######## block 1 ########
==> block_1/density.png <==
15 x 15 tiles, from white (low) to dark blue (high), 0 to 100% covered.
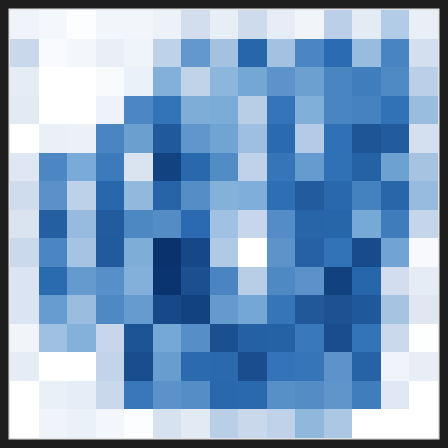

[src/rtl/graphics_pixel_writer_if.sv]
// Pixel writer bus bundle: Avalon-ST pixel sink (readyLatency 1) plus Avalon-MM write master.
// The master modport is the writer side; the slave modport is the source/memory side.
interface graphics_pixel_writer_if #(
   parameter int ST_DATA_WIDTH     = 32,
   parameter int MM_MEM_ADDR_WIDTH = 32,
   parameter int MM_MEM_DATA_WIDTH = 16
);
   logic                           st_ready;
   logic [ST_DATA_WIDTH-1:0]       st_data;
   logic                           st_valid;
   logic                           mm_write;
   logic [MM_MEM_ADDR_WIDTH-1:0]   mm_address;
   logic [MM_MEM_DATA_WIDTH-1:0]   mm_writedata;
   logic [MM_MEM_DATA_WIDTH/8-1:0] mm_byteenable;
   logic                           mm_waitrequest;

   modport master (
      output st_ready, mm_write, mm_address, mm_writedata, mm_byteenable,
      input  st_data, st_valid, mm_waitrequest
   );

   modport slave (
      input  st_ready, mm_write, mm_address, mm_writedata, mm_byteenable,
      output st_data, st_valid, mm_waitrequest
   );
endinterface

[src/rtl/graphics_pixel_writer.sv]
// Buffers {x, y, color} pixel beats and writes each color to its frame-buffer word in SDRAM.
// Define GRAPHICS_PIXEL_WRITER_CLIP_EN to discard off-screen pixels at acceptance.
module graphics_pixel_writer #(
   parameter int unsigned MM_START_ADDRESS  = 0,
   parameter int          BUFFER_DEPTH      = 4,
   parameter int          MM_MEM_ADDR_WIDTH = 32,
   parameter int          MM_MEM_DATA_WIDTH = 16,
   parameter int          COORD_WIDTH       = 11,
   parameter int          COLOR_DATA_WIDTH  = 8,
   parameter int          ST_DATA_WIDTH     = 32,
   parameter int          WIDTH             = 640,
   parameter int          HEIGHT            = 480
) (
   input  logic                         clk,
   input  logic                         reset_n,
   input  logic                         clken,
   graphics_pixel_writer_if.master      bus,
   input  logic                         flush,
   output logic                         flush_done,
   output logic                         busy,
   output logic [31:0]                  write_count,
   output logic [31:0]                  clip_count
);
   localparam int BYTES = MM_MEM_DATA_WIDTH / 8;
   localparam int PTR_W = $clog2(BUFFER_DEPTH);
   localparam int CNT_W = $clog2(BUFFER_DEPTH + 1);
   localparam int PAD_W = ST_DATA_WIDTH - 2 * COORD_WIDTH - COLOR_DATA_WIDTH;

   typedef enum logic [1:0] {StIdle, StActive, StFlush, StFlushDone} state_e;

   state_e                       state_q, state_d;
   logic [CNT_W-1:0]             cnt_q, cnt_d;
   logic [PTR_W-1:0]             wr_ptr_q, rd_ptr_q;
   logic                         rdy_prev_q;
   logic [31:0]                  write_count_q;
   logic [MM_MEM_ADDR_WIDTH-1:0] addr_mem [BUFFER_DEPTH];
   logic [COLOR_DATA_WIDTH-1:0]  color_mem [BUFFER_DEPTH];

   logic signed [COORD_WIDTH-1:0] pix_x, pix_y;
   logic [COLOR_DATA_WIDTH-1:0]   pix_color;
   logic [63:0]                   addr_full;
   logic                          accept, push, pop, mm_write;

   assign pix_x     = bus.st_data[ST_DATA_WIDTH-1 -: COORD_WIDTH];
   assign pix_y     = bus.st_data[ST_DATA_WIDTH-1-COORD_WIDTH -: COORD_WIDTH];
   assign pix_color = bus.st_data[ST_DATA_WIDTH-1-2*COORD_WIDTH -: COLOR_DATA_WIDTH];

   // Signed 64-bit arithmetic so negative coordinates wrap like the truncated address should.
   always_comb begin
      longint lin;
      lin       = longint'(pix_y) * longint'(WIDTH) + longint'(pix_x);
      addr_full = longint'(MM_START_ADDRESS) + lin * longint'(BYTES);
   end

   // A beat is legal, and must be taken, whenever ready was high the cycle before.
   assign accept = bus.st_valid & rdy_prev_q;
   assign mm_write = (cnt_q != '0);
   assign pop      = mm_write & ~bus.mm_waitrequest;

`ifdef GRAPHICS_PIXEL_WRITER_CLIP_EN
   logic        oob, clip;
   logic [31:0] clip_count_q;
   assign oob  = (longint'(pix_x) < 0) || (longint'(pix_x) >= longint'(WIDTH)) ||
                 (longint'(pix_y) < 0) || (longint'(pix_y) >= longint'(HEIGHT));
   assign clip = accept & oob;
   assign push = accept & ~oob;

   always_ff @(posedge clk or negedge reset_n) begin
      if (!reset_n) clip_count_q <= '0;
      else if (clip) clip_count_q <= clip_count_q + 32'd1;
   end
   assign clip_count = clip_count_q;
`else
   assign push       = accept;
   assign clip_count = '0;
`endif

   always_comb begin
      cnt_d = cnt_q;
      if (push && !pop) cnt_d = cnt_q + CNT_W'(1);
      else if (!push && pop) cnt_d = cnt_q - CNT_W'(1);
   end

   function automatic logic [PTR_W-1:0] ptr_inc(logic [PTR_W-1:0] p);
      return (p == PTR_W'(BUFFER_DEPTH - 1)) ? '0 : p + PTR_W'(1);
   endfunction

   // Reserve a slot for the beat that may still land this cycle from last cycle's ready.
   assign bus.st_ready = reset_n & clken &
                         ((32'(cnt_q) + 32'(rdy_prev_q)) < 32'(BUFFER_DEPTH));

   always_ff @(posedge clk) begin
      if (push) begin
         addr_mem[wr_ptr_q]  <= addr_full[MM_MEM_ADDR_WIDTH-1:0];
         color_mem[wr_ptr_q] <= pix_color;
      end
   end

   always_ff @(posedge clk or negedge reset_n) begin
      if (!reset_n) begin
         state_q       <= StIdle;
         cnt_q         <= '0;
         wr_ptr_q      <= '0;
         rd_ptr_q      <= '0;
         rdy_prev_q    <= 1'b0;
         write_count_q <= '0;
      end else begin
         state_q    <= state_d;
         cnt_q      <= cnt_d;
         rdy_prev_q <= bus.st_ready;
         if (push) wr_ptr_q <= ptr_inc(wr_ptr_q);
         if (pop) begin
            rd_ptr_q      <= ptr_inc(rd_ptr_q);
            write_count_q <= write_count_q + 32'd1;
         end
      end
   end

   always_comb begin
      state_d = state_q;
      unique case (state_q)
         StIdle: begin
            if (flush) state_d = StFlush;
            else if (accept) state_d = StActive;
         end
         StActive: begin
            if (flush) state_d = StFlush;
            else if (cnt_d == '0) state_d = StIdle;
         end
         StFlush:     if (cnt_d == '0) state_d = StFlushDone;
         StFlushDone: state_d = StIdle;
         default:     state_d = StIdle;
      endcase
   end

   assign bus.mm_write      = mm_write;
   assign bus.mm_address    = mm_write ? addr_mem[rd_ptr_q] : '0;
   assign bus.mm_writedata  = mm_write ? MM_MEM_DATA_WIDTH'(color_mem[rd_ptr_q]) : '0;
   assign bus.mm_byteenable = '1;
   assign flush_done        = (state_q == StFlushDone);
   assign busy              = mm_write;
   assign write_count       = write_count_q;

   logic unused_bits;
   assign unused_bits = ^{addr_full[63:MM_MEM_ADDR_WIDTH], bus.st_data[PAD_W-1:0]};
endmodule
[src/flat_wrapper.sv]
// flat-port wrapper written by rule: the top's interface ports become plain ports
module graphics_pixel_writer_flat 
#(
   parameter int unsigned MM_START_ADDRESS  = 0,
   parameter int          BUFFER_DEPTH      = 4,
   parameter int          MM_MEM_ADDR_WIDTH = 32,
   parameter int          MM_MEM_DATA_WIDTH = 16,
   parameter int          COORD_WIDTH       = 11,
   parameter int          COLOR_DATA_WIDTH  = 8,
   parameter int          ST_DATA_WIDTH     = 32,
   parameter int          WIDTH             = 640,
   parameter int          HEIGHT            = 480
)
  (clk, reset_n, clken, flush, flush_done, busy, write_count, clip_count, bus_st_ready, bus_mm_write, bus_mm_address, bus_mm_writedata, bus_mm_byteenable, bus_st_data, bus_st_valid, bus_mm_waitrequest);
  graphics_pixel_writer_if #(.ST_DATA_WIDTH(ST_DATA_WIDTH), .MM_MEM_ADDR_WIDTH(MM_MEM_ADDR_WIDTH), .MM_MEM_DATA_WIDTH(MM_MEM_DATA_WIDTH)) bus_i ();
  input  logic clk;
  input  logic reset_n;
  input  logic clken;
  input  logic flush;
  output logic flush_done;
  output logic busy;
  output logic [31:0] write_count;
  output logic [31:0] clip_count;
  output wire logic [$bits(bus_i.st_ready)-1:0] bus_st_ready;
  output wire logic [$bits(bus_i.mm_write)-1:0] bus_mm_write;
  output wire logic [$bits(bus_i.mm_address)-1:0] bus_mm_address;
  output wire logic [$bits(bus_i.mm_writedata)-1:0] bus_mm_writedata;
  output wire logic [$bits(bus_i.mm_byteenable)-1:0] bus_mm_byteenable;
  input wire logic [$bits(bus_i.st_data)-1:0] bus_st_data;
  input wire logic [$bits(bus_i.st_valid)-1:0] bus_st_valid;
  input wire logic [$bits(bus_i.mm_waitrequest)-1:0] bus_mm_waitrequest;
  assign bus_st_ready = bus_i.st_ready;
  assign bus_mm_write = bus_i.mm_write;
  assign bus_mm_address = bus_i.mm_address;
  assign bus_mm_writedata = bus_i.mm_writedata;
  assign bus_mm_byteenable = bus_i.mm_byteenable;
  assign bus_i.st_data = bus_st_data;
  assign bus_i.st_valid = bus_st_valid;
  assign bus_i.mm_waitrequest = bus_mm_waitrequest;
  graphics_pixel_writer #(.MM_START_ADDRESS(MM_START_ADDRESS), .BUFFER_DEPTH(BUFFER_DEPTH), .MM_MEM_ADDR_WIDTH(MM_MEM_ADDR_WIDTH), .MM_MEM_DATA_WIDTH(MM_MEM_DATA_WIDTH), .COORD_WIDTH(COORD_WIDTH), .COLOR_DATA_WIDTH(COLOR_DATA_WIDTH), .ST_DATA_WIDTH(ST_DATA_WIDTH), .WIDTH(WIDTH), .HEIGHT(HEIGHT)) u_core (.clk(clk), .reset_n(reset_n), .clken(clken), .bus(bus_i), .flush(flush), .flush_done(flush_done), .busy(busy), .write_count(write_count), .clip_count(clip_count));
endmodule
[config.mk]
export PLATFORM = sky130hd
export DESIGN_NAME = graphics_pixel_writer_flat
export DESIGN_NICKNAME = d
export VERILOG_FILES = /design/src/rtl/graphics_pixel_writer_if.sv /design/src/rtl/graphics_pixel_writer.sv /design/src/flat_wrapper.sv
export SDC_FILE = /design/constraint.sdc
export NUM_CORES = 1
export LEC_CHECK = 0
export CAP_MARGIN = 15
export CORE_MARGIN = 5
export CORE_UTILIZATION = 45
export DETAILED_ROUTE_END_ITERATION = 8
export PLACE_DENSITY = 0.71
export SLEW_MARGIN = 0
export SYNTH_ARGS = -nofsm -noshare
export SYNTH_HDL_FRONTEND = slang
export SYNTH_SLANG_ARGS = --single-unit
[constraint.sdc]
create_clock -name clk -period 5.6 [get_ports clk]
set_input_delay 1.12 -clock clk [delete_from_list [all_inputs] [get_ports clk]]
set_output_delay 1.12 -clock clk [all_outputs]
set_load 0.02 [all_outputs]
######## block 2 ########
## src/rtl/pcie_lcrc_stream.sv

```systemverilog
// Streaming LCRC-32 engine for the TX data link layer: accumulates a CRC over
// sop/eop-framed TLP beats and presents a registered result with backpressure.
module pcie_lcrc_stream #(
  parameter int          DATA_W  = 32,
  parameter logic [31:0] POLY    = 32'h04C11DB7,
  parameter logic [31:0] INIT    = 32'hFFFFFFFF,
  parameter logic [31:0] XOR_OUT = 32'h00000000,
  parameter int          LEN_W   = 13
) (
  input  logic                clk,
  input  logic                rst,
  input  logic                in_valid,
  output logic                in_ready,
  input  logic [DATA_W-1:0]   in_data,
  input  logic                in_sop,
  input  logic                in_eop,
  input  logic [DATA_W/8-1:0] in_keep,
  output logic                crc_valid,
  input  logic                crc_ready,
  output logic [31:0]         crc_data,
  output logic [LEN_W-1:0]    crc_len,
  output logic                err_o
);

  localparam int NB = DATA_W / 8;
  localparam int CW = $clog2(NB + 1);

  typedef enum logic {S_IDLE, S_ACCUM} state_t;

  state_t             r_state, w_state_nxt;
  logic [31:0]        r_crc, w_crc_nxt;
  logic [LEN_W-1:0]   r_cnt, w_cnt_nxt;
  logic               r_crc_valid, w_crc_valid_nxt;
  logic [31:0]        r_crc_data, w_crc_data_nxt;
  logic [LEN_W-1:0]   r_crc_len, w_crc_len_nxt;
  logic               r_err, w_err_nxt;

  logic               w_accept;
  logic               w_restart;
  logic               w_keep_ok;
  logic [31:0]        w_seed_crc;
  logic [LEN_W-1:0]   w_seed_cnt;
  logic [31:0]        w_beat_crc;
  logic [CW-1:0]      w_nbytes;
  logic [LEN_W:0]     w_sum;
  logic [LEN_W-1:0]   w_beat_cnt;

  // One byte, LSB first, MSB-first shift register form.
  function automatic logic [31:0] crc_byte(input logic [31:0] c, input logic [7:0] d);
    logic [31:0] v;
    logic        fb;
    v = c;
    for (int i = 0; i < 8; i++) begin
      fb = v[31] ^ d[i];
      v  = {v[30:0], 1'b0} ^ (fb ? POLY : 32'h0);
    end
    return v;
  endfunction

  assign in_ready  = !r_crc_valid || crc_ready;
  assign w_accept  = in_valid && in_ready;
  assign w_restart = (r_state == S_IDLE) || in_sop;
  assign w_keep_ok = (in_keep != '0) && ((in_keep & (in_keep + NB'(1))) == '0);

  always_comb begin
    // NOTE: every combinational output gets a default before any branch so no latch is inferred.
    w_seed_crc = w_restart ? INIT : r_crc;
    w_seed_cnt = w_restart ? '0 : r_cnt;
    w_beat_crc = w_seed_crc;
    w_nbytes   = '0;
    for (int k = 0; k < NB; k++) begin
      if (!in_eop || in_keep[k]) begin
        // NOTE: blocking assignments here chain the bytes through one cycle of logic.
        w_beat_crc = crc_byte(w_beat_crc, in_data[8*k +: 8]);
        w_nbytes   = w_nbytes + CW'(1);
      end
    end
    w_sum      = {1'b0, w_seed_cnt} + (LEN_W+1)'(w_nbytes);
    w_beat_cnt = w_sum[LEN_W] ? '1 : w_sum[LEN_W-1:0];
  end

  always_comb begin
    w_state_nxt     = r_state;
    w_crc_nxt       = r_crc;
    w_cnt_nxt       = r_cnt;
    w_crc_valid_nxt = r_crc_valid && !crc_ready;
    w_crc_data_nxt  = r_crc_data;
    w_crc_len_nxt   = r_crc_len;
    w_err_nxt       = 1'b0;
    if (w_accept) begin
      if (in_sop || r_state == S_ACCUM) begin
        // A sop inside a packet aborts it; the new beat still starts a packet.
        if (in_sop && r_state == S_ACCUM) w_err_nxt = 1'b1;
        if (in_eop) begin
          w_state_nxt = S_IDLE;
          w_crc_nxt   = INIT;
          w_cnt_nxt   = '0;
          if (w_keep_ok) begin
            w_crc_valid_nxt = 1'b1;
            w_crc_data_nxt  = w_beat_crc ^ XOR_OUT;
            w_crc_len_nxt   = w_beat_cnt;
          end else begin
            w_err_nxt = 1'b1;
          end
        end else begin
          w_state_nxt = S_ACCUM;
          w_crc_nxt   = w_beat_crc;
          w_cnt_nxt   = w_beat_cnt;
        end
      end else begin
        w_err_nxt = 1'b1;
      end
    end
  end

  always_ff @(posedge clk) begin
    if (rst) begin
      r_state     <= S_IDLE;
      r_crc       <= INIT;
      r_cnt       <= '0;
      r_crc_valid <= 1'b0;
      r_crc_data  <= '0;
      r_crc_len   <= '0;
      r_err       <= 1'b0;
    end else begin
      r_state     <= w_state_nxt;
      r_crc       <= w_crc_nxt;
      r_cnt       <= w_cnt_nxt;
      r_crc_valid <= w_crc_valid_nxt;
      r_crc_data  <= w_crc_data_nxt;
      r_crc_len   <= w_crc_len_nxt;
      r_err       <= w_err_nxt;
    end
  end

  assign crc_valid = r_crc_valid;
  assign crc_data  = r_crc_data;
  assign crc_len   = r_crc_len;
  assign err_o     = r_err;

endmodule

```

## config.mk

```make
export PLATFORM = sky130hd
export DESIGN_NAME = pcie_lcrc_stream
export DESIGN_NICKNAME = d
export VERILOG_FILES = /design/src/rtl/pcie_lcrc_stream.sv
export SDC_FILE = /design/constraint.sdc
export NUM_CORES = 1
export LEC_CHECK = 0
export ABC_AREA = 1
export CAP_MARGIN = 20
export CELL_PAD_IN_SITES_DETAIL_PLACEMENT = 1
export CELL_PAD_IN_SITES_GLOBAL_PLACEMENT = 1
export CORE_AREA = 2 2 138 208
export DETAILED_ROUTE_END_ITERATION = 10
export DIE_AREA = 0 0 140 210
export GPL_TIMING_DRIVEN = 0
export HOLD_SLACK_MARGIN = 0.12
export PLACE_DENSITY_LB_ADDON = 0.25
export SLEW_MARGIN = 20
export SYNTH_ARGS = -nofsm -noshare
export SYNTH_HDL_FRONTEND = slang
export SYNTH_SLANG_ARGS = --single-unit
```

## constraint.sdc

```tcl
create_clock -name clk -period 7.3 [get_ports clk]
set_input_delay 1.095 -clock clk [delete_from_list [all_inputs] [get_ports clk]]
set_output_delay 1.095 -clock clk [all_outputs]
set_load 0.02 [all_outputs]
```

######## block 3 ########
<file path="src/rtl/lap_time_counter_pkg.sv">
// Shared stopwatch definitions: digit widths, digit indices, packed time layout.
package lap_time_counter_pkg;

  localparam int unsigned DIGIT_W    = 4;
  localparam int unsigned NUM_DIGITS = 4;
  localparam int unsigned TIME_W     = DIGIT_W * NUM_DIGITS;

  // Digit indices, least significant first
  localparam int unsigned SEC_ONES = 0;
  localparam int unsigned SEC_TENS = 1;
  localparam int unsigned MIN_ONES = 2;
  localparam int unsigned MIN_TENS = 3;

  // Bit positions of each digit inside the packed time word
  localparam int unsigned SEC_ONES_LSB = SEC_ONES * DIGIT_W;
  localparam int unsigned SEC_TENS_LSB = SEC_TENS * DIGIT_W;
  localparam int unsigned MIN_ONES_LSB = MIN_ONES * DIGIT_W;
  localparam int unsigned MIN_TENS_LSB = MIN_TENS * DIGIT_W;

  typedef struct packed {
    logic [DIGIT_W-1:0] min_tens;
    logic [DIGIT_W-1:0] min_ones;
    logic [DIGIT_W-1:0] sec_tens;
    logic [DIGIT_W-1:0] sec_ones;
  } time_bcd_t;

  // Binary 0..99 to two BCD digits by repeated subtraction
  function automatic logic [7:0] to_bcd8(input int unsigned value);
    int unsigned rem;
    int unsigned tens;
    rem  = value;
    tens = 0;
    for (int i = 0; i < 10; i++) begin
      if (rem >= 10) begin
        rem  = rem - 10;
        tens = tens + 1;
      end
    end
    return {4'(tens), 4'(rem)};
  endfunction

endpackage

</file>
<file path="src/rtl/lap_time_counter_digit.sv">
// One BCD digit slice: up/down step with carry/borrow, synchronous load.
module bcd_digit
  import lap_time_counter_pkg::*;
#(
  parameter int unsigned MODULUS = 10
) (
  input  logic               clk,
  input  logic               rst_n,
  input  logic               step_in,
  input  logic               down,
  input  logic               load,
  input  logic [DIGIT_W-1:0] load_val,
  output logic [DIGIT_W-1:0] value,
  output logic               carry_c
);

  localparam logic [DIGIT_W-1:0] TOP = DIGIT_W'(MODULUS - 1);

  logic [DIGIT_W-1:0] value_next;

  // Next digit value and carry/borrow toward the next slice
  always_comb begin
    value_next = value;
    carry_c    = step_in & (down ? (value == '0) : (value == TOP));
    if (load) begin
      value_next = load_val;
    end else if (step_in) begin
      if (down) begin
        value_next = (value == '0) ? TOP : value - DIGIT_W'(1);
      end else begin
        value_next = (value == TOP) ? '0 : value + DIGIT_W'(1);
      end
    end
  end

  // Digit register
  always_ff @(posedge clk or negedge rst_n) begin
    if (!rst_n) begin
      value <= '0;
    end else begin
      value <= value_next;
    end
  end

endmodule

</file>
<file path="src/rtl/lap_time_counter.sv">
// mm:ss BCD stopwatch counter with limit handling and a lap capture register.
module lap_time_counter
  import lap_time_counter_pkg::*;
#(
  parameter int unsigned MAX_MINUTES = 59,
  parameter bit          WRAP        = 1'b0
) (
  input  logic              clk,
  input  logic              rst_n,
  input  logic              tick,
  input  logic              enable,
  input  logic              clear,
  input  logic              down,
  input  logic              load,
  input  logic [TIME_W-1:0] load_value,
  input  logic              lap_req,
  input  logic              lap_ack,
  output logic [TIME_W-1:0] time_bcd,
  output logic [TIME_W-1:0] lap_time,
  output logic              lap_valid,
  output logic              lap_overrun,
  output logic              at_limit,
  output logic              expired
);

  localparam logic [7:0]        MAX_MIN_BCD = to_bcd8(MAX_MINUTES);
  localparam logic [TIME_W-1:0] MAX_TIME    = {MAX_MIN_BCD, 8'h59};

  logic [DIGIT_W-1:0]    digit_q [NUM_DIGITS];
  logic [NUM_DIGITS-1:0] carry;
  logic [NUM_DIGITS-1:0] step_in;
  time_bcd_t             count;
  time_bcd_t             lv;
  logic                  load_ok;
  logic                  step_en;
  logic                  at_max;
  logic                  at_zero;
  logic                  boundary;
  logic                  wrap_load;
  logic                  digit_load;
  logic [TIME_W-1:0]     digit_load_val;

  assign count    = {digit_q[MIN_TENS], digit_q[MIN_ONES], digit_q[SEC_TENS], digit_q[SEC_ONES]};
  assign time_bcd = count;
  assign lv       = load_value;

  // Preset is accepted only if every digit is in range for its position
  assign load_ok = (lv.sec_ones <= 4'd9) && (lv.sec_tens <= 4'd5) &&
                   (lv.min_ones <= 4'd9) && (lv.min_tens <= 4'd9) &&
                   ({lv.min_tens, lv.min_ones} <= MAX_MIN_BCD);

  // Limit detection, count-step qualification and digit load muxing
  always_comb begin
    at_max     = (count == MAX_TIME);
    at_zero    = (count == '0);
    boundary   = down ? at_zero : at_max;
    at_limit   = boundary;
    step_en    = tick & enable & ~clear & ~load;
    wrap_load  = step_en & WRAP & boundary;
    digit_load = clear | (load & load_ok) | wrap_load;
    if (clear) begin
      digit_load_val = '0;
    end else if (load) begin
      digit_load_val = load_value;
    end else begin
      digit_load_val = down ? MAX_TIME : '0;
    end
  end

  // Four cascaded digit slices; seconds-tens rolls at 6, the rest at 10
  for (genvar i = 0; i < NUM_DIGITS; i++) begin : g_digit
    if (i == 0) begin : g_first
      assign step_in[i] = step_en & ~boundary;
    end else begin : g_chain
      assign step_in[i] = carry[i-1];
    end
    bcd_digit #(
      .MODULUS((i == SEC_TENS) ? 6 : 10)
    ) u_digit (
      .clk      (clk),
      .rst_n    (rst_n),
      .step_in  (step_in[i]),
      .down     (down),
      .load     (digit_load),
      .load_val (digit_load_val[i*DIGIT_W +: DIGIT_W]),
      .value    (digit_q[i]),
      .carry_c  (carry[i])
    );
  end

  // Expiry pulse: a real down-step from 00:01 to 00:00
  always_ff @(posedge clk or negedge rst_n) begin
    if (!rst_n) begin
      expired <= 1'b0;
    end else begin
      expired <= step_en & down & (count == TIME_W'(1));
    end
  end

  // Lap capture handshake and sticky overrun flag
  always_ff @(posedge clk or negedge rst_n) begin
    if (!rst_n) begin
      lap_time    <= '0;
      lap_valid   <= 1'b0;
      lap_overrun <= 1'b0;
    end else begin
      if (lap_req && (!lap_valid || lap_ack)) begin
        lap_time  <= count;
        lap_valid <= 1'b1;
      end else if (lap_ack) begin
        lap_valid <= 1'b0;
      end
      if (clear) begin
        lap_overrun <= 1'b0;
      end else if (lap_req && lap_valid && !lap_ack) begin
        lap_overrun <= 1'b1;
      end
    end
  end

endmodule
</file>
<file path="config.mk">
export PLATFORM = sky130hd
export DESIGN_NAME = lap_time_counter
export DESIGN_NICKNAME = d
export VERILOG_FILES = /design/src/rtl/lap_time_counter_pkg.sv /design/src/rtl/lap_time_counter_digit.sv /design/src/rtl/lap_time_counter.sv
export SDC_FILE = /design/constraint.sdc
export NUM_CORES = 1
export LEC_CHECK = 0
export ABC_AREA = 1
export CAP_MARGIN = 10
export CORE_UTILIZATION = 48
export DETAILED_ROUTE_END_ITERATION = 16
export PLACE_DENSITY = 0.77
export SYNTH_ARGS = -nofsm -noshare
export SYNTH_HDL_FRONTEND = slang
export SYNTH_SLANG_ARGS = --single-unit
</file>
<file path="constraint.sdc">
create_clock -name clk -period 1.7 [get_ports clk]
set_input_delay 0.255 -clock clk [delete_from_list [all_inputs] [get_ports clk]]
set_output_delay 0.255 -clock clk [all_outputs]
set_load 0.005 [all_outputs]
</file>
==> block_2/final_congestion.png <==
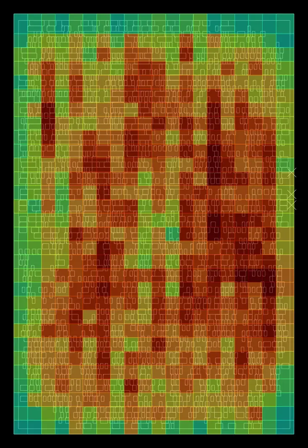
Finished Core Util: 46.3%
layer with the highest usage after global routing: met2
combined global-route utilization of all metal layers: 36.0%
GR Layer Usage met1: 41.5%

==> out/summary.txt, block 2 <==
Status = finished with violations
Violated checks = design-rule violations
Slew at the pin closest to its max-slew limit = 0.725 ns
# Max-Cap Violations = 0
Peak clock frequency supported by timing = 0.145 GHz
Clock edge transition at the registers on the reported setup and hold paths = 0.07 ns
Reported sequential group power = 557 uW
Fraction of power spent switching nets = 55.6%
Hold violation total from the final report = 0
Met3 layer wire length in the routed design = 2.39 mm
Capture instance of the worst register-to-register path = r_crc[1]
Met1 wire length = 21.0 mm
Yosys cell count = 2041
Final std cell area, no fill = 12800 um2
Tally of OpenROAD warnings = 27
CP top delay family = buffers and inverters
Synth mux share = 0%
Proportion of power drawn by the clock network = 15.8%
Final GP Congestion = 0.989
Type of destination of the critical path = flop
Comb area share = 64.8%
Largest incremental delay on the critical path = 0.51 ns
Most frequent cell after synthesis = sky130_fd_sc_hd__nand2_1
Worst setup skew after layout = 0.0120 ns
Maximum fanout along the worst path = 19
Cell type contributing the most total cell area after synthesis = sky130_fd_sc_hd__nand2_1
Number of design-rule violations left by the first detailed-router iteration = 742
Power share of the combinational group = 66.8%
Total overflow reported by the global router = 0
Cell Count Post-Placement = 2475
Area used by sequential logic in the layout = 1860 um2
Detail-routed via count per cell = 5.61
Total power divided by cell area = 250 nW/um2
Port Buffers = 88
Maximum number of pins on one net before global-route repair = 19
NonClk Buf Share = 9.26%
Signed area change from the synthesized netlist to the final layout = 14.7%
Dominant Register Cell = sky130_fd_sc_hd__dfxtp_1
Top cells by area in the synthesized netlist = sky130_fd_sc_hd__nand2_1 (28%), sky130_fd_sc_hd__dfxtp_1 (17%), sky130_fd_sc_hd__nand3_1 (15%)
Flop share of the area = 14.5%
Die outline height = 210 um
Inserted Clock Buffers = 9
# DRC = 3
Antenna Diode Count = 0
==> block_1/final_congestion.png <==
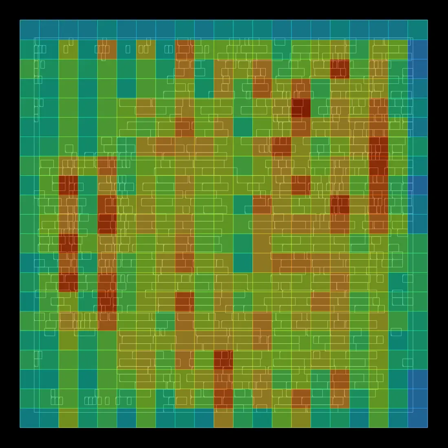
routing usage on met2: 26.4%
GR Layer Usage met1: 18.0%
DR WL/cell: 16.7 um
layer with the highest usage after global routing: met2
grt met3 use: 4.05%

## Picture notes: block_1/density.png
20% of the tiles are over 75% full. 7.6% of the tiles are nearly empty. The emptiest ninth of the die: top left. The fullest tile reaches 99%. The mean over all tiles is 46%.

==> out/summary.txt, block 1 <==
Worst-Skew Late Latency = 0.42 ns
Compound-gate portion of the synthesized area = 4.22%
Fraction of power spent switching nets = 33.5%
Met1 wire length = 6.36 mm
Largest incremental delay on the critical path = 0.47 ns
Final Worst Setup Slack = 1.01 ns
Comb gates = 368
Combinational Area = 3090 um2
Area fraction in full adders, half adders and majority gates = 7.47%
Synth mux share = 9.42%
Remaining antenna violation count after routing = 0
Endpoint, Worst Hold = u_core.write_count[31]
Count of TritonRoute iterations in the first routing pass = 4
Starting Density = 45.7%
Cell Count Post-Placement = 887
Layout inverter count without the clock tree = 11
Largest non-sequential cell family by area = multiplexers
Most frequent cell after synthesis = sky130_fd_sc_hd__edfxtp_1
Power share of the combinational group = 39.3%
CP top delay family = AND-OR/OR-AND gates
Floorplan row count = 49
Peak clock frequency supported by timing = 0.218 GHz
Crit path launch = bus_st_data[11]
Capture instance of the worst register-to-register path = u_core.write_count[20]
Switching power total = 1510 uW
Top cells by area in the synthesized netlist = sky130_fd_sc_hd__edfxtp_1 (45%), sky130_fd_sc_hd__dfrtp_1 (13%), sky130_fd_sc_hd__mux4_2 (8.5%)
Worst hold path depth = 1
Worst voltage drop across the vdd grid = 217 uV
Largest register by flop count = u_core.addr_mem
# Max-Cap Violations = 0
Leading cell type in the layout, fill and taps excluded = sky130_fd_sc_hd__edfxtp_1
Status = finished, final reports clean
Crit-path cells = clkdlybuf4s50_1, ha_1, ha_1, fa_1, a21o_1, a21oi_1, o211ai_1, a21oi_1, o21ba_2, xnor2_1, ha_1, a21oi_1, nor2_1, a211oi_1, o21ai_0, xor2_1
==> block_3/cell_classes.png <==
The bar under the picture is 20 um long. Fill, decap, tap and diode cells in gray.
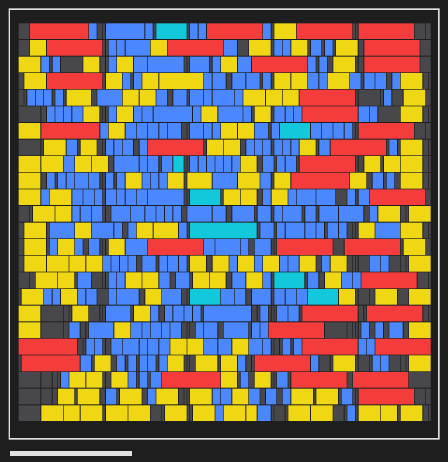
Key: flip-flops = red [cells 35, share of their area 24%]; all other logic = blue [cells 281, share of their area 39%]; other buffers and delay cells = yellow [cells 143, share of their area 34%]; clock drivers and dummy loads = cyan [cells 8, share of their area 3.2%]

==> out/summary.txt, block 3 <==
CP bufs+invs = 3
Final Worst Setup Slack = -0.0246 ns
Top routing layer in use = met4
Clk power = 801 uW
Compound-gate portion of the synthesized area = 15.8%
Violated checks = negative setup slack
Floorplan row count = 24
Synth mux share = 0.506%
Number of nets at floorplan = 347
Signed area change from the synthesized netlist to the final layout = 69.3%
Setup tns final = -0.0277 ns
Synth top cells by count = sky130_fd_sc_hd__nand2_1 (116), sky130_fd_sc_hd__dfrtp_1 (35), sky130_fd_sc_hd__o21ai_0 (33)
Dominant Register Cell = sky130_fd_sc_hd__dfrtp_1
Static leakage = 0.00184 uW
CP top delay family = simple AND/OR/NAND/NOR gates
Hold violation total from the final report = 0
Peak clock frequency supported by timing = 0.580 GHz
Count of endpoints failing setup in the final report = 2
Met1 wire length = 3.16 mm
Type of destination of the critical path = flop
Status = finished with violations
Post-synthesis sequential element count = 35
Resized Gates After CTS = 15
Combined global-route utilization of all metal layers = 29.8%
Hold Worst Slack = 0.366 ns
Comb area share = 35.7%
Slew at the pin closest to its max-slew limit = 0.471 ns

######## block 4 ########
==> block_4/final_congestion.png <==
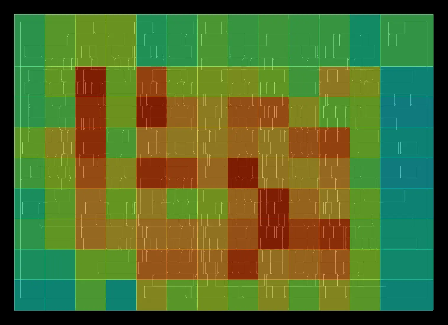

**src/rtl/ps2_host_tx.sv**
```systemverilog
// PS/2 host-to-device transmitter: inhibits the bus, clocks out one command
// byte (start, 8 data LSB first, odd parity, stop) on device-driven falling
// edges, then checks the device ACK. Outputs are open-collector enables.
// Optional build macro: PS2_TX_RETRY_EN (automatic resend after NACK/timeout).
module ps2_host_tx #(
   parameter int INHIBIT_CYCLES = 5000,
   parameter int FILTER_CYCLES  = 8,
   parameter int TIMEOUT_CYCLES = 750000,
   parameter int MAX_RETRY      = 2
) (
   input  logic       clk,
   input  logic       rst_n,
   input  logic [7:0] tx_data,
   input  logic       tx_valid,
   output logic       tx_ready,
   input  logic       ps2_clk_in,
   input  logic       ps2_data_in,
   output logic       ps2_clk_oe,
   output logic       ps2_data_oe,
   output logic       tx_done,
   output logic       tx_error,
   output logic [1:0] err_code
);

   localparam int TW = $clog2(TIMEOUT_CYCLES + 1);
   localparam int IW = $clog2(INHIBIT_CYCLES + 1);
   localparam int CW = (TW > IW) ? TW : IW;
   localparam int FW = $clog2(FILTER_CYCLES + 1);

   typedef enum logic [2:0] {S_IDLE, S_INHIBIT, S_SEND, S_WAIT_IDLE, S_FAIL} state_t;

   // bit 0 = ps2_clk, bit 1 = ps2_data
   logic [1:0] raw_in;
   logic [1:0] filt;
   assign raw_in = {ps2_data_in, ps2_clk_in};

   generate
      for (genvar gi = 0; gi < 2; gi++) begin : g_in
         logic          s1_q, s2_q, f_q;
         logic [FW-1:0] fcnt_q;
         // Synchronize, then only accept a new level after FILTER_CYCLES equal samples
         always_ff @(posedge clk or negedge rst_n) begin
            if (!rst_n) begin
               s1_q   <= 1'b1;
               s2_q   <= 1'b1;
               f_q    <= 1'b1;
               fcnt_q <= '0;
            end else begin
               s1_q <= raw_in[gi];
               s2_q <= s1_q;
               if (s2_q == f_q) begin
                  fcnt_q <= '0;
               end else if (fcnt_q == FW'(FILTER_CYCLES - 1)) begin
                  f_q    <= s2_q;
                  fcnt_q <= '0;
               end else begin
                  fcnt_q <= fcnt_q + 1'b1;
               end
            end
         end
         assign filt[gi] = f_q;
      end
   endgenerate

   logic filt_clk, filt_data;
   assign filt_clk  = filt[0];
   assign filt_data = filt[1];

   state_t        state_q, state_d;
   logic [7:0]    data_q, data_d;
   logic          par_q, par_d;
   logic [3:0]    bit_idx_q, bit_idx_d;
   logic [CW-1:0] cnt_q, cnt_d;
   logic          clk_oe_q, clk_oe_d;
   logic          data_oe_q, data_oe_d;
   logic          done_q, done_d;
   logic          error_q, error_d;
   logic [1:0]    err_code_q, err_code_d;
   logic          clk_prev_q;

   logic clk_fall, accept, nack_hit, tout_hit, retry_ok;

   assign clk_fall = clk_prev_q & ~filt_clk;
   assign accept   = (state_q == S_IDLE) && tx_valid && tx_ready;
   assign nack_hit = (state_q == S_SEND) && clk_fall && (bit_idx_q == 4'd10) && filt_data;
   assign tout_hit = ((state_q == S_SEND) || (state_q == S_WAIT_IDLE) || (state_q == S_FAIL))
                     && (cnt_q == CW'(TIMEOUT_CYCLES));

`ifdef PS2_TX_RETRY_EN
   localparam int RW = $clog2(MAX_RETRY + 2);
   logic [RW-1:0] retry_q, retry_d;
   assign retry_ok = (retry_q < RW'(MAX_RETRY));

   // Retry count: cleared on accept, bumped on every failure that is retried
   always_comb begin
      retry_d = retry_q;
      if (accept) begin
         retry_d = '0;
      end else if ((nack_hit || tout_hit) && retry_ok) begin
         retry_d = retry_q + 1'b1;
      end
   end

   // Retry count register
   always_ff @(posedge clk or negedge rst_n) begin
      if (!rst_n) retry_q <= '0;
      else        retry_q <= retry_d;
   end
`else
   assign retry_ok = 1'b0;
`endif

   // State and output registers; reset releases both lines at once
   always_ff @(posedge clk or negedge rst_n) begin
      if (!rst_n) begin
         state_q    <= S_IDLE;
         data_q     <= '0;
         par_q      <= 1'b0;
         bit_idx_q  <= '0;
         cnt_q      <= '0;
         clk_oe_q   <= 1'b0;
         data_oe_q  <= 1'b0;
         done_q     <= 1'b0;
         error_q    <= 1'b0;
         err_code_q <= 2'd0;
         clk_prev_q <= 1'b1;
      end else begin
         state_q    <= state_d;
         data_q     <= data_d;
         par_q      <= par_d;
         bit_idx_q  <= bit_idx_d;
         cnt_q      <= cnt_d;
         clk_oe_q   <= clk_oe_d;
         data_oe_q  <= data_oe_d;
         done_q     <= done_d;
         error_q    <= error_d;
         err_code_q <= err_code_d;
         clk_prev_q <= filt_clk;
      end
   end

   // Next-state logic; failures (NACK/watchdog) override the per-state action
   always_comb begin
      state_d    = state_q;
      data_d     = data_q;
      par_d      = par_q;
      bit_idx_d  = bit_idx_q;
      cnt_d      = cnt_q;
      clk_oe_d   = clk_oe_q;
      data_oe_d  = data_oe_q;
      done_d     = 1'b0;
      error_d    = 1'b0;
      err_code_d = err_code_q;

      case (state_q)
         S_IDLE: begin
            if (accept) begin
               data_d     = tx_data;
               par_d      = ~^tx_data;
               err_code_d = 2'd0;
               bit_idx_d  = '0;
               cnt_d      = '0;
               clk_oe_d   = 1'b1;
               data_oe_d  = 1'b0;
               state_d    = S_INHIBIT;
            end
         end
         S_INHIBIT: begin
            cnt_d = cnt_q + 1'b1;
            // registered, so raising it one count early lands it on the last inhibit cycle
            if (cnt_q == CW'(INHIBIT_CYCLES - 2)) data_oe_d = 1'b1;
            if (cnt_q == CW'(INHIBIT_CYCLES - 1)) begin
               clk_oe_d = 1'b0;
               cnt_d    = '0;
               state_d  = S_SEND;
            end
         end
         S_SEND: begin
            cnt_d = cnt_q + 1'b1;
            if (clk_fall) begin
               bit_idx_d = bit_idx_q + 1'b1;
               if (bit_idx_q < 4'd8)       data_oe_d = ~data_q[bit_idx_q[2:0]];
               else if (bit_idx_q == 4'd8) data_oe_d = ~par_q;
               else if (bit_idx_q == 4'd9) data_oe_d = 1'b0;
               else if (!filt_data)        state_d   = S_WAIT_IDLE;
            end
         end
         S_WAIT_IDLE: begin
            cnt_d = cnt_q + 1'b1;
            if (filt_clk && filt_data) begin
               done_d  = 1'b1;
               state_d = S_IDLE;
            end
         end
         S_FAIL: begin
            cnt_d = cnt_q + 1'b1;
            if (filt_clk && filt_data) begin
               error_d = 1'b1;
               state_d = S_IDLE;
            end
         end
         default: state_d = S_IDLE;
      endcase

      if (nack_hit || tout_hit) begin
         done_d    = 1'b0;
         data_oe_d = 1'b0;
         if (retry_ok) begin
            state_d   = S_INHIBIT;
            cnt_d     = '0;
            bit_idx_d = '0;
            clk_oe_d  = 1'b1;
            error_d   = 1'b0;
         end else if (tout_hit) begin
            clk_oe_d   = 1'b0;
            err_code_d = (err_code_q == 2'd1) ? 2'd1 : 2'd2;
            error_d    = 1'b1;
            state_d    = S_IDLE;
         end else begin
            clk_oe_d   = 1'b0;
            err_code_d = 2'd1;
            state_d    = S_FAIL;
         end
      end
   end

   assign tx_ready    = (state_q == S_IDLE) && !done_q;
   assign ps2_clk_oe  = clk_oe_q;
   assign ps2_data_oe = data_oe_q;
   assign tx_done     = done_q;
   assign tx_error    = error_q;
   assign err_code    = err_code_q;

endmodule
```
**config.mk**
```make
export PLATFORM = sky130hd
export DESIGN_NAME = ps2_host_tx
export DESIGN_NICKNAME = d
export VERILOG_FILES = /design/src/rtl/ps2_host_tx.sv
export SDC_FILE = /design/constraint.sdc
export NUM_CORES = 1
export LEC_CHECK = 0
export CORE_ASPECT_RATIO = 0.7
export CORE_UTILIZATION = 50
export DETAILED_ROUTE_END_ITERATION = 6
export PLACE_DENSITY = 0.76
export SYNTH_ARGS = -nofsm -noshare
export SYNTH_HDL_FRONTEND = slang
export SYNTH_SLANG_ARGS = --single-unit
```
**constraint.sdc**
```tcl
create_clock -name clk -period 2.2 [get_ports clk]
set_clock_uncertainty 0.1 [all_clocks]
set_input_delay 0.33 -clock clk [delete_from_list [all_inputs] [get_ports clk]]
set_output_delay 0.33 -clock clk [all_outputs]
set_load 0.005 [all_outputs]
```
######## block 5 ########
--- src/rtl/router_ovch_credit_tx_if.sv ---
// Link-side bundle of the output-VC transmitter: per-VC upstream handshake,
// registered link outputs and the downstream credit return path.
interface router_ovch_credit_tx_if #(
    parameter int NUM_VC = 2,
    parameter int FLIT_W = 16,
    parameter int VW     = (NUM_VC > 1) ? $clog2(NUM_VC) : 1
);
    logic [NUM_VC-1:0]        in_valid;
    logic [NUM_VC*FLIT_W-1:0] in_flit;
    logic [NUM_VC-1:0]        in_tail;
    logic [NUM_VC-1:0]        in_ready;
    logic                     out_valid;
    logic [VW-1:0]            out_vc;
    logic [FLIT_W-1:0]        out_flit;
    logic                     out_tail;
    logic                     credit_valid;
    logic [VW-1:0]            credit_vc;
    logic                     credit_err;

    modport master (
        output in_valid, in_flit, in_tail, credit_valid, credit_vc,
        input  in_ready, out_valid, out_vc, out_flit, out_tail, credit_err
    );

    modport slave (
        input  in_valid, in_flit, in_tail, credit_valid, credit_vc,
        output in_ready, out_valid, out_vc, out_flit, out_tail, credit_err
    );
endinterface

--- src/rtl/router_ovch_credit_tx.sv ---
// Output-VC transmitter: round-robin picks one credit-holding VC per cycle and
// registers its flit onto the link; returned credits refill per-VC counters.
module router_ovch_credit_tx #(
    parameter int NUM_VC  = 2,
    parameter int FLIT_W  = 16,
    parameter int CREDITS = 4
) (
    input  logic                   clk,
    input  logic                   reset,
    router_ovch_credit_tx_if.slave bus
);
    localparam int VW = (NUM_VC > 1) ? $clog2(NUM_VC) : 1;
    localparam int CW = $clog2(CREDITS + 1);
    localparam logic [CW-1:0] CRED_MAX = CW'(CREDITS);
    localparam logic [VW:0]   NUM_VC_W = (VW + 1)'(NUM_VC);

    logic [CW-1:0]     cnt_q [NUM_VC];
    logic [CW-1:0]     cnt_d [NUM_VC];
    logic [VW-1:0]     rr_q, rr_d;
    logic              out_valid_q, out_valid_d;
    logic [VW-1:0]     out_vc_q, out_vc_d;
    logic [FLIT_W-1:0] out_flit_q, out_flit_d;
    logic              out_tail_q, out_tail_d;
    logic              credit_err_q, credit_err_d;

    logic [NUM_VC-1:0] elig_s;
    logic [NUM_VC-1:0] send_s;
    logic [NUM_VC-1:0] ret_s;
    logic              gnt_vld_s;
    logic [VW-1:0]     gnt_idx_s;
    logic              ovf_s;
    logic              bad_vc_s;

    // VC index base+off wrapped modulo NUM_VC without a divider
    function automatic logic [VW-1:0] wrap_add(input logic [VW-1:0] base, input int unsigned off);
        int unsigned s;
        s = off + 32'(base);
        if (s >= NUM_VC) begin
            s = s - NUM_VC;
        end else begin
            s = s;
        end
        return VW'(s);
    endfunction

    // eligibility and first-eligible search starting at the round-robin pointer
    always_comb begin
        gnt_vld_s = 1'b0;
        gnt_idx_s = '0;
        for (int v = 0; v < NUM_VC; v++) begin
            elig_s[v] = bus.in_valid[v] & (cnt_q[v] != '0);
        end
        for (int i = 0; i < NUM_VC; i++) begin
            if (!gnt_vld_s && elig_s[wrap_add(rr_q, i)]) begin
                gnt_vld_s = 1'b1;
                gnt_idx_s = wrap_add(rr_q, i);
            end else begin
                gnt_vld_s = gnt_vld_s;
            end
        end
    end

    // one-hot grant / credit-return decode; in_ready is held low during reset
    always_comb begin
        for (int v = 0; v < NUM_VC; v++) begin
            send_s[v]       = gnt_vld_s & (gnt_idx_s == VW'(v));
            ret_s[v]        = bus.credit_valid & (bus.credit_vc == VW'(v));
            bus.in_ready[v] = send_s[v] & reset;
        end
    end

    // counter update, error detection, pointer advance and link register load
    always_comb begin
        ovf_s    = 1'b0;
        bad_vc_s = bus.credit_valid & ({1'b0, bus.credit_vc} >= NUM_VC_W);
        for (int v = 0; v < NUM_VC; v++) begin
            if (send_s[v] && !ret_s[v]) begin
                cnt_d[v] = cnt_q[v] - CW'(1);
            end else if (ret_s[v] && !send_s[v]) begin
                if (cnt_q[v] == CRED_MAX) begin
                    cnt_d[v] = cnt_q[v];
                    ovf_s    = 1'b1;
                end else begin
                    cnt_d[v] = cnt_q[v] + CW'(1);
                end
            end else begin
                cnt_d[v] = cnt_q[v];
            end
        end
        credit_err_d = credit_err_q | ovf_s | bad_vc_s;
        if (gnt_vld_s) begin
            rr_d        = wrap_add(gnt_idx_s, 1);
            out_valid_d = 1'b1;
            out_vc_d    = gnt_idx_s;
            out_flit_d  = bus.in_flit[gnt_idx_s*FLIT_W +: FLIT_W];
            out_tail_d  = bus.in_tail[gnt_idx_s];
        end else begin
            rr_d        = rr_q;
            out_valid_d = 1'b0;
            out_vc_d    = out_vc_q;
            out_flit_d  = out_flit_q;
            out_tail_d  = out_tail_q;
        end
    end

    // state registers
    always_ff @(posedge clk or negedge reset) begin
        if (!reset) begin
            for (int v = 0; v < NUM_VC; v++) begin
                cnt_q[v] <= CRED_MAX;
            end
            rr_q         <= '0;
            out_valid_q  <= 1'b0;
            out_vc_q     <= '0;
            out_flit_q   <= '0;
            out_tail_q   <= 1'b0;
            credit_err_q <= 1'b0;
        end else begin
            for (int v = 0; v < NUM_VC; v++) begin
                cnt_q[v] <= cnt_d[v];
            end
            rr_q         <= rr_d;
            out_valid_q  <= out_valid_d;
            out_vc_q     <= out_vc_d;
            out_flit_q   <= out_flit_d;
            out_tail_q   <= out_tail_d;
            credit_err_q <= credit_err_d;
        end
    end

    assign bus.out_valid  = out_valid_q;
    assign bus.out_vc     = out_vc_q;
    assign bus.out_flit   = out_flit_q;
    assign bus.out_tail   = out_tail_q;
    assign bus.credit_err = credit_err_q;
endmodule

--- src/flat_wrapper.sv ---
// flat-port wrapper written by rule: the top's interface ports become plain ports
module router_ovch_credit_tx_flat 
#(
    parameter int NUM_VC  = 2,
    parameter int FLIT_W  = 16,
    parameter int CREDITS = 4
)
  (clk, reset, bus_in_valid, bus_in_flit, bus_in_tail, bus_credit_valid, bus_credit_vc, bus_in_ready, bus_out_valid, bus_out_vc, bus_out_flit, bus_out_tail, bus_credit_err);
  router_ovch_credit_tx_if #(.NUM_VC(NUM_VC), .FLIT_W(FLIT_W)) bus_i ();
  input  logic clk;
  input  logic reset;
  input wire logic [$bits(bus_i.in_valid)-1:0] bus_in_valid;
  input wire logic [$bits(bus_i.in_flit)-1:0] bus_in_flit;
  input wire logic [$bits(bus_i.in_tail)-1:0] bus_in_tail;
  input wire logic [$bits(bus_i.credit_valid)-1:0] bus_credit_valid;
  input wire logic [$bits(bus_i.credit_vc)-1:0] bus_credit_vc;
  output wire logic [$bits(bus_i.in_ready)-1:0] bus_in_ready;
  output wire logic [$bits(bus_i.out_valid)-1:0] bus_out_valid;
  output wire logic [$bits(bus_i.out_vc)-1:0] bus_out_vc;
  output wire logic [$bits(bus_i.out_flit)-1:0] bus_out_flit;
  output wire logic [$bits(bus_i.out_tail)-1:0] bus_out_tail;
  output wire logic [$bits(bus_i.credit_err)-1:0] bus_credit_err;
  assign bus_i.in_valid = bus_in_valid;
  assign bus_i.in_flit = bus_in_flit;
  assign bus_i.in_tail = bus_in_tail;
  assign bus_i.credit_valid = bus_credit_valid;
  assign bus_i.credit_vc = bus_credit_vc;
  assign bus_in_ready = bus_i.in_ready;
  assign bus_out_valid = bus_i.out_valid;
  assign bus_out_vc = bus_i.out_vc;
  assign bus_out_flit = bus_i.out_flit;
  assign bus_out_tail = bus_i.out_tail;
  assign bus_credit_err = bus_i.credit_err;
  router_ovch_credit_tx #(.NUM_VC(NUM_VC), .FLIT_W(FLIT_W), .CREDITS(CREDITS)) u_core (.clk(clk), .reset(reset), .bus(bus_i));
endmodule
--- config.mk ---
export PLATFORM = sky130hd
export DESIGN_NAME = router_ovch_credit_tx_flat
export DESIGN_NICKNAME = d
export VERILOG_FILES = /design/src/rtl/router_ovch_credit_tx_if.sv /design/src/rtl/router_ovch_credit_tx.sv /design/src/flat_wrapper.sv
export SDC_FILE = /design/constraint.sdc
export NUM_CORES = 1
export LEC_CHECK = 0
export CAP_MARGIN = 20
export CORE_MARGIN = 2
export CORE_UTILIZATION = 40
export CTS_BUF_LIST = sky130_fd_sc_hd__clkbuf_16
export DETAILED_ROUTE_END_ITERATION = 7
export GPL_TIMING_DRIVEN = 0
export PLACE_DENSITY = 0.8
export SLEW_MARGIN = 20
export SYNTH_ARGS = -nofsm -noshare
export SYNTH_HDL_FRONTEND = slang
export SYNTH_SLANG_ARGS = --single-unit
--- constraint.sdc ---
create_clock -name clk -period 5.82 [get_ports clk]
set_input_delay 0.582 -clock clk [delete_from_list [all_inputs] [get_ports clk]]
set_output_delay 0.582 -clock clk [all_outputs]
set_load 0.05 [all_outputs]
==> block_5/cell_classes.png <==
The bar under the picture is 20 um long. Fill, decap, tap and diode cells in gray.
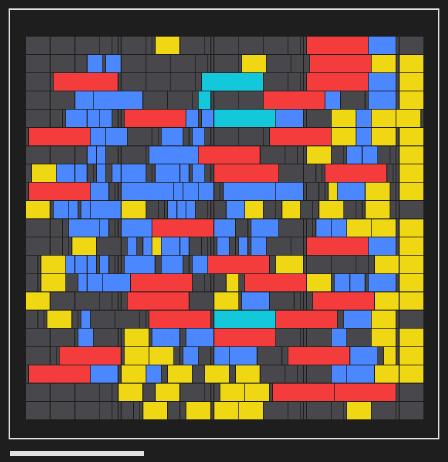
Key: clock drivers and dummy loads = cyan [cells 4, share of their area 3.8%]; other buffers and delay cells = yellow [cells 67, share of their area 30%]; flip-flops = red [cells 27, share of their area 32%]; all other logic = blue [cells 92, share of their area 34%]

==> block_5/met1.png <==
Supply wires on this layer in gray.
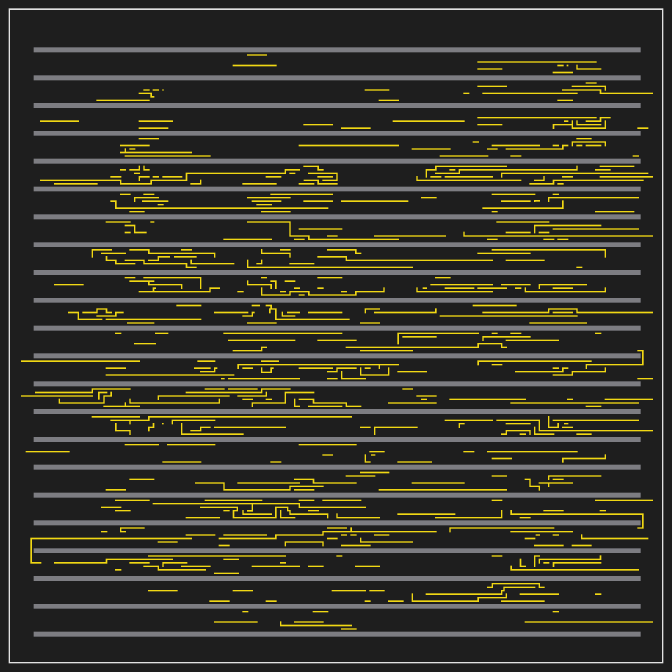
The longest straight run is 20.7 um. 204 nets have wire on it. The layer carries 1650 um of wire. The layer holds 46% of the routed length.

==> out/summary.txt, block 5 <==
Clock edge transition at the registers on the reported setup and hold paths = 0.06 ns
Total core area = 3390 um2
Commonest cells after routing, fill and taps aside = sky130_fd_sc_hd__clkdlybuf4s50_1 (60), sky130_fd_sc_hd__dfrtp_1 (25), sky130_fd_sc_hd__or3_1 (17), sky130_fd_sc_hd__o221a_2 (17), sky130_fd_sc_hd__inv_1 (11)
Crit path launch = bus_in_valid[1]
Standard cell with the maximum stage delay on the critical path = sky130_fd_sc_hd__clkdlybuf4s50_1
Share of final-layout standard cells stronger than drive strength 1 = 17.9%
Tap cells = 46
Setup repair after global routing missed its margin = no
Depth of the critical timing path with buffers and inverters included = 6
Detailed Route WL = 3.60 mm
Type of destination of the critical path = output port
Synth top cells by count = sky130_fd_sc_hd__dfrtp_1 (25), sky130_fd_sc_hd__o221a_2 (17), sky130_fd_sc_hd__or3_1 (17)
Status = finished, final reports clean
Fraction of power spent switching nets = 45.1%
Number of clock buffer instances in the layout = 3
CP top delay family = buffers and inverters
Layer with the highest usage after global routing = met2
Area fraction in xor and xnor cells = 1.23%
Maximum fanout along the worst path = 10
Nets = 237
Number of instances in the synthesized netlist = 125
Final-layout fill cell count = 254
Proportion of power drawn by the clock network = 13.5%
CTS Hold Bufs = 0
Max-slew headroom at the worst pin = 58.1%
Crit Path Category = in -> out
Final std cell area, no fill = 2170 um2
Total power divided by cell area = 529 nW/um2
Power share of the combinational group = 55.9%
Leading cell type in the layout, fill and taps excluded = sky130_fd_sc_hd__clkdlybuf4s50_1
Ports placed on the boundary = 62
Sink Count = 27
Compound-gate portion of the synthesized area = 24.7%
Final GP Congestion = 0.702
Met3 layer wire length in the routed design = 210 um
Clock tree root driver cell = sky130_fd_sc_hd__clkbuf_16
Worst setup skew after layout = 0.00286 ns
Total overflow reported by the global router = 0
Area fraction in full adders, half adders and majority gates = 6.31%
Combined global-route utilization of all metal layers = 19.1%
Sort of element at the start of the critical path = input port
==> block_4/density.png <==
9 x 7 tiles, from white (low) to dark blue (high), 0 to 100% covered.
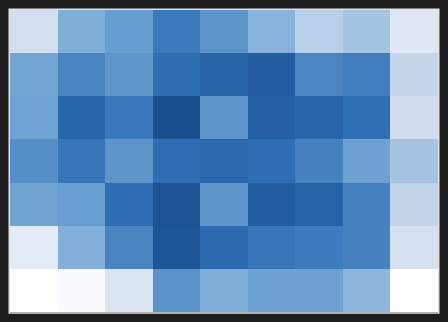
The emptiest ninth of the die: bottom left. The densest ninth of the die: middle. 22% of the tiles are over 75% full. The mean over all tiles is 56%.

==> block_4/met1.png <==
Supply wires on this layer in gray.
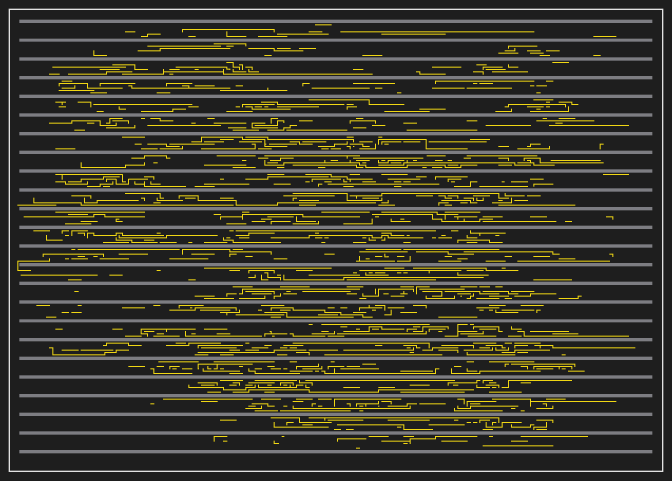
The layer carries 3170 um of wire. The layer holds 48% of the routed length.

Notes on block_4/final_congestion.png above:
DR WL/cell: 15.2 um
routing usage on met2: 32.7%

==> out/summary.txt, block 4 <==
Top routing layer in use = met4
Number of global-route vias before repair = 2253
Status = finished, final reports clean
Post-CTS repair timing setup buffer count = 0
Power consumed by combinational cells = 213 uW
Count of endpoints failing setup in the final report = 0
Total power divided by cell area = 640 nW/um2
Top cells by area in the synthesized netlist = sky130_fd_sc_hd__dfrtp_1 (42%), sky130_fd_sc_hd__dfstp_2 (6.1%), sky130_fd_sc_hd__nand2_1 (6.1%)
Synth mux share = 3.61%
Share of final-layout standard cells stronger than drive strength 1 = 16.7%
Post-synthesis sequential element count = 57
Yosys cell count = 311
CP top delay family = simple AND/OR/NAND/NOR gates
Final-layout fill cell count = 494
Buffer depth of the longest clock path = 2
Grt met3 use = 7.65%
Final Worst Setup Slack = 0.0987 ns
CTS Hold Bufs = 1
Sort of element at the start of the critical path = flop
Crit path launch = state_q[2]
Compound-gate portion of the synthesized area = 9.84%
Hold violation total from the final report = 0
Kind of path behind the tightest hold check = reg -> reg
Reported sequential group power = 1220 uW
Number of pins exceeding their max-slew limit in the final report = 0
# Max-Cap Violations = 0
Setup repair after global routing missed its margin = no
Tcrit/Tclk final = 95.5%

######## block 6 ########
==> block_6/met4.png <==
The bar under the picture is 50 um long. Supply wires on this layer in gray. Cells faint in the background.
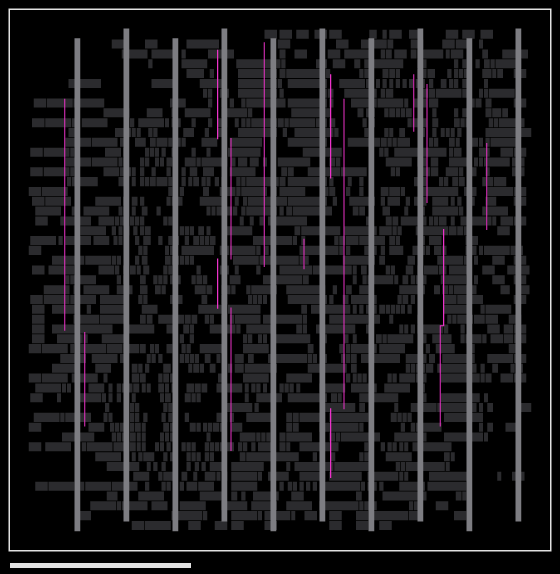

### config.mk
export PLATFORM = sky130hd
export DESIGN_NAME = adc_stream_read_flat
export DESIGN_NICKNAME = d
export VERILOG_FILES = /design/src/rtl/adc_read_pkg.sv /design/src/rtl/adc_stream_read_if.sv /design/src/rtl/adc_stream_fifo2.sv /design/src/rtl/adc_stream_read.sv /design/src/flat_wrapper.sv
export SDC_FILE = /design/constraint.sdc
export NUM_CORES = 1
export LEC_CHECK = 0
export ABC_AREA = 1
export ABC_CLOCK_PERIOD_IN_PS = 4200
export CAP_MARGIN = 20
export CORE_MARGIN = 5
export CORE_UTILIZATION = 45
export DETAILED_ROUTE_END_ITERATION = 10
export GPL_TIMING_DRIVEN = 0
export HOLD_SLACK_MARGIN = 0.05
export PLACE_DENSITY_LB_ADDON = 0.1
export SLEW_MARGIN = 5
export SYNTH_ARGS = -nofsm -noshare
export SYNTH_HDL_FRONTEND = slang
export SYNTH_SLANG_ARGS = --single-unit
### constraint.sdc
create_clock -name in_clk -period 4.2 [get_ports in_clk]
set_input_delay 1.26 -clock in_clk [delete_from_list [all_inputs] [get_ports in_clk]]
set_output_delay 1.26 -clock in_clk [all_outputs]
set_load 0.005 [all_outputs]
### src/rtl/adc_read_pkg.sv
// Shared encoding constants, conversion mask and parameter legality helpers
// for the ADC stream capture front-end.
package adc_read_pkg;

    localparam bit ENC_OFFSETBIN = 1'b0;
    localparam bit ENC_TWOSCOMPL = 1'b1;

    // XOR mask that undoes bus inversion and swaps encoding when input and
    // output encodings differ; returned 32 bits wide, caller truncates to W.
    function automatic logic [31:0] conv_mask(int unsigned w, bit inv, bit ienc, bit oenc);
        logic [31:0] m;
        m = inv ? ((32'd1 << w) - 32'd1) : 32'd0;
        if (ienc != oenc) begin
            m = m ^ (32'd1 << (w - 1));
        end
        return m;
    endfunction

    // Width of one channel lane inside the stream word.
    function automatic int unsigned lane_width(int unsigned axis_w, int unsigned ch);
        return (ch == 0) ? axis_w : axis_w / ch;
    endfunction

    function automatic bit params_legal(int unsigned ch, int unsigned w, int unsigned axis_w,
                                        int unsigned d);
        return (ch >= 1) && (ch <= 4) && (w >= 2) && (d <= 8) &&
               ((axis_w % ch) == 0) && ((axis_w / ch) >= w);
    endfunction

endpackage

### src/rtl/adc_stream_read_if.sv
// AXI-Stream style output bundle (data, valid, ready).
interface adc_stream_read_if #(
    parameter int unsigned DW = 32
);
    logic [DW-1:0] tdata;
    logic          tvalid;
    logic          tready;

    modport master (output tdata, output tvalid, input tready);
    modport slave  (input tdata, input tvalid, output tready);
endinterface

### src/rtl/adc_stream_fifo2.sv
// Two-entry stream FIFO. A push that finds the FIFO full with no same-cycle
// pop is dropped and flagged on drop_o; push+pop while full is accepted.
module adc_stream_fifo2 #(
    parameter int unsigned DW = 32
) (
    input  logic          in_clk,
    input  logic          in_rst,
    input  logic          push_i,
    input  logic [DW-1:0] din_i,
    input  logic          pop_i,
    output logic [DW-1:0] dout_o,
    output logic          empty_o,
    output logic          full_o,
    output logic          drop_o
);
    logic [DW-1:0] mem_q [2];
    logic          wr_ptr_q, wr_ptr_d;
    logic          rd_ptr_q, rd_ptr_d;
    logic [1:0]    cnt_q, cnt_d;
    logic          empty, full, do_pop, do_push;

    // Occupancy, handshake qualification and next pointers.
    always_comb begin
        empty    = (cnt_q == 2'd0);
        full     = (cnt_q == 2'd2);
        do_pop   = pop_i & ~empty;
        do_push  = push_i & (~full | do_pop);
        wr_ptr_d = wr_ptr_q ^ do_push;
        rd_ptr_d = rd_ptr_q ^ do_pop;
        cnt_d    = cnt_q + {1'b0, do_push} - {1'b0, do_pop};
        empty_o  = empty;
        full_o   = full;
        drop_o   = push_i & full & ~do_pop;
        // Head word is forced to zero when nothing is buffered.
        dout_o   = empty ? '0 : mem_q[rd_ptr_q];
    end

    // Pointer and occupancy state.
    always_ff @(posedge in_clk) begin
        if (in_rst) begin
            wr_ptr_q <= 1'b0;
            rd_ptr_q <= 1'b0;
            cnt_q    <= 2'd0;
        end else begin
            wr_ptr_q <= wr_ptr_d;
            rd_ptr_q <= rd_ptr_d;
            cnt_q    <= cnt_d;
        end
    end

    // Storage; contents are don't-care while the slot is not occupied.
    always_ff @(posedge in_clk) begin
        if (do_push) begin
            mem_q[wr_ptr_q] <= din_i;
        end
    end

endmodule

### src/rtl/adc_stream_read.sv
// Multi-channel ADC capture: register pins, undo inversion / re-encode,
// optional 2^D averaging, pack lanes and buffer in a 2-entry stream FIFO.
module adc_stream_read
    import adc_read_pkg::*;
#(
    parameter int unsigned INT_ADC_CHANNELS         = 2,
    parameter int unsigned INT_ADC_DATA_WIDTH       = 14,
    parameter int unsigned INT_AXIS_DATA_WIDTH      = 32,
    parameter int unsigned INT_ADC_DATA_IS_INVERTED = 1,
    parameter int unsigned INT_IDATA_ENC_TWOSCOMPL  = 0,
    parameter int unsigned INT_ODATA_ENC_TWOSCOMPL  = 1,
    parameter int unsigned INT_DECIM_LOG2           = 0
) (
    input  logic                                         in_clk,
    input  logic                                         in_rst,
    input  logic [INT_ADC_CHANNELS*INT_ADC_DATA_WIDTH-1:0] in_data,
    input  logic                                         in_enable,
    input  logic                                         in_clr_overflow,
    adc_stream_read_if.master                            axis,
    output logic                                         out_overflow,
    output logic [31:0]                                  out_sample_cnt
);
    localparam int unsigned CH     = INT_ADC_CHANNELS;
    localparam int unsigned W      = INT_ADC_DATA_WIDTH;
    localparam int unsigned AXIS   = INT_AXIS_DATA_WIDTH;
    localparam int unsigned D      = INT_DECIM_LOG2;
    localparam int unsigned LANE   = lane_width(AXIS, CH);
    localparam int unsigned ACCW   = W + D;
    localparam int unsigned CNTW   = (D == 0) ? 1 : D;
    localparam int unsigned WIN_M1 = (1 << D) - 1;
    localparam bit          OENC   = (INT_ODATA_ENC_TWOSCOMPL != 0);

    localparam logic [W-1:0] MSB     = {1'b1, {(W-1){1'b0}}};
    localparam logic [W-1:0] IN_MASK = W'(conv_mask(W, INT_ADC_DATA_IS_INVERTED != 0,
                                                     INT_IDATA_ENC_TWOSCOMPL != 0, OENC));
    // Extra flip so the datapath always carries two's complement.
    localparam logic [W-1:0] INT_FLIP = (OENC == ENC_OFFSETBIN) ? MSB : '0;

    if (!params_legal(CH, W, AXIS, D)) begin : g_param_check
        $error("adc_stream_read: illegal channel/width/decimation parameters");
    end

    logic [CH*W-1:0] cap_data_q;
    logic            cap_en_q;
    logic            conv_vld_q;
    logic [CNTW-1:0] dec_cnt_q, dec_cnt_d;
    logic            dec_last;
    logic            res_vld_q, res_vld_d;
    logic [AXIS-1:0] pack_data;
    logic [AXIS-1:0] fifo_dout;
    logic            fifo_empty, fifo_full, fifo_drop;
    logic            beat;
    logic            overflow_q, overflow_d;
    logic [31:0]     sample_cnt_q, sample_cnt_d;

    // Pin capture; data is deliberately left unreset, only the enable is.
    always_ff @(posedge in_clk) begin
        cap_data_q <= in_data;
    end

    // Qualifier pipeline and decimation window counter.
    always_ff @(posedge in_clk) begin
        if (in_rst) begin
            cap_en_q   <= 1'b0;
            conv_vld_q <= 1'b0;
            dec_cnt_q  <= '0;
            res_vld_q  <= 1'b0;
        end else begin
            cap_en_q   <= in_enable;
            conv_vld_q <= cap_en_q;
            dec_cnt_q  <= dec_cnt_d;
            res_vld_q  <= res_vld_d;
        end
    end

    // Window bookkeeping: a non-qualified cycle discards the partial window.
    always_comb begin
        dec_last  = (dec_cnt_q == CNTW'(WIN_M1));
        dec_cnt_d = (!conv_vld_q || dec_last) ? '0 : dec_cnt_q + CNTW'(1);
        res_vld_d = conv_vld_q & dec_last;
    end

    for (genvar i = 0; i < CH; i++) begin : g_ch
        logic signed [W-1:0]    conv_q;
        logic signed [ACCW-1:0] conv_ext, acc_sum, acc_q, acc_d;
        logic        [W-1:0]    res_q, res_d;

        // Inversion/encoding fix-up into two's complement.
        always_ff @(posedge in_clk) begin
            conv_q <= $signed(cap_data_q[i*W +: W] ^ IN_MASK ^ INT_FLIP);
        end

        // Accumulate the window; on its last sample emit floor(sum / 2^D).
        always_comb begin
            conv_ext = ACCW'(conv_q);
            acc_sum  = acc_q + conv_ext;
            acc_d    = (conv_vld_q && !dec_last) ? acc_sum : '0;
            res_d    = (conv_vld_q && dec_last) ? W'(acc_sum >>> D) : res_q;
        end

        // Accumulator and result registers.
        always_ff @(posedge in_clk) begin
            if (in_rst) begin
                acc_q <= '0;
                res_q <= '0;
            end else begin
                acc_q <= acc_d;
                res_q <= res_d;
            end
        end

        if (OENC == ENC_TWOSCOMPL) begin : g_twos
            assign pack_data[i*LANE +: LANE] = LANE'($signed(res_q));
        end else begin : g_offs
            assign pack_data[i*LANE +: LANE] = LANE'(res_q ^ MSB);
        end
    end

    adc_stream_fifo2 #(
        .DW (AXIS)
    ) u_fifo (
        .in_clk  (in_clk),
        .in_rst  (in_rst),
        .push_i  (res_vld_q),
        .din_i   (pack_data),
        .pop_i   (beat),
        .dout_o  (fifo_dout),
        .empty_o (fifo_empty),
        .full_o  (fifo_full),
        .drop_o  (fifo_drop)
    );

    assign axis.tdata  = fifo_dout;
    assign axis.tvalid = ~fifo_empty;
    assign beat        = ~fifo_empty & axis.tready;

    // Sticky overflow (set beats clear) and accepted-beat counter.
    always_comb begin
        overflow_d   = fifo_drop ? 1'b1 : (in_clr_overflow ? 1'b0 : overflow_q);
        sample_cnt_d = sample_cnt_q + {31'd0, beat};
    end

    // Status registers.
    always_ff @(posedge in_clk) begin
        if (in_rst) begin
            overflow_q   <= 1'b0;
            sample_cnt_q <= 32'd0;
        end else begin
            overflow_q   <= overflow_d;
            sample_cnt_q <= sample_cnt_d;
        end
    end

    assign out_overflow   = overflow_q;
    assign out_sample_cnt = sample_cnt_q;

    a_drop_only_when_full: assert property (@(posedge in_clk) disable iff (in_rst)
        fifo_drop |-> fifo_full);

endmodule
### src/flat_wrapper.sv
// flat-port wrapper written by rule: the top's interface ports become plain ports
module adc_stream_read_flat import adc_read_pkg::*;
#(
    parameter int unsigned INT_ADC_CHANNELS         = 2,
    parameter int unsigned INT_ADC_DATA_WIDTH       = 14,
    parameter int unsigned INT_AXIS_DATA_WIDTH      = 32,
    parameter int unsigned INT_ADC_DATA_IS_INVERTED = 1,
    parameter int unsigned INT_IDATA_ENC_TWOSCOMPL  = 0,
    parameter int unsigned INT_ODATA_ENC_TWOSCOMPL  = 1,
    parameter int unsigned INT_DECIM_LOG2           = 0
)
  (in_clk, in_rst, in_data, in_enable, in_clr_overflow, out_overflow, out_sample_cnt, axis_tdata, axis_tvalid, axis_tready);
  adc_stream_read_if axis_i ();
  input  logic in_clk;
  input  logic in_rst;
  input  logic [INT_ADC_CHANNELS*INT_ADC_DATA_WIDTH-1:0] in_data;
  input  logic in_enable;
  input  logic in_clr_overflow;
  output logic out_overflow;
  output logic [31:0] out_sample_cnt;
  output wire logic [$bits(axis_i.tdata)-1:0] axis_tdata;
  output wire logic [$bits(axis_i.tvalid)-1:0] axis_tvalid;
  input wire logic [$bits(axis_i.tready)-1:0] axis_tready;
  assign axis_tdata = axis_i.tdata;
  assign axis_tvalid = axis_i.tvalid;
  assign axis_i.tready = axis_tready;
  adc_stream_read #(.INT_ADC_CHANNELS(INT_ADC_CHANNELS), .INT_ADC_DATA_WIDTH(INT_ADC_DATA_WIDTH), .INT_AXIS_DATA_WIDTH(INT_AXIS_DATA_WIDTH), .INT_ADC_DATA_IS_INVERTED(INT_ADC_DATA_IS_INVERTED), .INT_IDATA_ENC_TWOSCOMPL(INT_IDATA_ENC_TWOSCOMPL), .INT_ODATA_ENC_TWOSCOMPL(INT_ODATA_ENC_TWOSCOMPL), .INT_DECIM_LOG2(INT_DECIM_LOG2)) u_core (.in_clk(in_clk), .in_rst(in_rst), .in_data(in_data), .in_enable(in_enable), .in_clr_overflow(in_clr_overflow), .axis(axis_i), .out_overflow(out_overflow), .out_sample_cnt(out_sample_cnt));
endmodule
######## block 7 ########
### config.mk
export PLATFORM = sky130hd
export DESIGN_NAME = acc_core_multi_flat
export DESIGN_NICKNAME = d
export VERILOG_FILES = /design/src/rtl/acc_core_multi_pkg.sv /design/src/rtl/acc_core_multi_if.sv /design/src/rtl/acc_core_multi_lane.sv /design/src/rtl/acc_core_multi.sv /design/src/flat_wrapper.sv
export SDC_FILE = /design/constraint.sdc
export NUM_CORES = 1
export LEC_CHECK = 0
export ABC_CLOCK_PERIOD_IN_PS = 3500
export CORE_AREA = 8 8 137 107
export DETAILED_ROUTE_END_ITERATION = 6
export DIE_AREA = 0 0 145 115
export PLACE_DENSITY = 0.89
export SYNTH_ARGS = -nofsm -noshare
export SYNTH_HDL_FRONTEND = slang
export SYNTH_SLANG_ARGS = --single-unit
### constraint.sdc
create_clock -name clk -period 3.5 [get_ports clk]
set_input_delay 0.7 -clock clk [delete_from_list [all_inputs] [get_ports clk]]
set_output_delay 0.7 -clock clk [all_outputs]
set_load 0.01 [all_outputs]
### src/rtl/acc_core_multi_pkg.sv
// Shared definitions for the multi-lane accumulator: FSM state codes and the
// per-lane add-with-overflow helper.
package acc_core_multi_pkg;

    localparam logic [1:0] ST_IDLE = 2'd0;
    localparam logic [1:0] ST_ACC  = 2'd1;
    localparam logic [1:0] ST_DONE = 2'd2;

    // Working width of sat_add; must be at least DWIDTH+1 of any user.
    localparam int unsigned SA_W = 32;
    typedef logic [SA_W-1:0] sa_word_t;

    // acc/opnd arrive already extended (sign or zero) past bit dw; returns {ovf, sum}
    // with the valid result in sum[dw-1:0].
    function automatic logic [SA_W:0] sat_add(input sa_word_t acc, input sa_word_t opnd,
                                              input logic sgn, input logic sat_en,
                                              input int unsigned dw);
        sa_word_t sum;
        sa_word_t maxv;
        sa_word_t minv;
        logic     ovf;
        sum  = acc + opnd;
        ovf  = sgn ? (sum[dw] != sum[dw-1]) : sum[dw];
        maxv = sgn ? ((SA_W'(1) << (dw - 1)) - SA_W'(1)) : ((SA_W'(1) << dw) - SA_W'(1));
        minv = sgn ? (SA_W'(1) << (dw - 1)) : '0;
        // sum[dw] carries the true sign of the signed result, so it picks the clamp rail
        if (ovf && sat_en) begin
            sum = (sgn && sum[dw]) ? minv : maxv;
        end
        return {ovf, sum};
    endfunction

endpackage

### src/rtl/acc_core_multi_if.sv
// Job/operand/result bundle of acc_core_multi; slave side is the accumulator.
interface acc_core_multi_if #(
    parameter int unsigned NUM_CH        = 4,
    parameter int unsigned IN_DATA_WIDTH = 8,
    parameter int unsigned DWIDTH        = 16,
    parameter int unsigned CNT_W         = 8
);
    logic                            run_i;
    logic [CNT_W-1:0]                len_i;
    logic                            signed_i;
    logic                            sat_en_i;
    logic                            valid_i;
    logic [NUM_CH*IN_DATA_WIDTH-1:0] number_i;
    logic                            ready_o;
    logic                            busy_o;
    logic                            valid_o;
    logic [NUM_CH*DWIDTH-1:0]        result_o;
    logic [NUM_CH-1:0]               ovf_o;

    modport slave (
        input  run_i, len_i, signed_i, sat_en_i, valid_i, number_i,
        output ready_o, busy_o, valid_o, result_o, ovf_o
    );

    modport master (
        output run_i, len_i, signed_i, sat_en_i, valid_i, number_i,
        input  ready_o, busy_o, valid_o, result_o, ovf_o
    );
endinterface

### src/rtl/acc_core_multi_lane.sv
// One accumulator lane: DWIDTH accumulator plus sticky overflow flag,
// signed/unsigned with optional saturation.
module acc_lane
    import acc_core_multi_pkg::*;
#(
    parameter int unsigned IN_DATA_WIDTH = 8,
    parameter int unsigned DWIDTH        = 16
) (
    input  logic                     clk,
    input  logic                     reset,
    input  logic                     clr,
    input  logic                     add_en,
    input  logic [IN_DATA_WIDTH-1:0] operand,
    input  logic                     sgn,
    input  logic                     sat_en,
    output logic [DWIDTH-1:0]        acc,
    output logic                     ovf
);

    sa_word_t      acc_w;
    sa_word_t      op_w;
    logic [SA_W:0] res;
    logic          unused_hi;

    always_comb begin
        acc_w = SA_W'(acc);
        op_w  = SA_W'(operand);
        if (sgn) begin
            acc_w = SA_W'($signed(acc));
            op_w  = SA_W'($signed(operand));
        end
    end

    assign res       = sat_add(acc_w, op_w, sgn, sat_en, DWIDTH);
    assign unused_hi = ^res[SA_W-1:DWIDTH];

    always_ff @(posedge clk) begin
        if (reset || clr) begin
            acc <= '0;
            ovf <= 1'b0;
        end else if (add_en) begin
            acc <= res[DWIDTH-1:0];
            ovf <= ovf | res[SA_W];
        end
    end

endmodule

### src/rtl/acc_core_multi.sv
// Multi-channel length-counted accumulator: run_i arms a job of len_i beats,
// each accepted beat adds one operand per lane, valid_o pulses when done.
module acc_core_multi
    import acc_core_multi_pkg::*;
#(
    parameter int unsigned NUM_CH        = 4,
    parameter int unsigned IN_DATA_WIDTH = 8,
    parameter int unsigned DWIDTH        = 16,
    parameter int unsigned CNT_W         = 8
) (
    input  logic             clk,
    input  logic             reset,
    acc_core_multi_if.slave  bus
);

    logic [1:0]               state;
    logic [1:0]               state_nx;
    logic [CNT_W-1:0]         cnt;
    logic                     sgn_q;
    logic                     sat_q;
    logic                     ready;
    logic                     accept;
    logic                     last_beat;
    logic [DWIDTH-1:0]        lane_acc [NUM_CH];
    logic [NUM_CH-1:0]        lane_ovf;
    logic [NUM_CH*DWIDTH-1:0] result_p;

    assign ready     = (state == ST_ACC);
    // run_i wins over a beat presented in the same cycle
    assign accept    = bus.valid_i & ready & ~bus.run_i;
    assign last_beat = accept & (cnt == CNT_W'(1));

    always_comb begin
        state_nx = state;
        if (bus.run_i) begin
            state_nx = (bus.len_i == '0) ? ST_DONE : ST_ACC;
        end else begin
            case (state)
                ST_ACC:  if (last_beat) state_nx = ST_DONE;
                default: state_nx = ST_IDLE;
            endcase
        end
    end

    always_ff @(posedge clk) begin
        if (reset) begin
            state <= ST_IDLE;
            cnt   <= '0;
            sgn_q <= 1'b0;
            sat_q <= 1'b0;
        end else begin
            state <= state_nx;
            if (bus.run_i) begin
                cnt   <= bus.len_i;
                sgn_q <= bus.signed_i;
                sat_q <= bus.sat_en_i;
            end else if (accept) begin
                cnt <= cnt - CNT_W'(1);
            end
        end
    end

    for (genvar k = 0; k < NUM_CH; k++) begin : g_lane
        acc_lane #(
            .IN_DATA_WIDTH(IN_DATA_WIDTH),
            .DWIDTH       (DWIDTH)
        ) u_lane (
            .clk    (clk),
            .reset  (reset),
            .clr    (bus.run_i),
            .add_en (accept),
            .operand(bus.number_i[k*IN_DATA_WIDTH +: IN_DATA_WIDTH]),
            .sgn    (sgn_q),
            .sat_en (sat_q),
            .acc    (lane_acc[k]),
            .ovf    (lane_ovf[k])
        );
    end

    always_comb begin
        result_p = '0;
        for (int unsigned k = 0; k < NUM_CH; k++) begin
            result_p[k*DWIDTH +: DWIDTH] = lane_acc[k];
        end
    end

    assign bus.ready_o  = ready;
    assign bus.busy_o   = (state != ST_IDLE);
    assign bus.valid_o  = (state == ST_DONE);
    assign bus.result_o = result_p;
    assign bus.ovf_o    = lane_ovf;

endmodule

### src/flat_wrapper.sv
// flat-port wrapper written by rule: the top's interface ports become plain ports
module acc_core_multi_flat import acc_core_multi_pkg::*;
#(
    parameter int unsigned NUM_CH        = 4,
    parameter int unsigned IN_DATA_WIDTH = 8,
    parameter int unsigned DWIDTH        = 16,
    parameter int unsigned CNT_W         = 8
)
  (clk, reset, bus_run_i, bus_len_i, bus_signed_i, bus_sat_en_i, bus_valid_i, bus_number_i, bus_ready_o, bus_busy_o, bus_valid_o, bus_result_o, bus_ovf_o);
  acc_core_multi_if #(.NUM_CH(NUM_CH), .IN_DATA_WIDTH(IN_DATA_WIDTH), .DWIDTH(DWIDTH), .CNT_W(CNT_W)) bus_i ();
  input  logic clk;
  input  logic reset;
  input wire logic [$bits(bus_i.run_i)-1:0] bus_run_i;
  input wire logic [$bits(bus_i.len_i)-1:0] bus_len_i;
  input wire logic [$bits(bus_i.signed_i)-1:0] bus_signed_i;
  input wire logic [$bits(bus_i.sat_en_i)-1:0] bus_sat_en_i;
  input wire logic [$bits(bus_i.valid_i)-1:0] bus_valid_i;
  input wire logic [$bits(bus_i.number_i)-1:0] bus_number_i;
  output wire logic [$bits(bus_i.ready_o)-1:0] bus_ready_o;
  output wire logic [$bits(bus_i.busy_o)-1:0] bus_busy_o;
  output wire logic [$bits(bus_i.valid_o)-1:0] bus_valid_o;
  output wire logic [$bits(bus_i.result_o)-1:0] bus_result_o;
  output wire logic [$bits(bus_i.ovf_o)-1:0] bus_ovf_o;
  assign bus_i.run_i = bus_run_i;
  assign bus_i.len_i = bus_len_i;
  assign bus_i.signed_i = bus_signed_i;
  assign bus_i.sat_en_i = bus_sat_en_i;
  assign bus_i.valid_i = bus_valid_i;
  assign bus_i.number_i = bus_number_i;
  assign bus_ready_o = bus_i.ready_o;
  assign bus_busy_o = bus_i.busy_o;
  assign bus_valid_o = bus_i.valid_o;
  assign bus_result_o = bus_i.result_o;
  assign bus_ovf_o = bus_i.ovf_o;
  acc_core_multi #(.NUM_CH(NUM_CH), .IN_DATA_WIDTH(IN_DATA_WIDTH), .DWIDTH(DWIDTH), .CNT_W(CNT_W)) u_core (.clk(clk), .reset(reset), .bus(bus_i));
endmodule
######## block 8 ########
<file path="config.mk">
export PLATFORM = sky130hd
export DESIGN_NAME = uart_tx_fifo_flat
export DESIGN_NICKNAME = d
export VERILOG_FILES = /design/src/rtl/uart_tx_fifo_pkg.sv /design/src/rtl/uart_tx_fifo_if.sv /design/src/rtl/uart_fifo_ram.sv /design/src/rtl/uart_tx_fifo.sv /design/src/flat_wrapper.sv
export SDC_FILE = /design/constraint.sdc
export NUM_CORES = 1
export LEC_CHECK = 0
export ABC_AREA = 1
export CAP_MARGIN = 10
export CORE_MARGIN = 2
export CORE_UTILIZATION = 60
export DETAILED_ROUTE_END_ITERATION = 7
export HOLD_SLACK_MARGIN = 0.03
export PLACE_DENSITY = 0.78
export REMOVE_ABC_BUFFERS = 1
export SKIP_LAST_GASP = 1
export SLEW_MARGIN = 20
export SYNTH_ARGS = -nofsm -noshare
export SYNTH_HDL_FRONTEND = slang
export SYNTH_SLANG_ARGS = --single-unit
</file>
<file path="constraint.sdc">
create_clock -name clk -period 5.61 [get_ports clk]
set_input_delay 1.683 -clock clk [delete_from_list [all_inputs] [get_ports clk]]
set_output_delay 1.683 -clock clk [all_outputs]
set_load 0.03 [all_outputs]
</file>
<file path="src/rtl/uart_tx_fifo_pkg.sv">
// rtl/uart_tx_fifo_pkg.sv - shared UART constants and FIFO operation types
// Line constants are shared with the uartTX/uartRX blocks.
package uart_tx_fifo_pkg;

   localparam int UART_DATA_W  = 8;
   localparam int CLK_FREQ     = 50_000_000;
   localparam int BAUD         = 9600;
   localparam int CLKS_PER_BIT = CLK_FREQ / BAUD;

   localparam int FIFO_DEPTH   = 16;
   localparam int FIFO_ADDR_W  = $clog2(FIFO_DEPTH);

   typedef enum logic [1:0] {
      OP_NONE = 2'b00,
      OP_PUSH = 2'b01,
      OP_POP  = 2'b10,
      OP_BOTH = 2'b11
   } fifo_op_e;

   function automatic fifo_op_e op_of(input logic push, input logic pop);
      return fifo_op_e'({pop, push});
   endfunction

endpackage

</file>
<file path="src/rtl/uart_tx_fifo_if.sv">
// rtl/uart_tx_fifo_if.sv - host write / uartTX handshake bundle for uart_tx_fifo
// Optional almost_full signal guarded by UART_TX_FIFO_ALMOST_FULL_EN.
interface uart_tx_fifo_if #(
   parameter int DATA_W = 8,
   parameter int ADDR_W = 4
);

   logic              wr_en;
   logic [DATA_W-1:0] wr_data;
   logic              full;
   logic              empty;
   logic [ADDR_W:0]   count;
   logic              overflow;
   logic              clr_ovf;
   logic              tx_valid;
   logic [DATA_W-1:0] tx_data;
   logic              tx_ready;
`ifdef UART_TX_FIFO_ALMOST_FULL_EN
   logic              almost_full;
`endif

   modport slave (
      input  wr_en, wr_data, clr_ovf, tx_ready,
      output full, empty, count, overflow, tx_valid, tx_data
`ifdef UART_TX_FIFO_ALMOST_FULL_EN
      , output almost_full
`endif
   );

   modport master (
      output wr_en, wr_data, clr_ovf, tx_ready,
      input  full, empty, count, overflow, tx_valid, tx_data
`ifdef UART_TX_FIFO_ALMOST_FULL_EN
      , input almost_full
`endif
   );

endinterface

</file>
<file path="src/rtl/uart_fifo_ram.sv">
// rtl/uart_fifo_ram.sv - simple dual-port register array, sync write, async read
// Cleared on reset so the read port shows zero until first written.
module uart_fifo_ram #(
   parameter int DATA_W = 8,
   parameter int DEPTH  = 16,
   parameter int ADDR_W = 4
) (
   input  logic              clk,
   input  logic              rst_n,
   input  logic              we_i,
   input  logic [ADDR_W-1:0] waddr_i,
   input  logic [DATA_W-1:0] wdata_i,
   input  logic [ADDR_W-1:0] raddr_i,
   output logic [DATA_W-1:0] rdata_o
);

   logic [DATA_W-1:0] mem_q [DEPTH];

   always_ff @(posedge clk or negedge rst_n) begin
      if (!rst_n) begin
         for (int i = 0; i < DEPTH; i++) begin
            mem_q[i] <= '0;
         end
      end else if (we_i) begin
         mem_q[waddr_i] <= wdata_i;
      end
   end

   assign rdata_o = mem_q[raddr_i];

endmodule

</file>
<file path="src/rtl/uart_tx_fifo.sv">
// rtl/uart_tx_fifo.sv - show-ahead byte FIFO feeding uartTX, sticky overflow flag
// Optional almost_full output and AF_LEVEL parameter under UART_TX_FIFO_ALMOST_FULL_EN.
module uart_tx_fifo
   import uart_tx_fifo_pkg::*;
#(
   parameter int DATA_W   = UART_DATA_W,
   parameter int DEPTH    = FIFO_DEPTH,
   parameter int ADDR_W   = FIFO_ADDR_W
`ifdef UART_TX_FIFO_ALMOST_FULL_EN
   , parameter int AF_LEVEL = DEPTH - 2
`endif
) (
   input  logic            clk,
   input  logic            rst_n,
   uart_tx_fifo_if.slave   bus
);

   logic [ADDR_W-1:0] wr_ptr_q, wr_ptr_d;
   logic [ADDR_W-1:0] rd_ptr_q, rd_ptr_d;
   logic [ADDR_W:0]   count_q, count_d;
   logic              empty_q, empty_d;
   logic              full_q, full_d;
   logic              overflow_q, overflow_d;
   logic              push, pop;
   fifo_op_e          op;

   // A full buffer still accepts a write when the head leaves on the same edge.
   always_comb begin
      pop        = !empty_q && bus.tx_ready;
      push       = bus.wr_en && (!full_q || pop);
      op         = op_of(push, pop);
      wr_ptr_d   = push ? wr_ptr_q + 1'b1 : wr_ptr_q;
      rd_ptr_d   = pop  ? rd_ptr_q + 1'b1 : rd_ptr_q;
      count_d    = count_q;
      unique case (op)
         OP_PUSH: count_d = count_q + 1'b1;
         OP_POP:  count_d = count_q - 1'b1;
         default: count_d = count_q;
      endcase
      empty_d    = (count_d == '0);
      full_d     = (count_d == (ADDR_W+1)'(DEPTH));
      overflow_d = overflow_q;
      if (bus.wr_en && !push) begin
         overflow_d = 1'b1;
      end else if (bus.clr_ovf) begin
         overflow_d = 1'b0;
      end
   end

   always_ff @(posedge clk or negedge rst_n) begin
      if (!rst_n) begin
         wr_ptr_q   <= '0;
         rd_ptr_q   <= '0;
         count_q    <= '0;
         empty_q    <= 1'b1;
         full_q     <= 1'b0;
         overflow_q <= 1'b0;
      end else begin
         wr_ptr_q   <= wr_ptr_d;
         rd_ptr_q   <= rd_ptr_d;
         count_q    <= count_d;
         empty_q    <= empty_d;
         full_q     <= full_d;
         overflow_q <= overflow_d;
      end
   end

   uart_fifo_ram #(
      .DATA_W (DATA_W),
      .DEPTH  (DEPTH),
      .ADDR_W (ADDR_W)
   ) u_ram (
      .clk     (clk),
      .rst_n   (rst_n),
      .we_i    (push),
      .waddr_i (wr_ptr_q),
      .wdata_i (bus.wr_data),
      .raddr_i (rd_ptr_q),
      .rdata_o (bus.tx_data)
   );

   assign bus.full     = full_q;
   assign bus.empty    = empty_q;
   assign bus.count    = count_q;
   assign bus.overflow = overflow_q;
   assign bus.tx_valid = !empty_q;

`ifdef UART_TX_FIFO_ALMOST_FULL_EN
   logic almost_full_q;

   always_ff @(posedge clk or negedge rst_n) begin
      if (!rst_n) begin
         almost_full_q <= 1'b0;
      end else begin
         almost_full_q <= (count_d >= (ADDR_W+1)'(AF_LEVEL));
      end
   end

   assign bus.almost_full = almost_full_q;
`endif

endmodule

</file>
<file path="src/flat_wrapper.sv">
// flat-port wrapper written by rule: the top's interface ports become plain ports
module uart_tx_fifo_flat import uart_tx_fifo_pkg::*;
#(
   parameter int DATA_W   = UART_DATA_W,
   parameter int DEPTH    = FIFO_DEPTH,
   parameter int ADDR_W   = FIFO_ADDR_W

)
  (clk, rst_n, bus_wr_en, bus_wr_data, bus_clr_ovf, bus_tx_ready, bus_full, bus_empty, bus_count, bus_overflow, bus_tx_valid, bus_tx_data);
  uart_tx_fifo_if #(.DATA_W(DATA_W), .ADDR_W(ADDR_W)) bus_i ();
  input  logic clk;
  input  logic rst_n;
  input wire logic [$bits(bus_i.wr_en)-1:0] bus_wr_en;
  input wire logic [$bits(bus_i.wr_data)-1:0] bus_wr_data;
  input wire logic [$bits(bus_i.clr_ovf)-1:0] bus_clr_ovf;
  input wire logic [$bits(bus_i.tx_ready)-1:0] bus_tx_ready;
  output wire logic [$bits(bus_i.full)-1:0] bus_full;
  output wire logic [$bits(bus_i.empty)-1:0] bus_empty;
  output wire logic [$bits(bus_i.count)-1:0] bus_count;
  output wire logic [$bits(bus_i.overflow)-1:0] bus_overflow;
  output wire logic [$bits(bus_i.tx_valid)-1:0] bus_tx_valid;
  output wire logic [$bits(bus_i.tx_data)-1:0] bus_tx_data;
  assign bus_i.wr_en = bus_wr_en;
  assign bus_i.wr_data = bus_wr_data;
  assign bus_i.clr_ovf = bus_clr_ovf;
  assign bus_i.tx_ready = bus_tx_ready;
  assign bus_full = bus_i.full;
  assign bus_empty = bus_i.empty;
  assign bus_count = bus_i.count;
  assign bus_overflow = bus_i.overflow;
  assign bus_tx_valid = bus_i.tx_valid;
  assign bus_tx_data = bus_i.tx_data;
  uart_tx_fifo #(.DATA_W(DATA_W), .DEPTH(DEPTH), .ADDR_W(ADDR_W)) u_core (.clk(clk), .rst_n(rst_n), .bus(bus_i));
endmodule
</file>
==> block_8/met4.png <==
The bar under the picture is 20 um long. Supply wires on this layer in gray. Cells faint in the background.
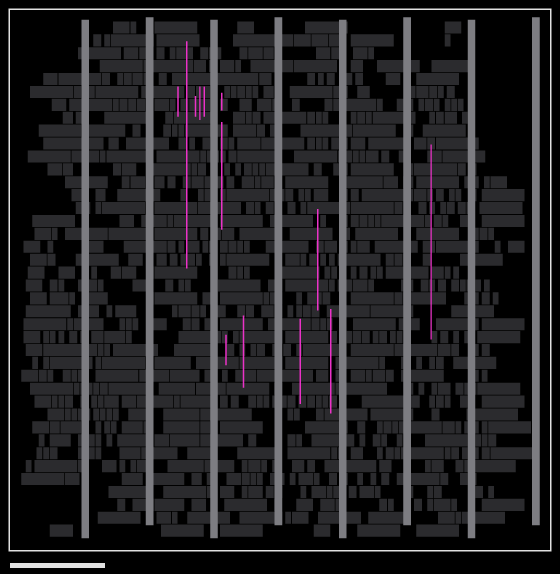
The wires run mostly vertical. The layer holds 1.3% of the routed length. 11 nets have wire on it. The longest straight run is 47.6 um. The layer carries 219 um of wire.

==> out/summary.txt, block 8 <==
Status = finished, final reports clean
Number of clock buffer instances in the layout = 21
Fraction of registers with async set/reset = 100%
Flop share of the area = 45.0%
CTS Hold Bufs = 0
Area share of the largest cell type after synthesis = 49.4%
Tcrit/Tclk final = 84.2%
Compound-gate portion of the synthesized area = 19.8%
Tap cells = 147
Wire length of the first global-routing pass = 28.8 mm
NonClk Buf Share = 4.23%
Sink Count = 144
Layer with the highest usage after global routing = met2
Worst R2R Start = u_core.bus.empty
Detailed Route WL = 17.3 mm
Top routing layer in use = met4
Signed area change from the synthesized netlist to the final layout = 10.7%
Count of cell types in the netlist = 33
Count of TritonRoute iterations in the first routing pass = 6
Total core area = 11900 um2
Clock tree root driver cell = sky130_fd_sc_hd__clkbuf_16
Count of endpoints failing setup in the final report = 0
Mean Syn Cell Area = 9.14 um2
Largest register by flop count = u_core.u_ram.mem_q
Antenna violations before repair = 0
Clock edge transition at the registers on the reported setup and hold paths = 0.06 ns
Die outline height = 114 um
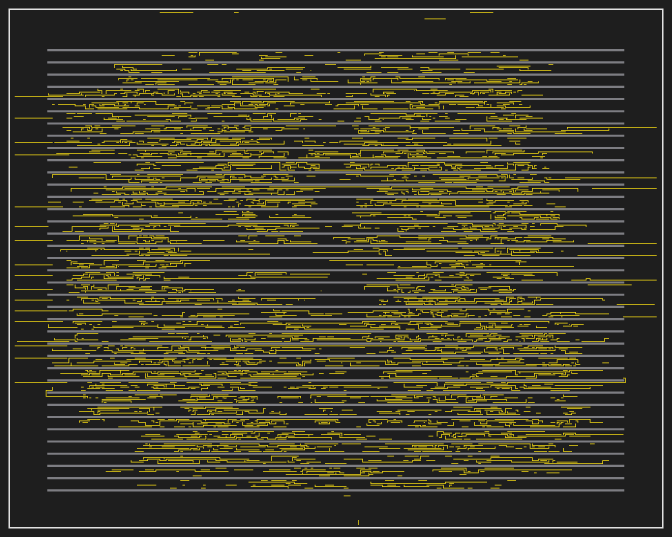
(block_7/met1.png)
Supply wires on this layer in gray.
1048 nets have wire on it. The layer holds 44% of the routed length.

==> out/summary.txt, block 7 <==
Status = finished with violations
Violated checks = design-rule violations
Overall power of the completed layout = 2470 uW
Clock edge transition at the registers on the reported setup and hold paths = 0.06 ns
DR WL/cell = 17.4 um
Met1 wire length = 9.25 mm
Largest cell class = combinational gates
Power group with the largest share = clock
Final GP Congestion = 0.947
Tap cells = 171
Ports placed on the boundary = 117
Met3 layer wire length in the routed design = 1.89 mm
Fraction of power spent switching nets = 28.3%
CTS Hold Bufs = 0
Endpoint, Worst Hold = u_core.g_lane[3].u_lane.ovf
Clock tree root driver cell = sky130_fd_sc_hd__clkbuf_16
Worst setup skew after layout = 0.00710 ns
Width of the die = 145 um
GR Layer Usage met1 = 31.2%
Yosys cell count = 888
Chip Footprint = 16700 um2
Die outline height = 115 um
Placed standard-cell area = 8340 um2
Largest non-sequential cell family by area = AND-OR/OR-AND gates
Met2 WL = 9.48 mm
Total overflow reported by the global router = 0
Count of TritonRoute iterations in the first routing pass = 7
Worst R2R Start = u_core.g_lane[1].u_lane.acc[0]
Compound-gate portion of the synthesized area = 30.1%
CP bufs+invs = 3
Max-slew headroom at the worst pin = 50.7%
Floorplan row count = 36
Flop share of the area = 18.3%
# DRC = 5
Starting Density = 52.6%
Final-layout fill cell count = 994
==> block_6/final_congestion.png <==
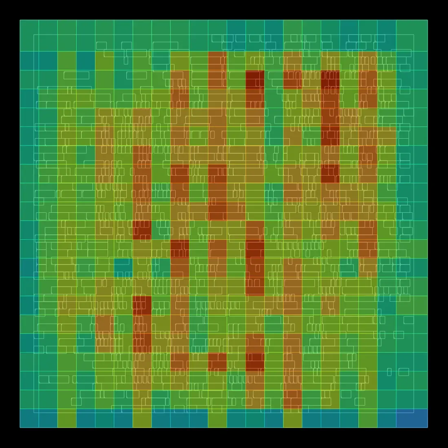
DR WL/cell: 13.0 um
routing usage on met2: 29.0%
layer with the highest usage after global routing: met2
Finished Core Util: 56.0%

## Picture notes: block_6/met4.png
7 nets have wire on it. The layer carries 531 um of wire. The longest straight run is 85.7 um.

==> out/summary.txt, block 6 <==
Total core area = 19300 um2
Number of design-rule violations left by the first detailed-router iteration = 262
Worst R2R Start = u_core.u_fifo.cnt_q[1]
Count of endpoints failing setup in the final report = 0
Die outline height = 150 um
Number of clock buffer instances in the layout = 30
Flop share of the area = 43.8%
Fraction of the yosys area taken by sequential cells = 54.2%
Peak clock frequency supported by timing = 0.266 GHz
HPWL after detailed placement = 14.1 mm
TritonCTS clock tree = built
Placed standard-cell area = 10100 um2
Starting Density = 45.3%
Status = finished, final reports clean
Final GP Congestion = 0.860
Met1 wire length = 8.68 mm
Total power divided by cell area = 438 nW/um2
Number of nets at floorplan = 1115
Detailed-route via count = 6701
Static leakage = 0.00472 uW
Final Worst Setup Slack = 0.439 ns
Proportion of power drawn by the clock network = 41.3%
Area used by sequential logic in the layout = 4740 um2
Grt met3 use = 2.42%
Worst hold path depth = 0
Setup tns final = 0 ns
Simple-Gate Area Share = 24.0%
Endpoint, Worst Hold = u_core.g_ch[1].conv_ext[13]
Comb gates = 643
R2R Setup Slk = 1.76 ns
Depth of the critical timing path with buffers and inverters included = 6
Part of the power in registers = 45.4%
Detailed Route WL = 18.8 mm
# Max-Cap Violations = 0
Synth top cells by count = sky130_fd_sc_hd__nand2_1 (266), sky130_fd_sc_hd__inv_1 (164), sky130_fd_sc_hd__dfxtp_1 (153)
Mean Syn Cell Area = 8.36 um2
Slew at the pin closest to its max-slew limit = 0.728 ns
Met3 layer wire length in the routed design = 867 um
Number of pins exceeding their max-slew limit in the final report = 0
Crit Path Category = reg -> out

######## block 9 ########
==> block_9/port_nets.png <==
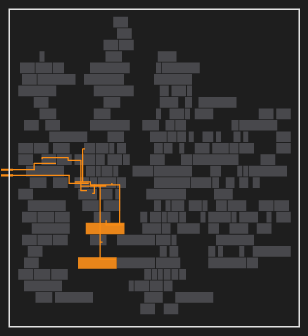

$ cat src/rtl/bus_read_sequencer.sv
// Receive side of a set of tri-state registers sharing one data bus.
// Selects one source at a time with an active-low chip-select, lets the bus
// settle, captures the value and hands it downstream over valid/ready.
//
// Handshake: data_valid rises with a captured word and data_out stays stable
// until a Tick edge sees data_valid=1 and data_ready=1; that edge consumes the
// word. data_ready is ignored while data_valid=0, and nothing is consumed on
// edges where Tick=0.
module bus_read_sequencer #(
  parameter int NrOfBits     = 8,
  parameter int NrOfSources  = 4,
  parameter int SettleCycles = 1,
  localparam int SW          = $clog2(NrOfSources)
) (
  input  logic                   Clock,
  input  logic                   Reset,
  input  logic                   Tick,
  input  logic                   start,
  input  logic [SW-1:0]          base_sel,
  input  logic [SW:0]            count,
  input  logic [NrOfBits-1:0]    bus_in,
  input  logic                   data_ready,
  output logic [NrOfSources-1:0] cs_n,
  output logic [NrOfBits-1:0]    data_out,
  output logic                   data_valid,
  output logic                   busy,
  output logic                   done,
  output logic [SW-1:0]          cur_sel,
  output logic [1:0]             fsm_state
);

  typedef enum logic [1:0] {
    S_IDLE   = 2'd0,
    S_SELECT = 2'd1,
    S_HOLD   = 2'd2,
    S_DONE   = 2'd3
  } state_t;

  localparam logic [3:0] SETTLE_LIM = 4'(SettleCycles);
  localparam logic [SW-1:0] LAST_IDX = SW'(NrOfSources - 1);

  state_t                 state_q;
  logic [3:0]             settle_q;
  logic [SW:0]            rem_q;
  logic [SW-1:0]          cur_sel_q;
  logic [NrOfSources-1:0] cs_n_q;
  logic [NrOfBits-1:0]    data_out_q;
  logic                   data_valid_q;
  logic                   busy_q;
  logic                   done_q;

  logic [SW-1:0]          next_idx_d;
  logic [SW:0]            rem_dec_d;

  // Active-low one-hot select for source i; out-of-range indices select nothing.
  function automatic logic [NrOfSources-1:0] sel_mask(input logic [SW-1:0] i);
    logic [NrOfSources-1:0] m;
    for (int k = 0; k < NrOfSources; k++) begin
      m[k] = (k != int'(i));
    end
    return m;
  endfunction

  // Next source index (wrapping) and the remaining count after a handshake.
  always_comb begin
    next_idx_d = (cur_sel_q == LAST_IDX) ? '0 : cur_sel_q + 1'b1;
    rem_dec_d  = rem_q - 1'b1;
  end

  // Sequencer FSM with all outputs registered; advances only on Tick edges.
  always_ff @(posedge Clock or posedge Reset) begin
    if (Reset) begin
      state_q      <= S_IDLE;
      settle_q     <= '0;
      rem_q        <= '0;
      cur_sel_q    <= '0;
      cs_n_q       <= '1;
      data_out_q   <= '0;
      data_valid_q <= 1'b0;
      busy_q       <= 1'b0;
      done_q       <= 1'b0;
    end else if (Tick) begin
      case (state_q)
        S_IDLE: begin
          if (start) begin
            busy_q <= 1'b1;
            if (count != '0) begin
              cur_sel_q <= base_sel;
              rem_q     <= count;
              settle_q  <= '0;
              cs_n_q    <= sel_mask(base_sel);
              state_q   <= S_SELECT;
            end else begin
              done_q  <= 1'b1;
              state_q <= S_DONE;
            end
          end
        end
        S_SELECT: begin
          // Sample while chip-select is still low, then release the bus.
          if (settle_q == SETTLE_LIM) begin
            data_out_q   <= bus_in;
            data_valid_q <= 1'b1;
            cs_n_q       <= '1;
            state_q      <= S_HOLD;
          end else begin
            settle_q <= settle_q + 1'b1;
          end
        end
        S_HOLD: begin
          if (data_valid_q && data_ready) begin
            data_valid_q <= 1'b0;
            rem_q        <= rem_dec_d;
            if (rem_dec_d == '0) begin
              done_q  <= 1'b1;
              state_q <= S_DONE;
            end else begin
              // cs_n is all ones here, so selecting the next source never
              // overlaps with the previous one.
              cur_sel_q <= next_idx_d;
              settle_q  <= '0;
              cs_n_q    <= sel_mask(next_idx_d);
              state_q   <= S_SELECT;
            end
          end
        end
        S_DONE: begin
          done_q  <= 1'b0;
          busy_q  <= 1'b0;
          state_q <= S_IDLE;
        end
        default: state_q <= S_IDLE;
      endcase
    end
  end

  assign cs_n       = cs_n_q;
  assign data_out   = data_out_q;
  assign data_valid = data_valid_q;
  assign busy       = busy_q;
  assign done       = done_q;
  assign cur_sel    = cur_sel_q;
  assign fsm_state  = state_q;

endmodule

$ cat config.mk
export PLATFORM = sky130hd
export DESIGN_NAME = bus_read_sequencer
export DESIGN_NICKNAME = d
export VERILOG_FILES = /design/src/rtl/bus_read_sequencer.sv
export SDC_FILE = /design/constraint.sdc
export NUM_CORES = 1
export LEC_CHECK = 0
export CAP_MARGIN = 5
export CELL_PAD_IN_SITES_DETAIL_PLACEMENT = 0
export CELL_PAD_IN_SITES_GLOBAL_PLACEMENT = 1
export CORE_ASPECT_RATIO = 1.1
export CORE_MARGIN = 1.5
export CORE_UTILIZATION = 33
export CTS_CLUSTER_SIZE = 40
export DETAILED_ROUTE_END_ITERATION = 10
export PLACE_DENSITY = 0.78
export SYNTH_ARGS = -nofsm -noshare
export SYNTH_HDL_FRONTEND = slang
export SYNTH_SLANG_ARGS = --single-unit
$ cat constraint.sdc
create_clock -name Clock -period 2 [get_ports Clock]
set_input_delay 0.2 -clock Clock [delete_from_list [all_inputs] [get_ports Clock]]
set_output_delay 0.2 -clock Clock [all_outputs]
set_load 0.01 [all_outputs]
######## block 10 ########
`src/rtl/spm_prod_collector.sv`:
```
// Serial-to-parallel product collector for a bit-serial multiplier.
// Gathers 2*WIDTH LSB-first product bits and presents them with a valid/ready handshake.
module spm_prod_collector #(
    parameter int unsigned WIDTH = 32
) (
    input  logic               clk,
    input  logic               rst,
    input  logic               start,
    input  logic               p,
    input  logic               out_ready,
    output logic [2*WIDTH-1:0] prod,
    output logic               prod_valid,
    output logic               busy,
    output logic               overrun
);

    localparam int unsigned PW = 2 * WIDTH;
    localparam int unsigned CW = $clog2(PW);
    localparam logic [CW-1:0] LastBit = CW'(PW - 1);

    typedef enum logic [1:0] {StIdle, StCollect, StHold} state_e;

    state_e          state_q, state_d;
    logic [CW-1:0]   cnt_q, cnt_d;
    logic [PW-1:0]   sr_q, sr_d;
    logic [PW-1:0]   prod_q, prod_d;
    logic [PW-1:0]   shifted;
    logic            valid_q, valid_d;
    logic            ovr_q, ovr_d;

    // LSB-first bits enter at the top so bit 0 ends at index 0 after PW shifts.
    assign shifted = {p, sr_q[PW-1:1]};

    always_comb begin
        state_d = state_q;
        cnt_d   = cnt_q;
        sr_d    = sr_q;
        prod_d  = prod_q;
        valid_d = valid_q;
        ovr_d   = ovr_q;
        unique case (state_q)
            StIdle: begin
                if (start) begin
                    state_d = StCollect;
                    cnt_d   = '0;
                    sr_d    = '0;
                end
            end
            StCollect: begin
                sr_d  = shifted;
                cnt_d = cnt_q + 1'b1;
                if (start) begin
                    ovr_d = 1'b1;
                end
                if (cnt_q == LastBit) begin
                    prod_d  = shifted;
                    valid_d = 1'b1;
                    cnt_d   = '0;
                    state_d = StHold;
                end
            end
            StHold: begin
                if (out_ready) begin
                    valid_d = 1'b0;
                    if (start) begin
                        state_d = StCollect;
                        cnt_d   = '0;
                        sr_d    = '0;
                    end else begin
                        state_d = StIdle;
                    end
                end else if (start) begin
                    ovr_d = 1'b1;
                end
            end
            default: begin
                state_d = StIdle;
            end
        endcase
    end

    always_ff @(posedge clk) begin
        if (rst) begin
            state_q <= StIdle;
            cnt_q   <= '0;
            sr_q    <= '0;
            prod_q  <= '0;
            valid_q <= 1'b0;
            ovr_q   <= 1'b0;
        end else begin
            state_q <= state_d;
            cnt_q   <= cnt_d;
            sr_q    <= sr_d;
            prod_q  <= prod_d;
            valid_q <= valid_d;
            ovr_q   <= ovr_d;
        end
    end

    assign prod       = prod_q;
    assign prod_valid = valid_q;
    assign busy       = (state_q == StCollect);
    assign overrun    = ovr_q;

endmodule

```
`config.mk`:
```
export PLATFORM = sky130hd
export DESIGN_NAME = spm_prod_collector
export DESIGN_NICKNAME = d
export VERILOG_FILES = /design/src/rtl/spm_prod_collector.sv
export SDC_FILE = /design/constraint.sdc
export NUM_CORES = 1
export LEC_CHECK = 0
export ABC_AREA = 1
export CORE_MARGIN = 5
export CORE_UTILIZATION = 58
export DETAILED_ROUTE_END_ITERATION = 10
export GPL_ROUTABILITY_DRIVEN = 0
export PLACE_DENSITY_LB_ADDON = 0.12
export SYNTH_ARGS = -nofsm -noshare
export SYNTH_HDL_FRONTEND = slang
export SYNTH_SLANG_ARGS = --single-unit
```
`constraint.sdc`:
```
create_clock -name clk -period 4.4 [get_ports clk]
set_input_delay 0.44 -clock clk [delete_from_list [all_inputs] [get_ports clk]]
set_output_delay 0.44 -clock clk [all_outputs]
set_load 0.02 [all_outputs]
```
==> block_9/final_congestion.png <==
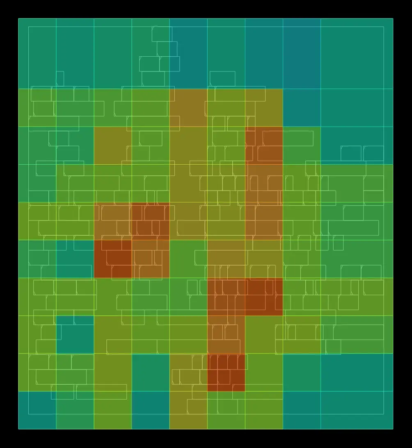
DR WL/cell: 14.5 um
layer with the highest usage after global routing: met2
combined global-route utilization of all metal layers: 15.6%
GR Layer Usage met1: 17.5%

Notes on block_9/port_nets.png above:
Key: cur_sel = orange [bits 2, direction output, end cells 2, buffers 2, wire 115 um]

==> out/summary.txt, block 9 <==
Minimum clock period after layout = 1.86 ns
Type of destination of the critical path = flop
Layout inverter count without the clock tree = 10
CTS Hold Bufs = 0
Flop share of the area = 31.2%
Antenna Diode Count = 0
Power share of the combinational group = 7.3%
Status = finished, final reports clean
Signed area change from the synthesized netlist to the final layout = 35.3%
Yosys cell count = 143
Wire length of the first global-routing pass = 5.95 mm
Count of TritonRoute iterations in the first routing pass = 4
Met2 WL = 1.78 mm
Resized Gates After CTS = 0
Maximum number of pins on one net before global-route repair = 27
Port Buffers = 36
Fraction of registers with async set/reset = 100%
Area share of the largest cell type after synthesis = 35.5%
Yosys Chip Area = 1550 um2
R2R Setup Slk = 0.14 ns
Worst R2R Start = rem_q[0]
Sink Count = 26
Fraction of the yosys area taken by sequential cells = 42.2%
Capture instance of the worst register-to-register path = settle_q[1]
Total power divided by cell area = 503 nW/um2
Share of final-layout standard cells stronger than drive strength 1 = 20.5%
Tap cells = 56
Int Power = 837 uW
Clock edge transition at the registers on the reported setup and hold paths = 0.10 ns
Met1 wire length = 1.50 mm
Tally of OpenROAD warnings = 33
Top routing layer in use = met4
==> block_10/met1.png <==
Supply wires on this layer in gray.
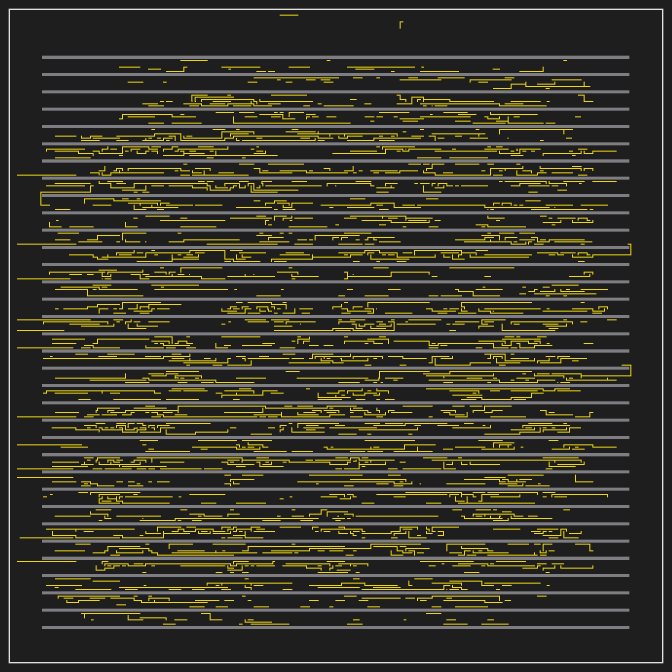
The longest straight run is 23.5 um. The wires run mostly horizontal. The layer carries 4740 um of wire. The layer holds 45% of the routed length.

==> out/summary.txt, block 10 <==
Status = finished, final reports clean
Endpoint, Worst Hold = prod[25]
Signed area change from the synthesized netlist to the final layout = 25.4%
# DRC = 0
Post-CTS repair timing setup buffer count = 0
Minimum clock period after layout = 2.96 ns
Worst Path Arrival = 2.52 ns
Area fraction in xor and xnor cells = 0%
Synth top cells by count = sky130_fd_sc_hd__nand2_1 (209), sky130_fd_sc_hd__dfxtp_1 (137), sky130_fd_sc_hd__a21oi_1 (136)
Proportion of power drawn by the clock network = 53.7%
Kind of path behind the tightest hold check = reg -> reg
Port Buffers = 71
Int Power = 2310 uW
Setup WS pre-CTS = 1.90 ns
Layer with the highest usage after global routing = met2
Setup repair after global routing missed its margin = no
Synth mux share = 0%
Fraction of registers with async set/reset = 0%
Routing usage on met2 = 36.3%
Number of global-route vias before repair = 3945
Power share of the combinational group = 3.2%
Tally of OpenROAD warnings = 26
Yosys Chip Area = 4980 um2
Met2 WL = 5.36 mm
HPWL after detailed placement = 5.98 mm
Met1 wire length = 4.74 mm

######## block 11 ########
==> block_11/met1.png <==
Supply wires on this layer in gray.
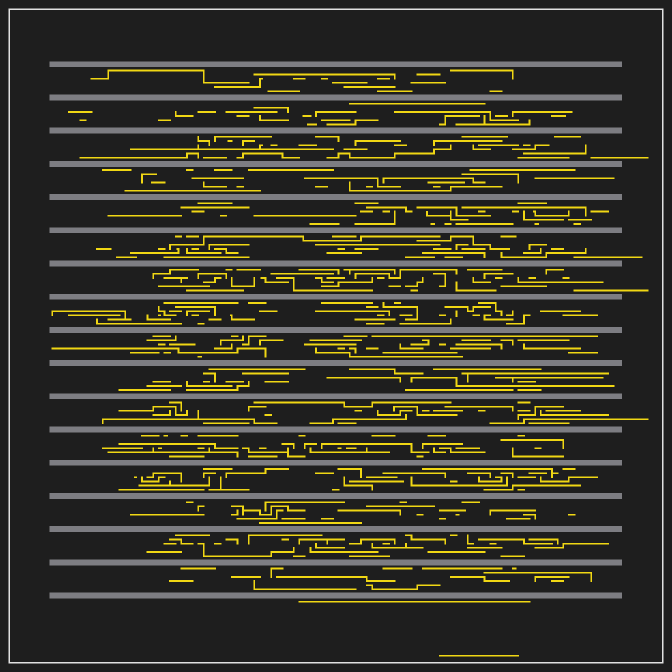
==> block_11/density.png <==
11 x 11 tiles, from white (low) to dark blue (high), 0 to 100% covered.
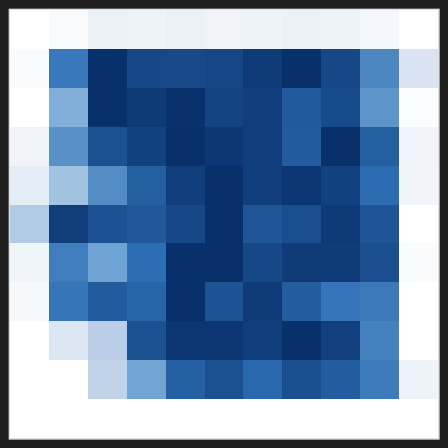
## src/rtl/mips_ctrl_pkg.sv

```systemverilog
// ---------------------------------------------------------------------------
// mips_ctrl_pkg
// Shared definitions for the multi-cycle MIPS32 main control FSM:
//   - opcode constants (IR[31:26])
//   - 4-bit FSM state encoding
//   - datapath mux select encodings (alu_op, alu_src_b, pc_src)
//   - helper to classify zero-extended (logical) immediate opcodes
// ---------------------------------------------------------------------------
package mips_ctrl_pkg;

    localparam logic [5:0] OP_RTYPE = 6'b000000;
    localparam logic [5:0] OP_J     = 6'b000010;
    localparam logic [5:0] OP_BEQ   = 6'b000100;
    localparam logic [5:0] OP_BNE   = 6'b000101;
    localparam logic [5:0] OP_ADDI  = 6'b001000;
    localparam logic [5:0] OP_SLTI  = 6'b001010;
    localparam logic [5:0] OP_ANDI  = 6'b001100;
    localparam logic [5:0] OP_ORI   = 6'b001101;
    localparam logic [5:0] OP_XORI  = 6'b001110;
    localparam logic [5:0] OP_LW    = 6'b100011;
    localparam logic [5:0] OP_SW    = 6'b101011;

    typedef enum logic [3:0] {
        S_IDLE    = 4'd0,
        S_FETCH   = 4'd1,
        S_DECODE  = 4'd2,
        S_MEMADR  = 4'd3,
        S_MEMRD   = 4'd4,
        S_MEMWR   = 4'd5,
        S_MEMWB   = 4'd6,
        S_RTYPE   = 4'd7,
        S_ALUWB_R = 4'd8,
        S_IMM     = 4'd9,
        S_ALUWB_I = 4'd10,
        S_BRANCH  = 4'd11,
        S_JUMP    = 4'd12,
        S_TRAP    = 4'd13
    } state_e;

    typedef enum logic [1:0] {
        ALU_ADD   = 2'b00,
        ALU_SUB   = 2'b01,
        ALU_FUNCT = 2'b10,
        ALU_IMM   = 2'b11
    } alu_op_e;

    typedef enum logic [1:0] {
        SRCB_REG     = 2'b00,
        SRCB_FOUR    = 2'b01,
        SRCB_IMM     = 2'b10,
        SRCB_IMM_SH2 = 2'b11
    } alu_src_b_e;

    typedef enum logic [1:0] {
        PC_ALU    = 2'b00,
        PC_ALUOUT = 2'b01,
        PC_JUMP   = 2'b10
    } pc_src_e;

    // Logical immediates take a zero-extended operand; everything else sign-extends.
    function automatic logic is_logical_imm(input logic [5:0] op);
        return (op == OP_ANDI) || (op == OP_ORI) || (op == OP_XORI);
    endfunction

endpackage

```

## src/rtl/mem_wait_timer.sv

```systemverilog
// ---------------------------------------------------------------------------
// mem_wait_timer
// Counts consecutive cycles a memory access is stalled (active && !mem_ready)
// and flags a bus timeout on the TIMEOUT_CYCLES-th stalled cycle.
// Ports:
//   clk        in   rising-edge clock
//   reset      in   asynchronous, active-high reset
//   active     in   FSM is in a memory-access state this cycle
//   mem_ready  in   memory completes the access this cycle
//   timeout    out  this is the last tolerated stall cycle (combinational)
// ---------------------------------------------------------------------------
module mem_wait_timer #(
    parameter int TIMEOUT_CYCLES = 16,
    parameter int TIMEOUT_W      = 5
) (
    input  logic clk,
    input  logic reset,
    input  logic active,
    input  logic mem_ready,
    output logic timeout
);

    localparam logic [TIMEOUT_W-1:0] LAST_WAIT = TIMEOUT_W'(TIMEOUT_CYCLES - 1);

    logic [TIMEOUT_W-1:0] cnt_q;
    logic [TIMEOUT_W-1:0] cnt_d;

    always_comb begin
        // mem_ready in the final cycle suppresses the timeout.
        timeout = active && !mem_ready && (cnt_q == LAST_WAIT);
        // Any cycle that is not a continuing stall (ready, idle, or leaving
        // the state through a timeout) restarts the count from zero.
        cnt_d = '0;
        if (active && !mem_ready && !timeout) begin
            cnt_d = cnt_q + 1'b1;
        end
    end

    // NOTE: sequential state is updated with non-blocking assignments only, so
    // every flop samples pre-edge values regardless of process ordering.
    always_ff @(posedge clk or posedge reset) begin
        if (reset) begin
            cnt_q <= '0;
        end else begin
            cnt_q <= cnt_d;
        end
    end

endmodule

```

## src/rtl/multicycle_control.sv

```systemverilog
// ---------------------------------------------------------------------------
// multicycle_control
// Main control FSM for a multi-cycle MIPS32 datapath. Sequences
// FETCH/DECODE/EXECUTE/MEM/WB, stalls on the memory ready handshake, and
// traps (absorbing until reset) on bus timeouts and illegal opcodes.
// Ports:
//   clk, reset                       clock, async active-high reset
//   opcode[5:0]                      IR[31:26], sampled in DECODE
//   zero                             ALU zero flag (branch qualification)
//   mem_ready                        memory completes current access
//   mem_read, mem_write, i_or_d      memory request / address select
//   ir_write, pc_write               IR and PC load enables
//   reg_dst, reg_write, mem_to_reg   register-file write controls
//   ext_op                           1: sign-extend imm, 0: zero-extend
//   alu_src_a, alu_src_b[1:0]        ALU operand selects
//   alu_op[1:0], pc_src[1:0]         ALU function class, PC source select
//   bus_err, illegal_op              sticky error flags
// ---------------------------------------------------------------------------
module multicycle_control
    import mips_ctrl_pkg::*;
#(
    parameter int TIMEOUT_CYCLES = 16,
    parameter int TIMEOUT_W      = 5,
    parameter bit EN_BNE         = 1'b1
) (
    input  logic       clk,
    input  logic       reset,
    input  logic [5:0] opcode,
    input  logic       zero,
    input  logic       mem_ready,
    output logic       mem_read,
    output logic       mem_write,
    output logic       i_or_d,
    output logic       ir_write,
    output logic       pc_write,
    output logic       reg_dst,
    output logic       reg_write,
    output logic       mem_to_reg,
    output logic       ext_op,
    output logic       alu_src_a,
    output logic [1:0] alu_src_b,
    output logic [1:0] alu_op,
    output logic [1:0] pc_src,
    output logic       bus_err,
    output logic       illegal_op
);

    state_e     state_q, state_d;
    logic [5:0] op_q, op_d;          // opcode captured in DECODE for later states
    logic       bus_err_q, bus_err_d;
    logic       illegal_op_q, illegal_op_d;
    logic       mem_active;
    logic       timeout;

    assign mem_active = (state_q == S_FETCH) || (state_q == S_MEMRD) || (state_q == S_MEMWR);

    mem_wait_timer #(
        .TIMEOUT_CYCLES (TIMEOUT_CYCLES),
        .TIMEOUT_W      (TIMEOUT_W)
    ) u_wait_timer (
        .clk       (clk),
        .reset     (reset),
        .active    (mem_active),
        .mem_ready (mem_ready),
        .timeout   (timeout)
    );

    // Next-state logic
    always_comb begin
        // NOTE: every variable written here gets a default first, so no path
        // through the case statement can leave one unassigned and infer a latch.
        state_d      = state_q;
        op_d         = op_q;
        bus_err_d    = bus_err_q;
        illegal_op_d = illegal_op_q;

        case (state_q)
            S_IDLE:    state_d = S_FETCH;
            S_FETCH:   if (mem_ready) state_d = S_DECODE;
            S_DECODE: begin
                op_d = opcode;
                case (opcode)
                    OP_RTYPE:                               state_d = S_RTYPE;
                    OP_LW, OP_SW:                           state_d = S_MEMADR;
                    OP_BEQ:                                 state_d = S_BRANCH;
                    OP_J:                                   state_d = S_JUMP;
                    OP_ADDI, OP_SLTI, OP_ANDI, OP_ORI, OP_XORI: state_d = S_IMM;
                    OP_BNE: begin
                        if (EN_BNE) begin
                            state_d = S_BRANCH;
                        end else begin
                            state_d      = S_TRAP;
                            illegal_op_d = 1'b1;
                        end
                    end
                    default: begin
                        state_d      = S_TRAP;
                        illegal_op_d = 1'b1;
                    end
                endcase
            end
            S_MEMADR:  state_d = (op_q == OP_SW) ? S_MEMWR : S_MEMRD;
            S_MEMRD:   if (mem_ready) state_d = S_MEMWB;
            S_MEMWR:   if (mem_ready) state_d = S_FETCH;
            S_MEMWB,
            S_ALUWB_R,
            S_ALUWB_I,
            S_BRANCH,
            S_JUMP:    state_d = S_FETCH;
            S_RTYPE:   state_d = S_ALUWB_R;
            S_IMM:     state_d = S_ALUWB_I;
            S_TRAP:    state_d = S_TRAP;
            default:   state_d = S_TRAP;
        endcase

        // The timer only fires in a stalled memory state, so it overrides the
        // "stay" decision made above.
        if (timeout) begin
            state_d   = S_TRAP;
            bus_err_d = 1'b1;
        end
    end

    always_ff @(posedge clk or posedge reset) begin
        if (reset) begin
            state_q      <= S_IDLE;
            op_q         <= '0;
            bus_err_q    <= 1'b0;
            illegal_op_q <= 1'b0;
        end else begin
            state_q      <= state_d;
            op_q         <= op_d;
            bus_err_q    <= bus_err_d;
            illegal_op_q <= illegal_op_d;
        end
    end

    // Output decode: Moore on state, except the handshake-qualified IR/PC
    // writes in FETCH and the zero-qualified PC write in BRANCH.
    always_comb begin
        mem_read   = 1'b0;
        mem_write  = 1'b0;
        i_or_d     = 1'b0;
        ir_write   = 1'b0;
        pc_write   = 1'b0;
        reg_dst    = 1'b0;
        reg_write  = 1'b0;
        mem_to_reg = 1'b0;
        ext_op     = 1'b1;
        alu_src_a  = 1'b0;
        alu_src_b  = SRCB_REG;
        alu_op     = ALU_ADD;
        pc_src     = PC_ALU;

        case (state_q)
            S_FETCH: begin
                mem_read  = 1'b1;
                alu_src_b = SRCB_FOUR;
                ir_write  = mem_ready;
                pc_write  = mem_ready;
            end
            S_DECODE:  alu_src_b = SRCB_IMM_SH2;
            S_MEMADR: begin
                alu_src_a = 1'b1;
                alu_src_b = SRCB_IMM;
            end
            S_MEMRD: begin
                mem_read = 1'b1;
                i_or_d   = 1'b1;
            end
            S_MEMWR: begin
                mem_write = 1'b1;
                i_or_d    = 1'b1;
            end
            S_MEMWB: begin
                reg_write  = 1'b1;
                mem_to_reg = 1'b1;
            end
            S_RTYPE: begin
                alu_src_a = 1'b1;
                alu_op    = ALU_FUNCT;
            end
            S_ALUWB_R: begin
                reg_dst   = 1'b1;
                reg_write = 1'b1;
            end
            S_IMM: begin
                alu_src_a = 1'b1;
                alu_src_b = SRCB_IMM;
                alu_op    = ALU_IMM;
                ext_op    = ~is_logical_imm(op_q);
            end
            S_ALUWB_I: reg_write = 1'b1;
            S_BRANCH: begin
                alu_src_a = 1'b1;
                alu_op    = ALU_SUB;
                pc_src    = PC_ALUOUT;
                pc_write  = (op_q == OP_BEQ) ? zero : ~zero;
            end
            S_JUMP: begin
                pc_src   = PC_JUMP;
                pc_write = 1'b1;
            end
            default: ;  // IDLE, TRAP: all enables and requests stay low
        endcase
    end

    assign bus_err    = bus_err_q;
    assign illegal_op = illegal_op_q;

endmodule
```

## config.mk

```make
export PLATFORM = sky130hd
export DESIGN_NAME = multicycle_control
export DESIGN_NICKNAME = d
export VERILOG_FILES = /design/src/rtl/mips_ctrl_pkg.sv /design/src/rtl/mem_wait_timer.sv /design/src/rtl/multicycle_control.sv
export SDC_FILE = /design/constraint.sdc
export NUM_CORES = 1
export LEC_CHECK = 0
export ABC_AREA = 1
export CAP_MARGIN = 20
export CORE_MARGIN = 3
export CORE_UTILIZATION = 48
export DETAILED_ROUTE_END_ITERATION = 12
export PLACE_DENSITY = 0.9
export REMOVE_ABC_BUFFERS = 1
export SETUP_SLACK_MARGIN = 0.02
export SLEW_MARGIN = 20
export SYNTH_ARGS = -nofsm -noshare
export SYNTH_HDL_FRONTEND = slang
export SYNTH_SLANG_ARGS = --single-unit
```

## constraint.sdc

```tcl
create_clock -name clk -period 1.71 [get_ports clk]
set_input_delay 0.2565 -clock clk [delete_from_list [all_inputs] [get_ports clk]]
set_output_delay 0.2565 -clock clk [all_outputs]
set_load 0.01 [all_outputs]
```

==> out/summary.txt <==
Status = finished with violations
Violated checks = negative setup slack
Count of endpoints failing setup in the final report = 2
Maximum number of pins on one net before global-route repair = 18
Comb gates = 110
Antenna Diode Count = 0
Count of yosys warnings during synthesis = 0
Fraction of power spent switching nets = 23.4%
Flip-flop count of the largest register after layout = 6
Power group with the largest share = registers
Clock edge transition at the registers on the reported setup and hold paths = 0.10 ns
Detailed-route via count = 1293
Detail-routed via count per cell = 5.39
Placed standard-cell area = 1500 um2
Int Power = 514 uW
Final Worst Setup Slack = -0.0500 ns
Area fraction in xor and xnor cells = 0.812%
Type of destination of the critical path = output port
Total core area = 2040 um2
Met1 wire length = 1.45 mm
Setup tns final = -0.0591 ns
Power share of the combinational group = 7.7%
Non-filler cells, final = 240
About block_11/met1.png:
The layer carries 1450 um of wire. The layer holds 40% of the routed length.

About block_11/density.png:
The emptiest ninth of the die: bottom left. The mean over all tiles is 56%. 51% of the tiles are over 75% full. 17% of the tiles are nearly empty.



## Gallery

Cell density map.
(a)
15 x 15 tiles, from white (low) to dark blue (high), 0 to 100% covered.
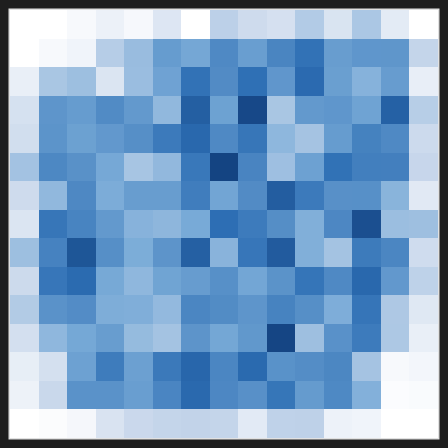
(b)
7 x 7 tiles, from white (low) to dark blue (high), 0 to 100% covered.
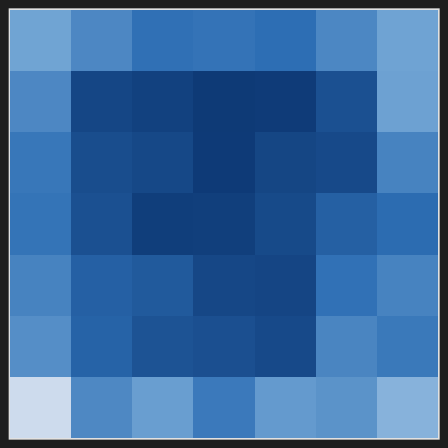
(c)
14 x 12 tiles, from white (low) to dark blue (high), 0 to 100% covered.
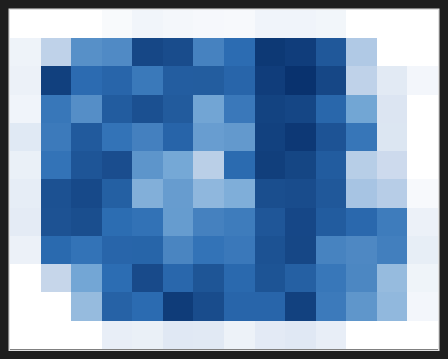
(d)
10 x 10 tiles, from white (low) to dark blue (high), 0 to 100% covered.
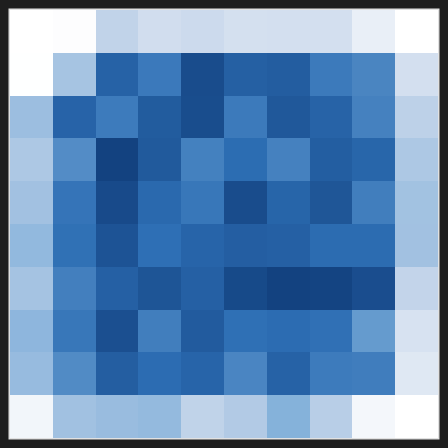
(e)
6 x 6 tiles, from white (low) to dark blue (high), 0 to 100% covered.
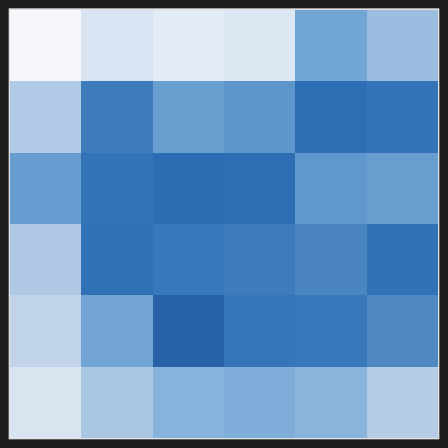
(f)
14 x 21 tiles, from white (low) to dark blue (high), 0 to 100% covered.
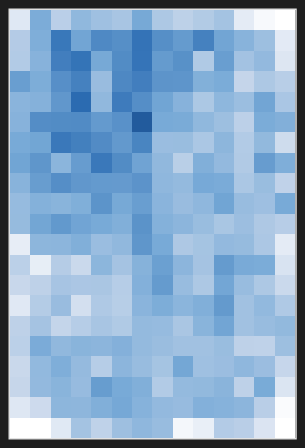
block 10 -> (d)
block 5 -> (e)
block 7 -> (c)
block 2 -> (f)
block 3 -> (b)
block 6 -> (a)
Of these, lowest utilization: (f)

Key to (e):
The mean over all tiles is 52%. The fullest tile reaches 80%. 8.3% of the tiles are over 75% full. The densest ninth of the die: middle.


==> screenshots <==
Port wiring.
image #1
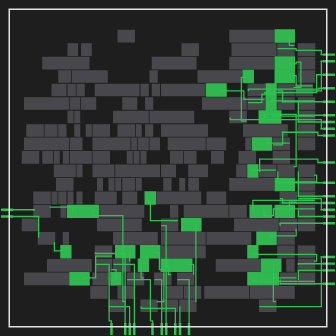
image #2
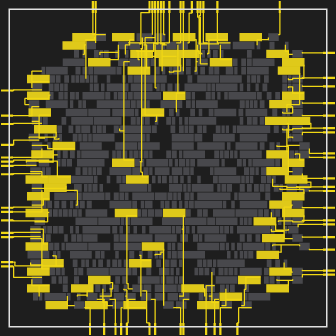
image #3
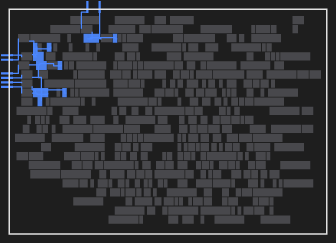
image #3: block 4
image #2: block 10
image #1: block 5
The one with the fewest cells is image #1.
The one with the most cells is image #2.

Key to image #2:
Key: prod = yellow [bits 64, direction output, end cells 64, buffers 64, wire 1530 um]

Power figures rest on the tool's default switching activity, not on a simulated workload.
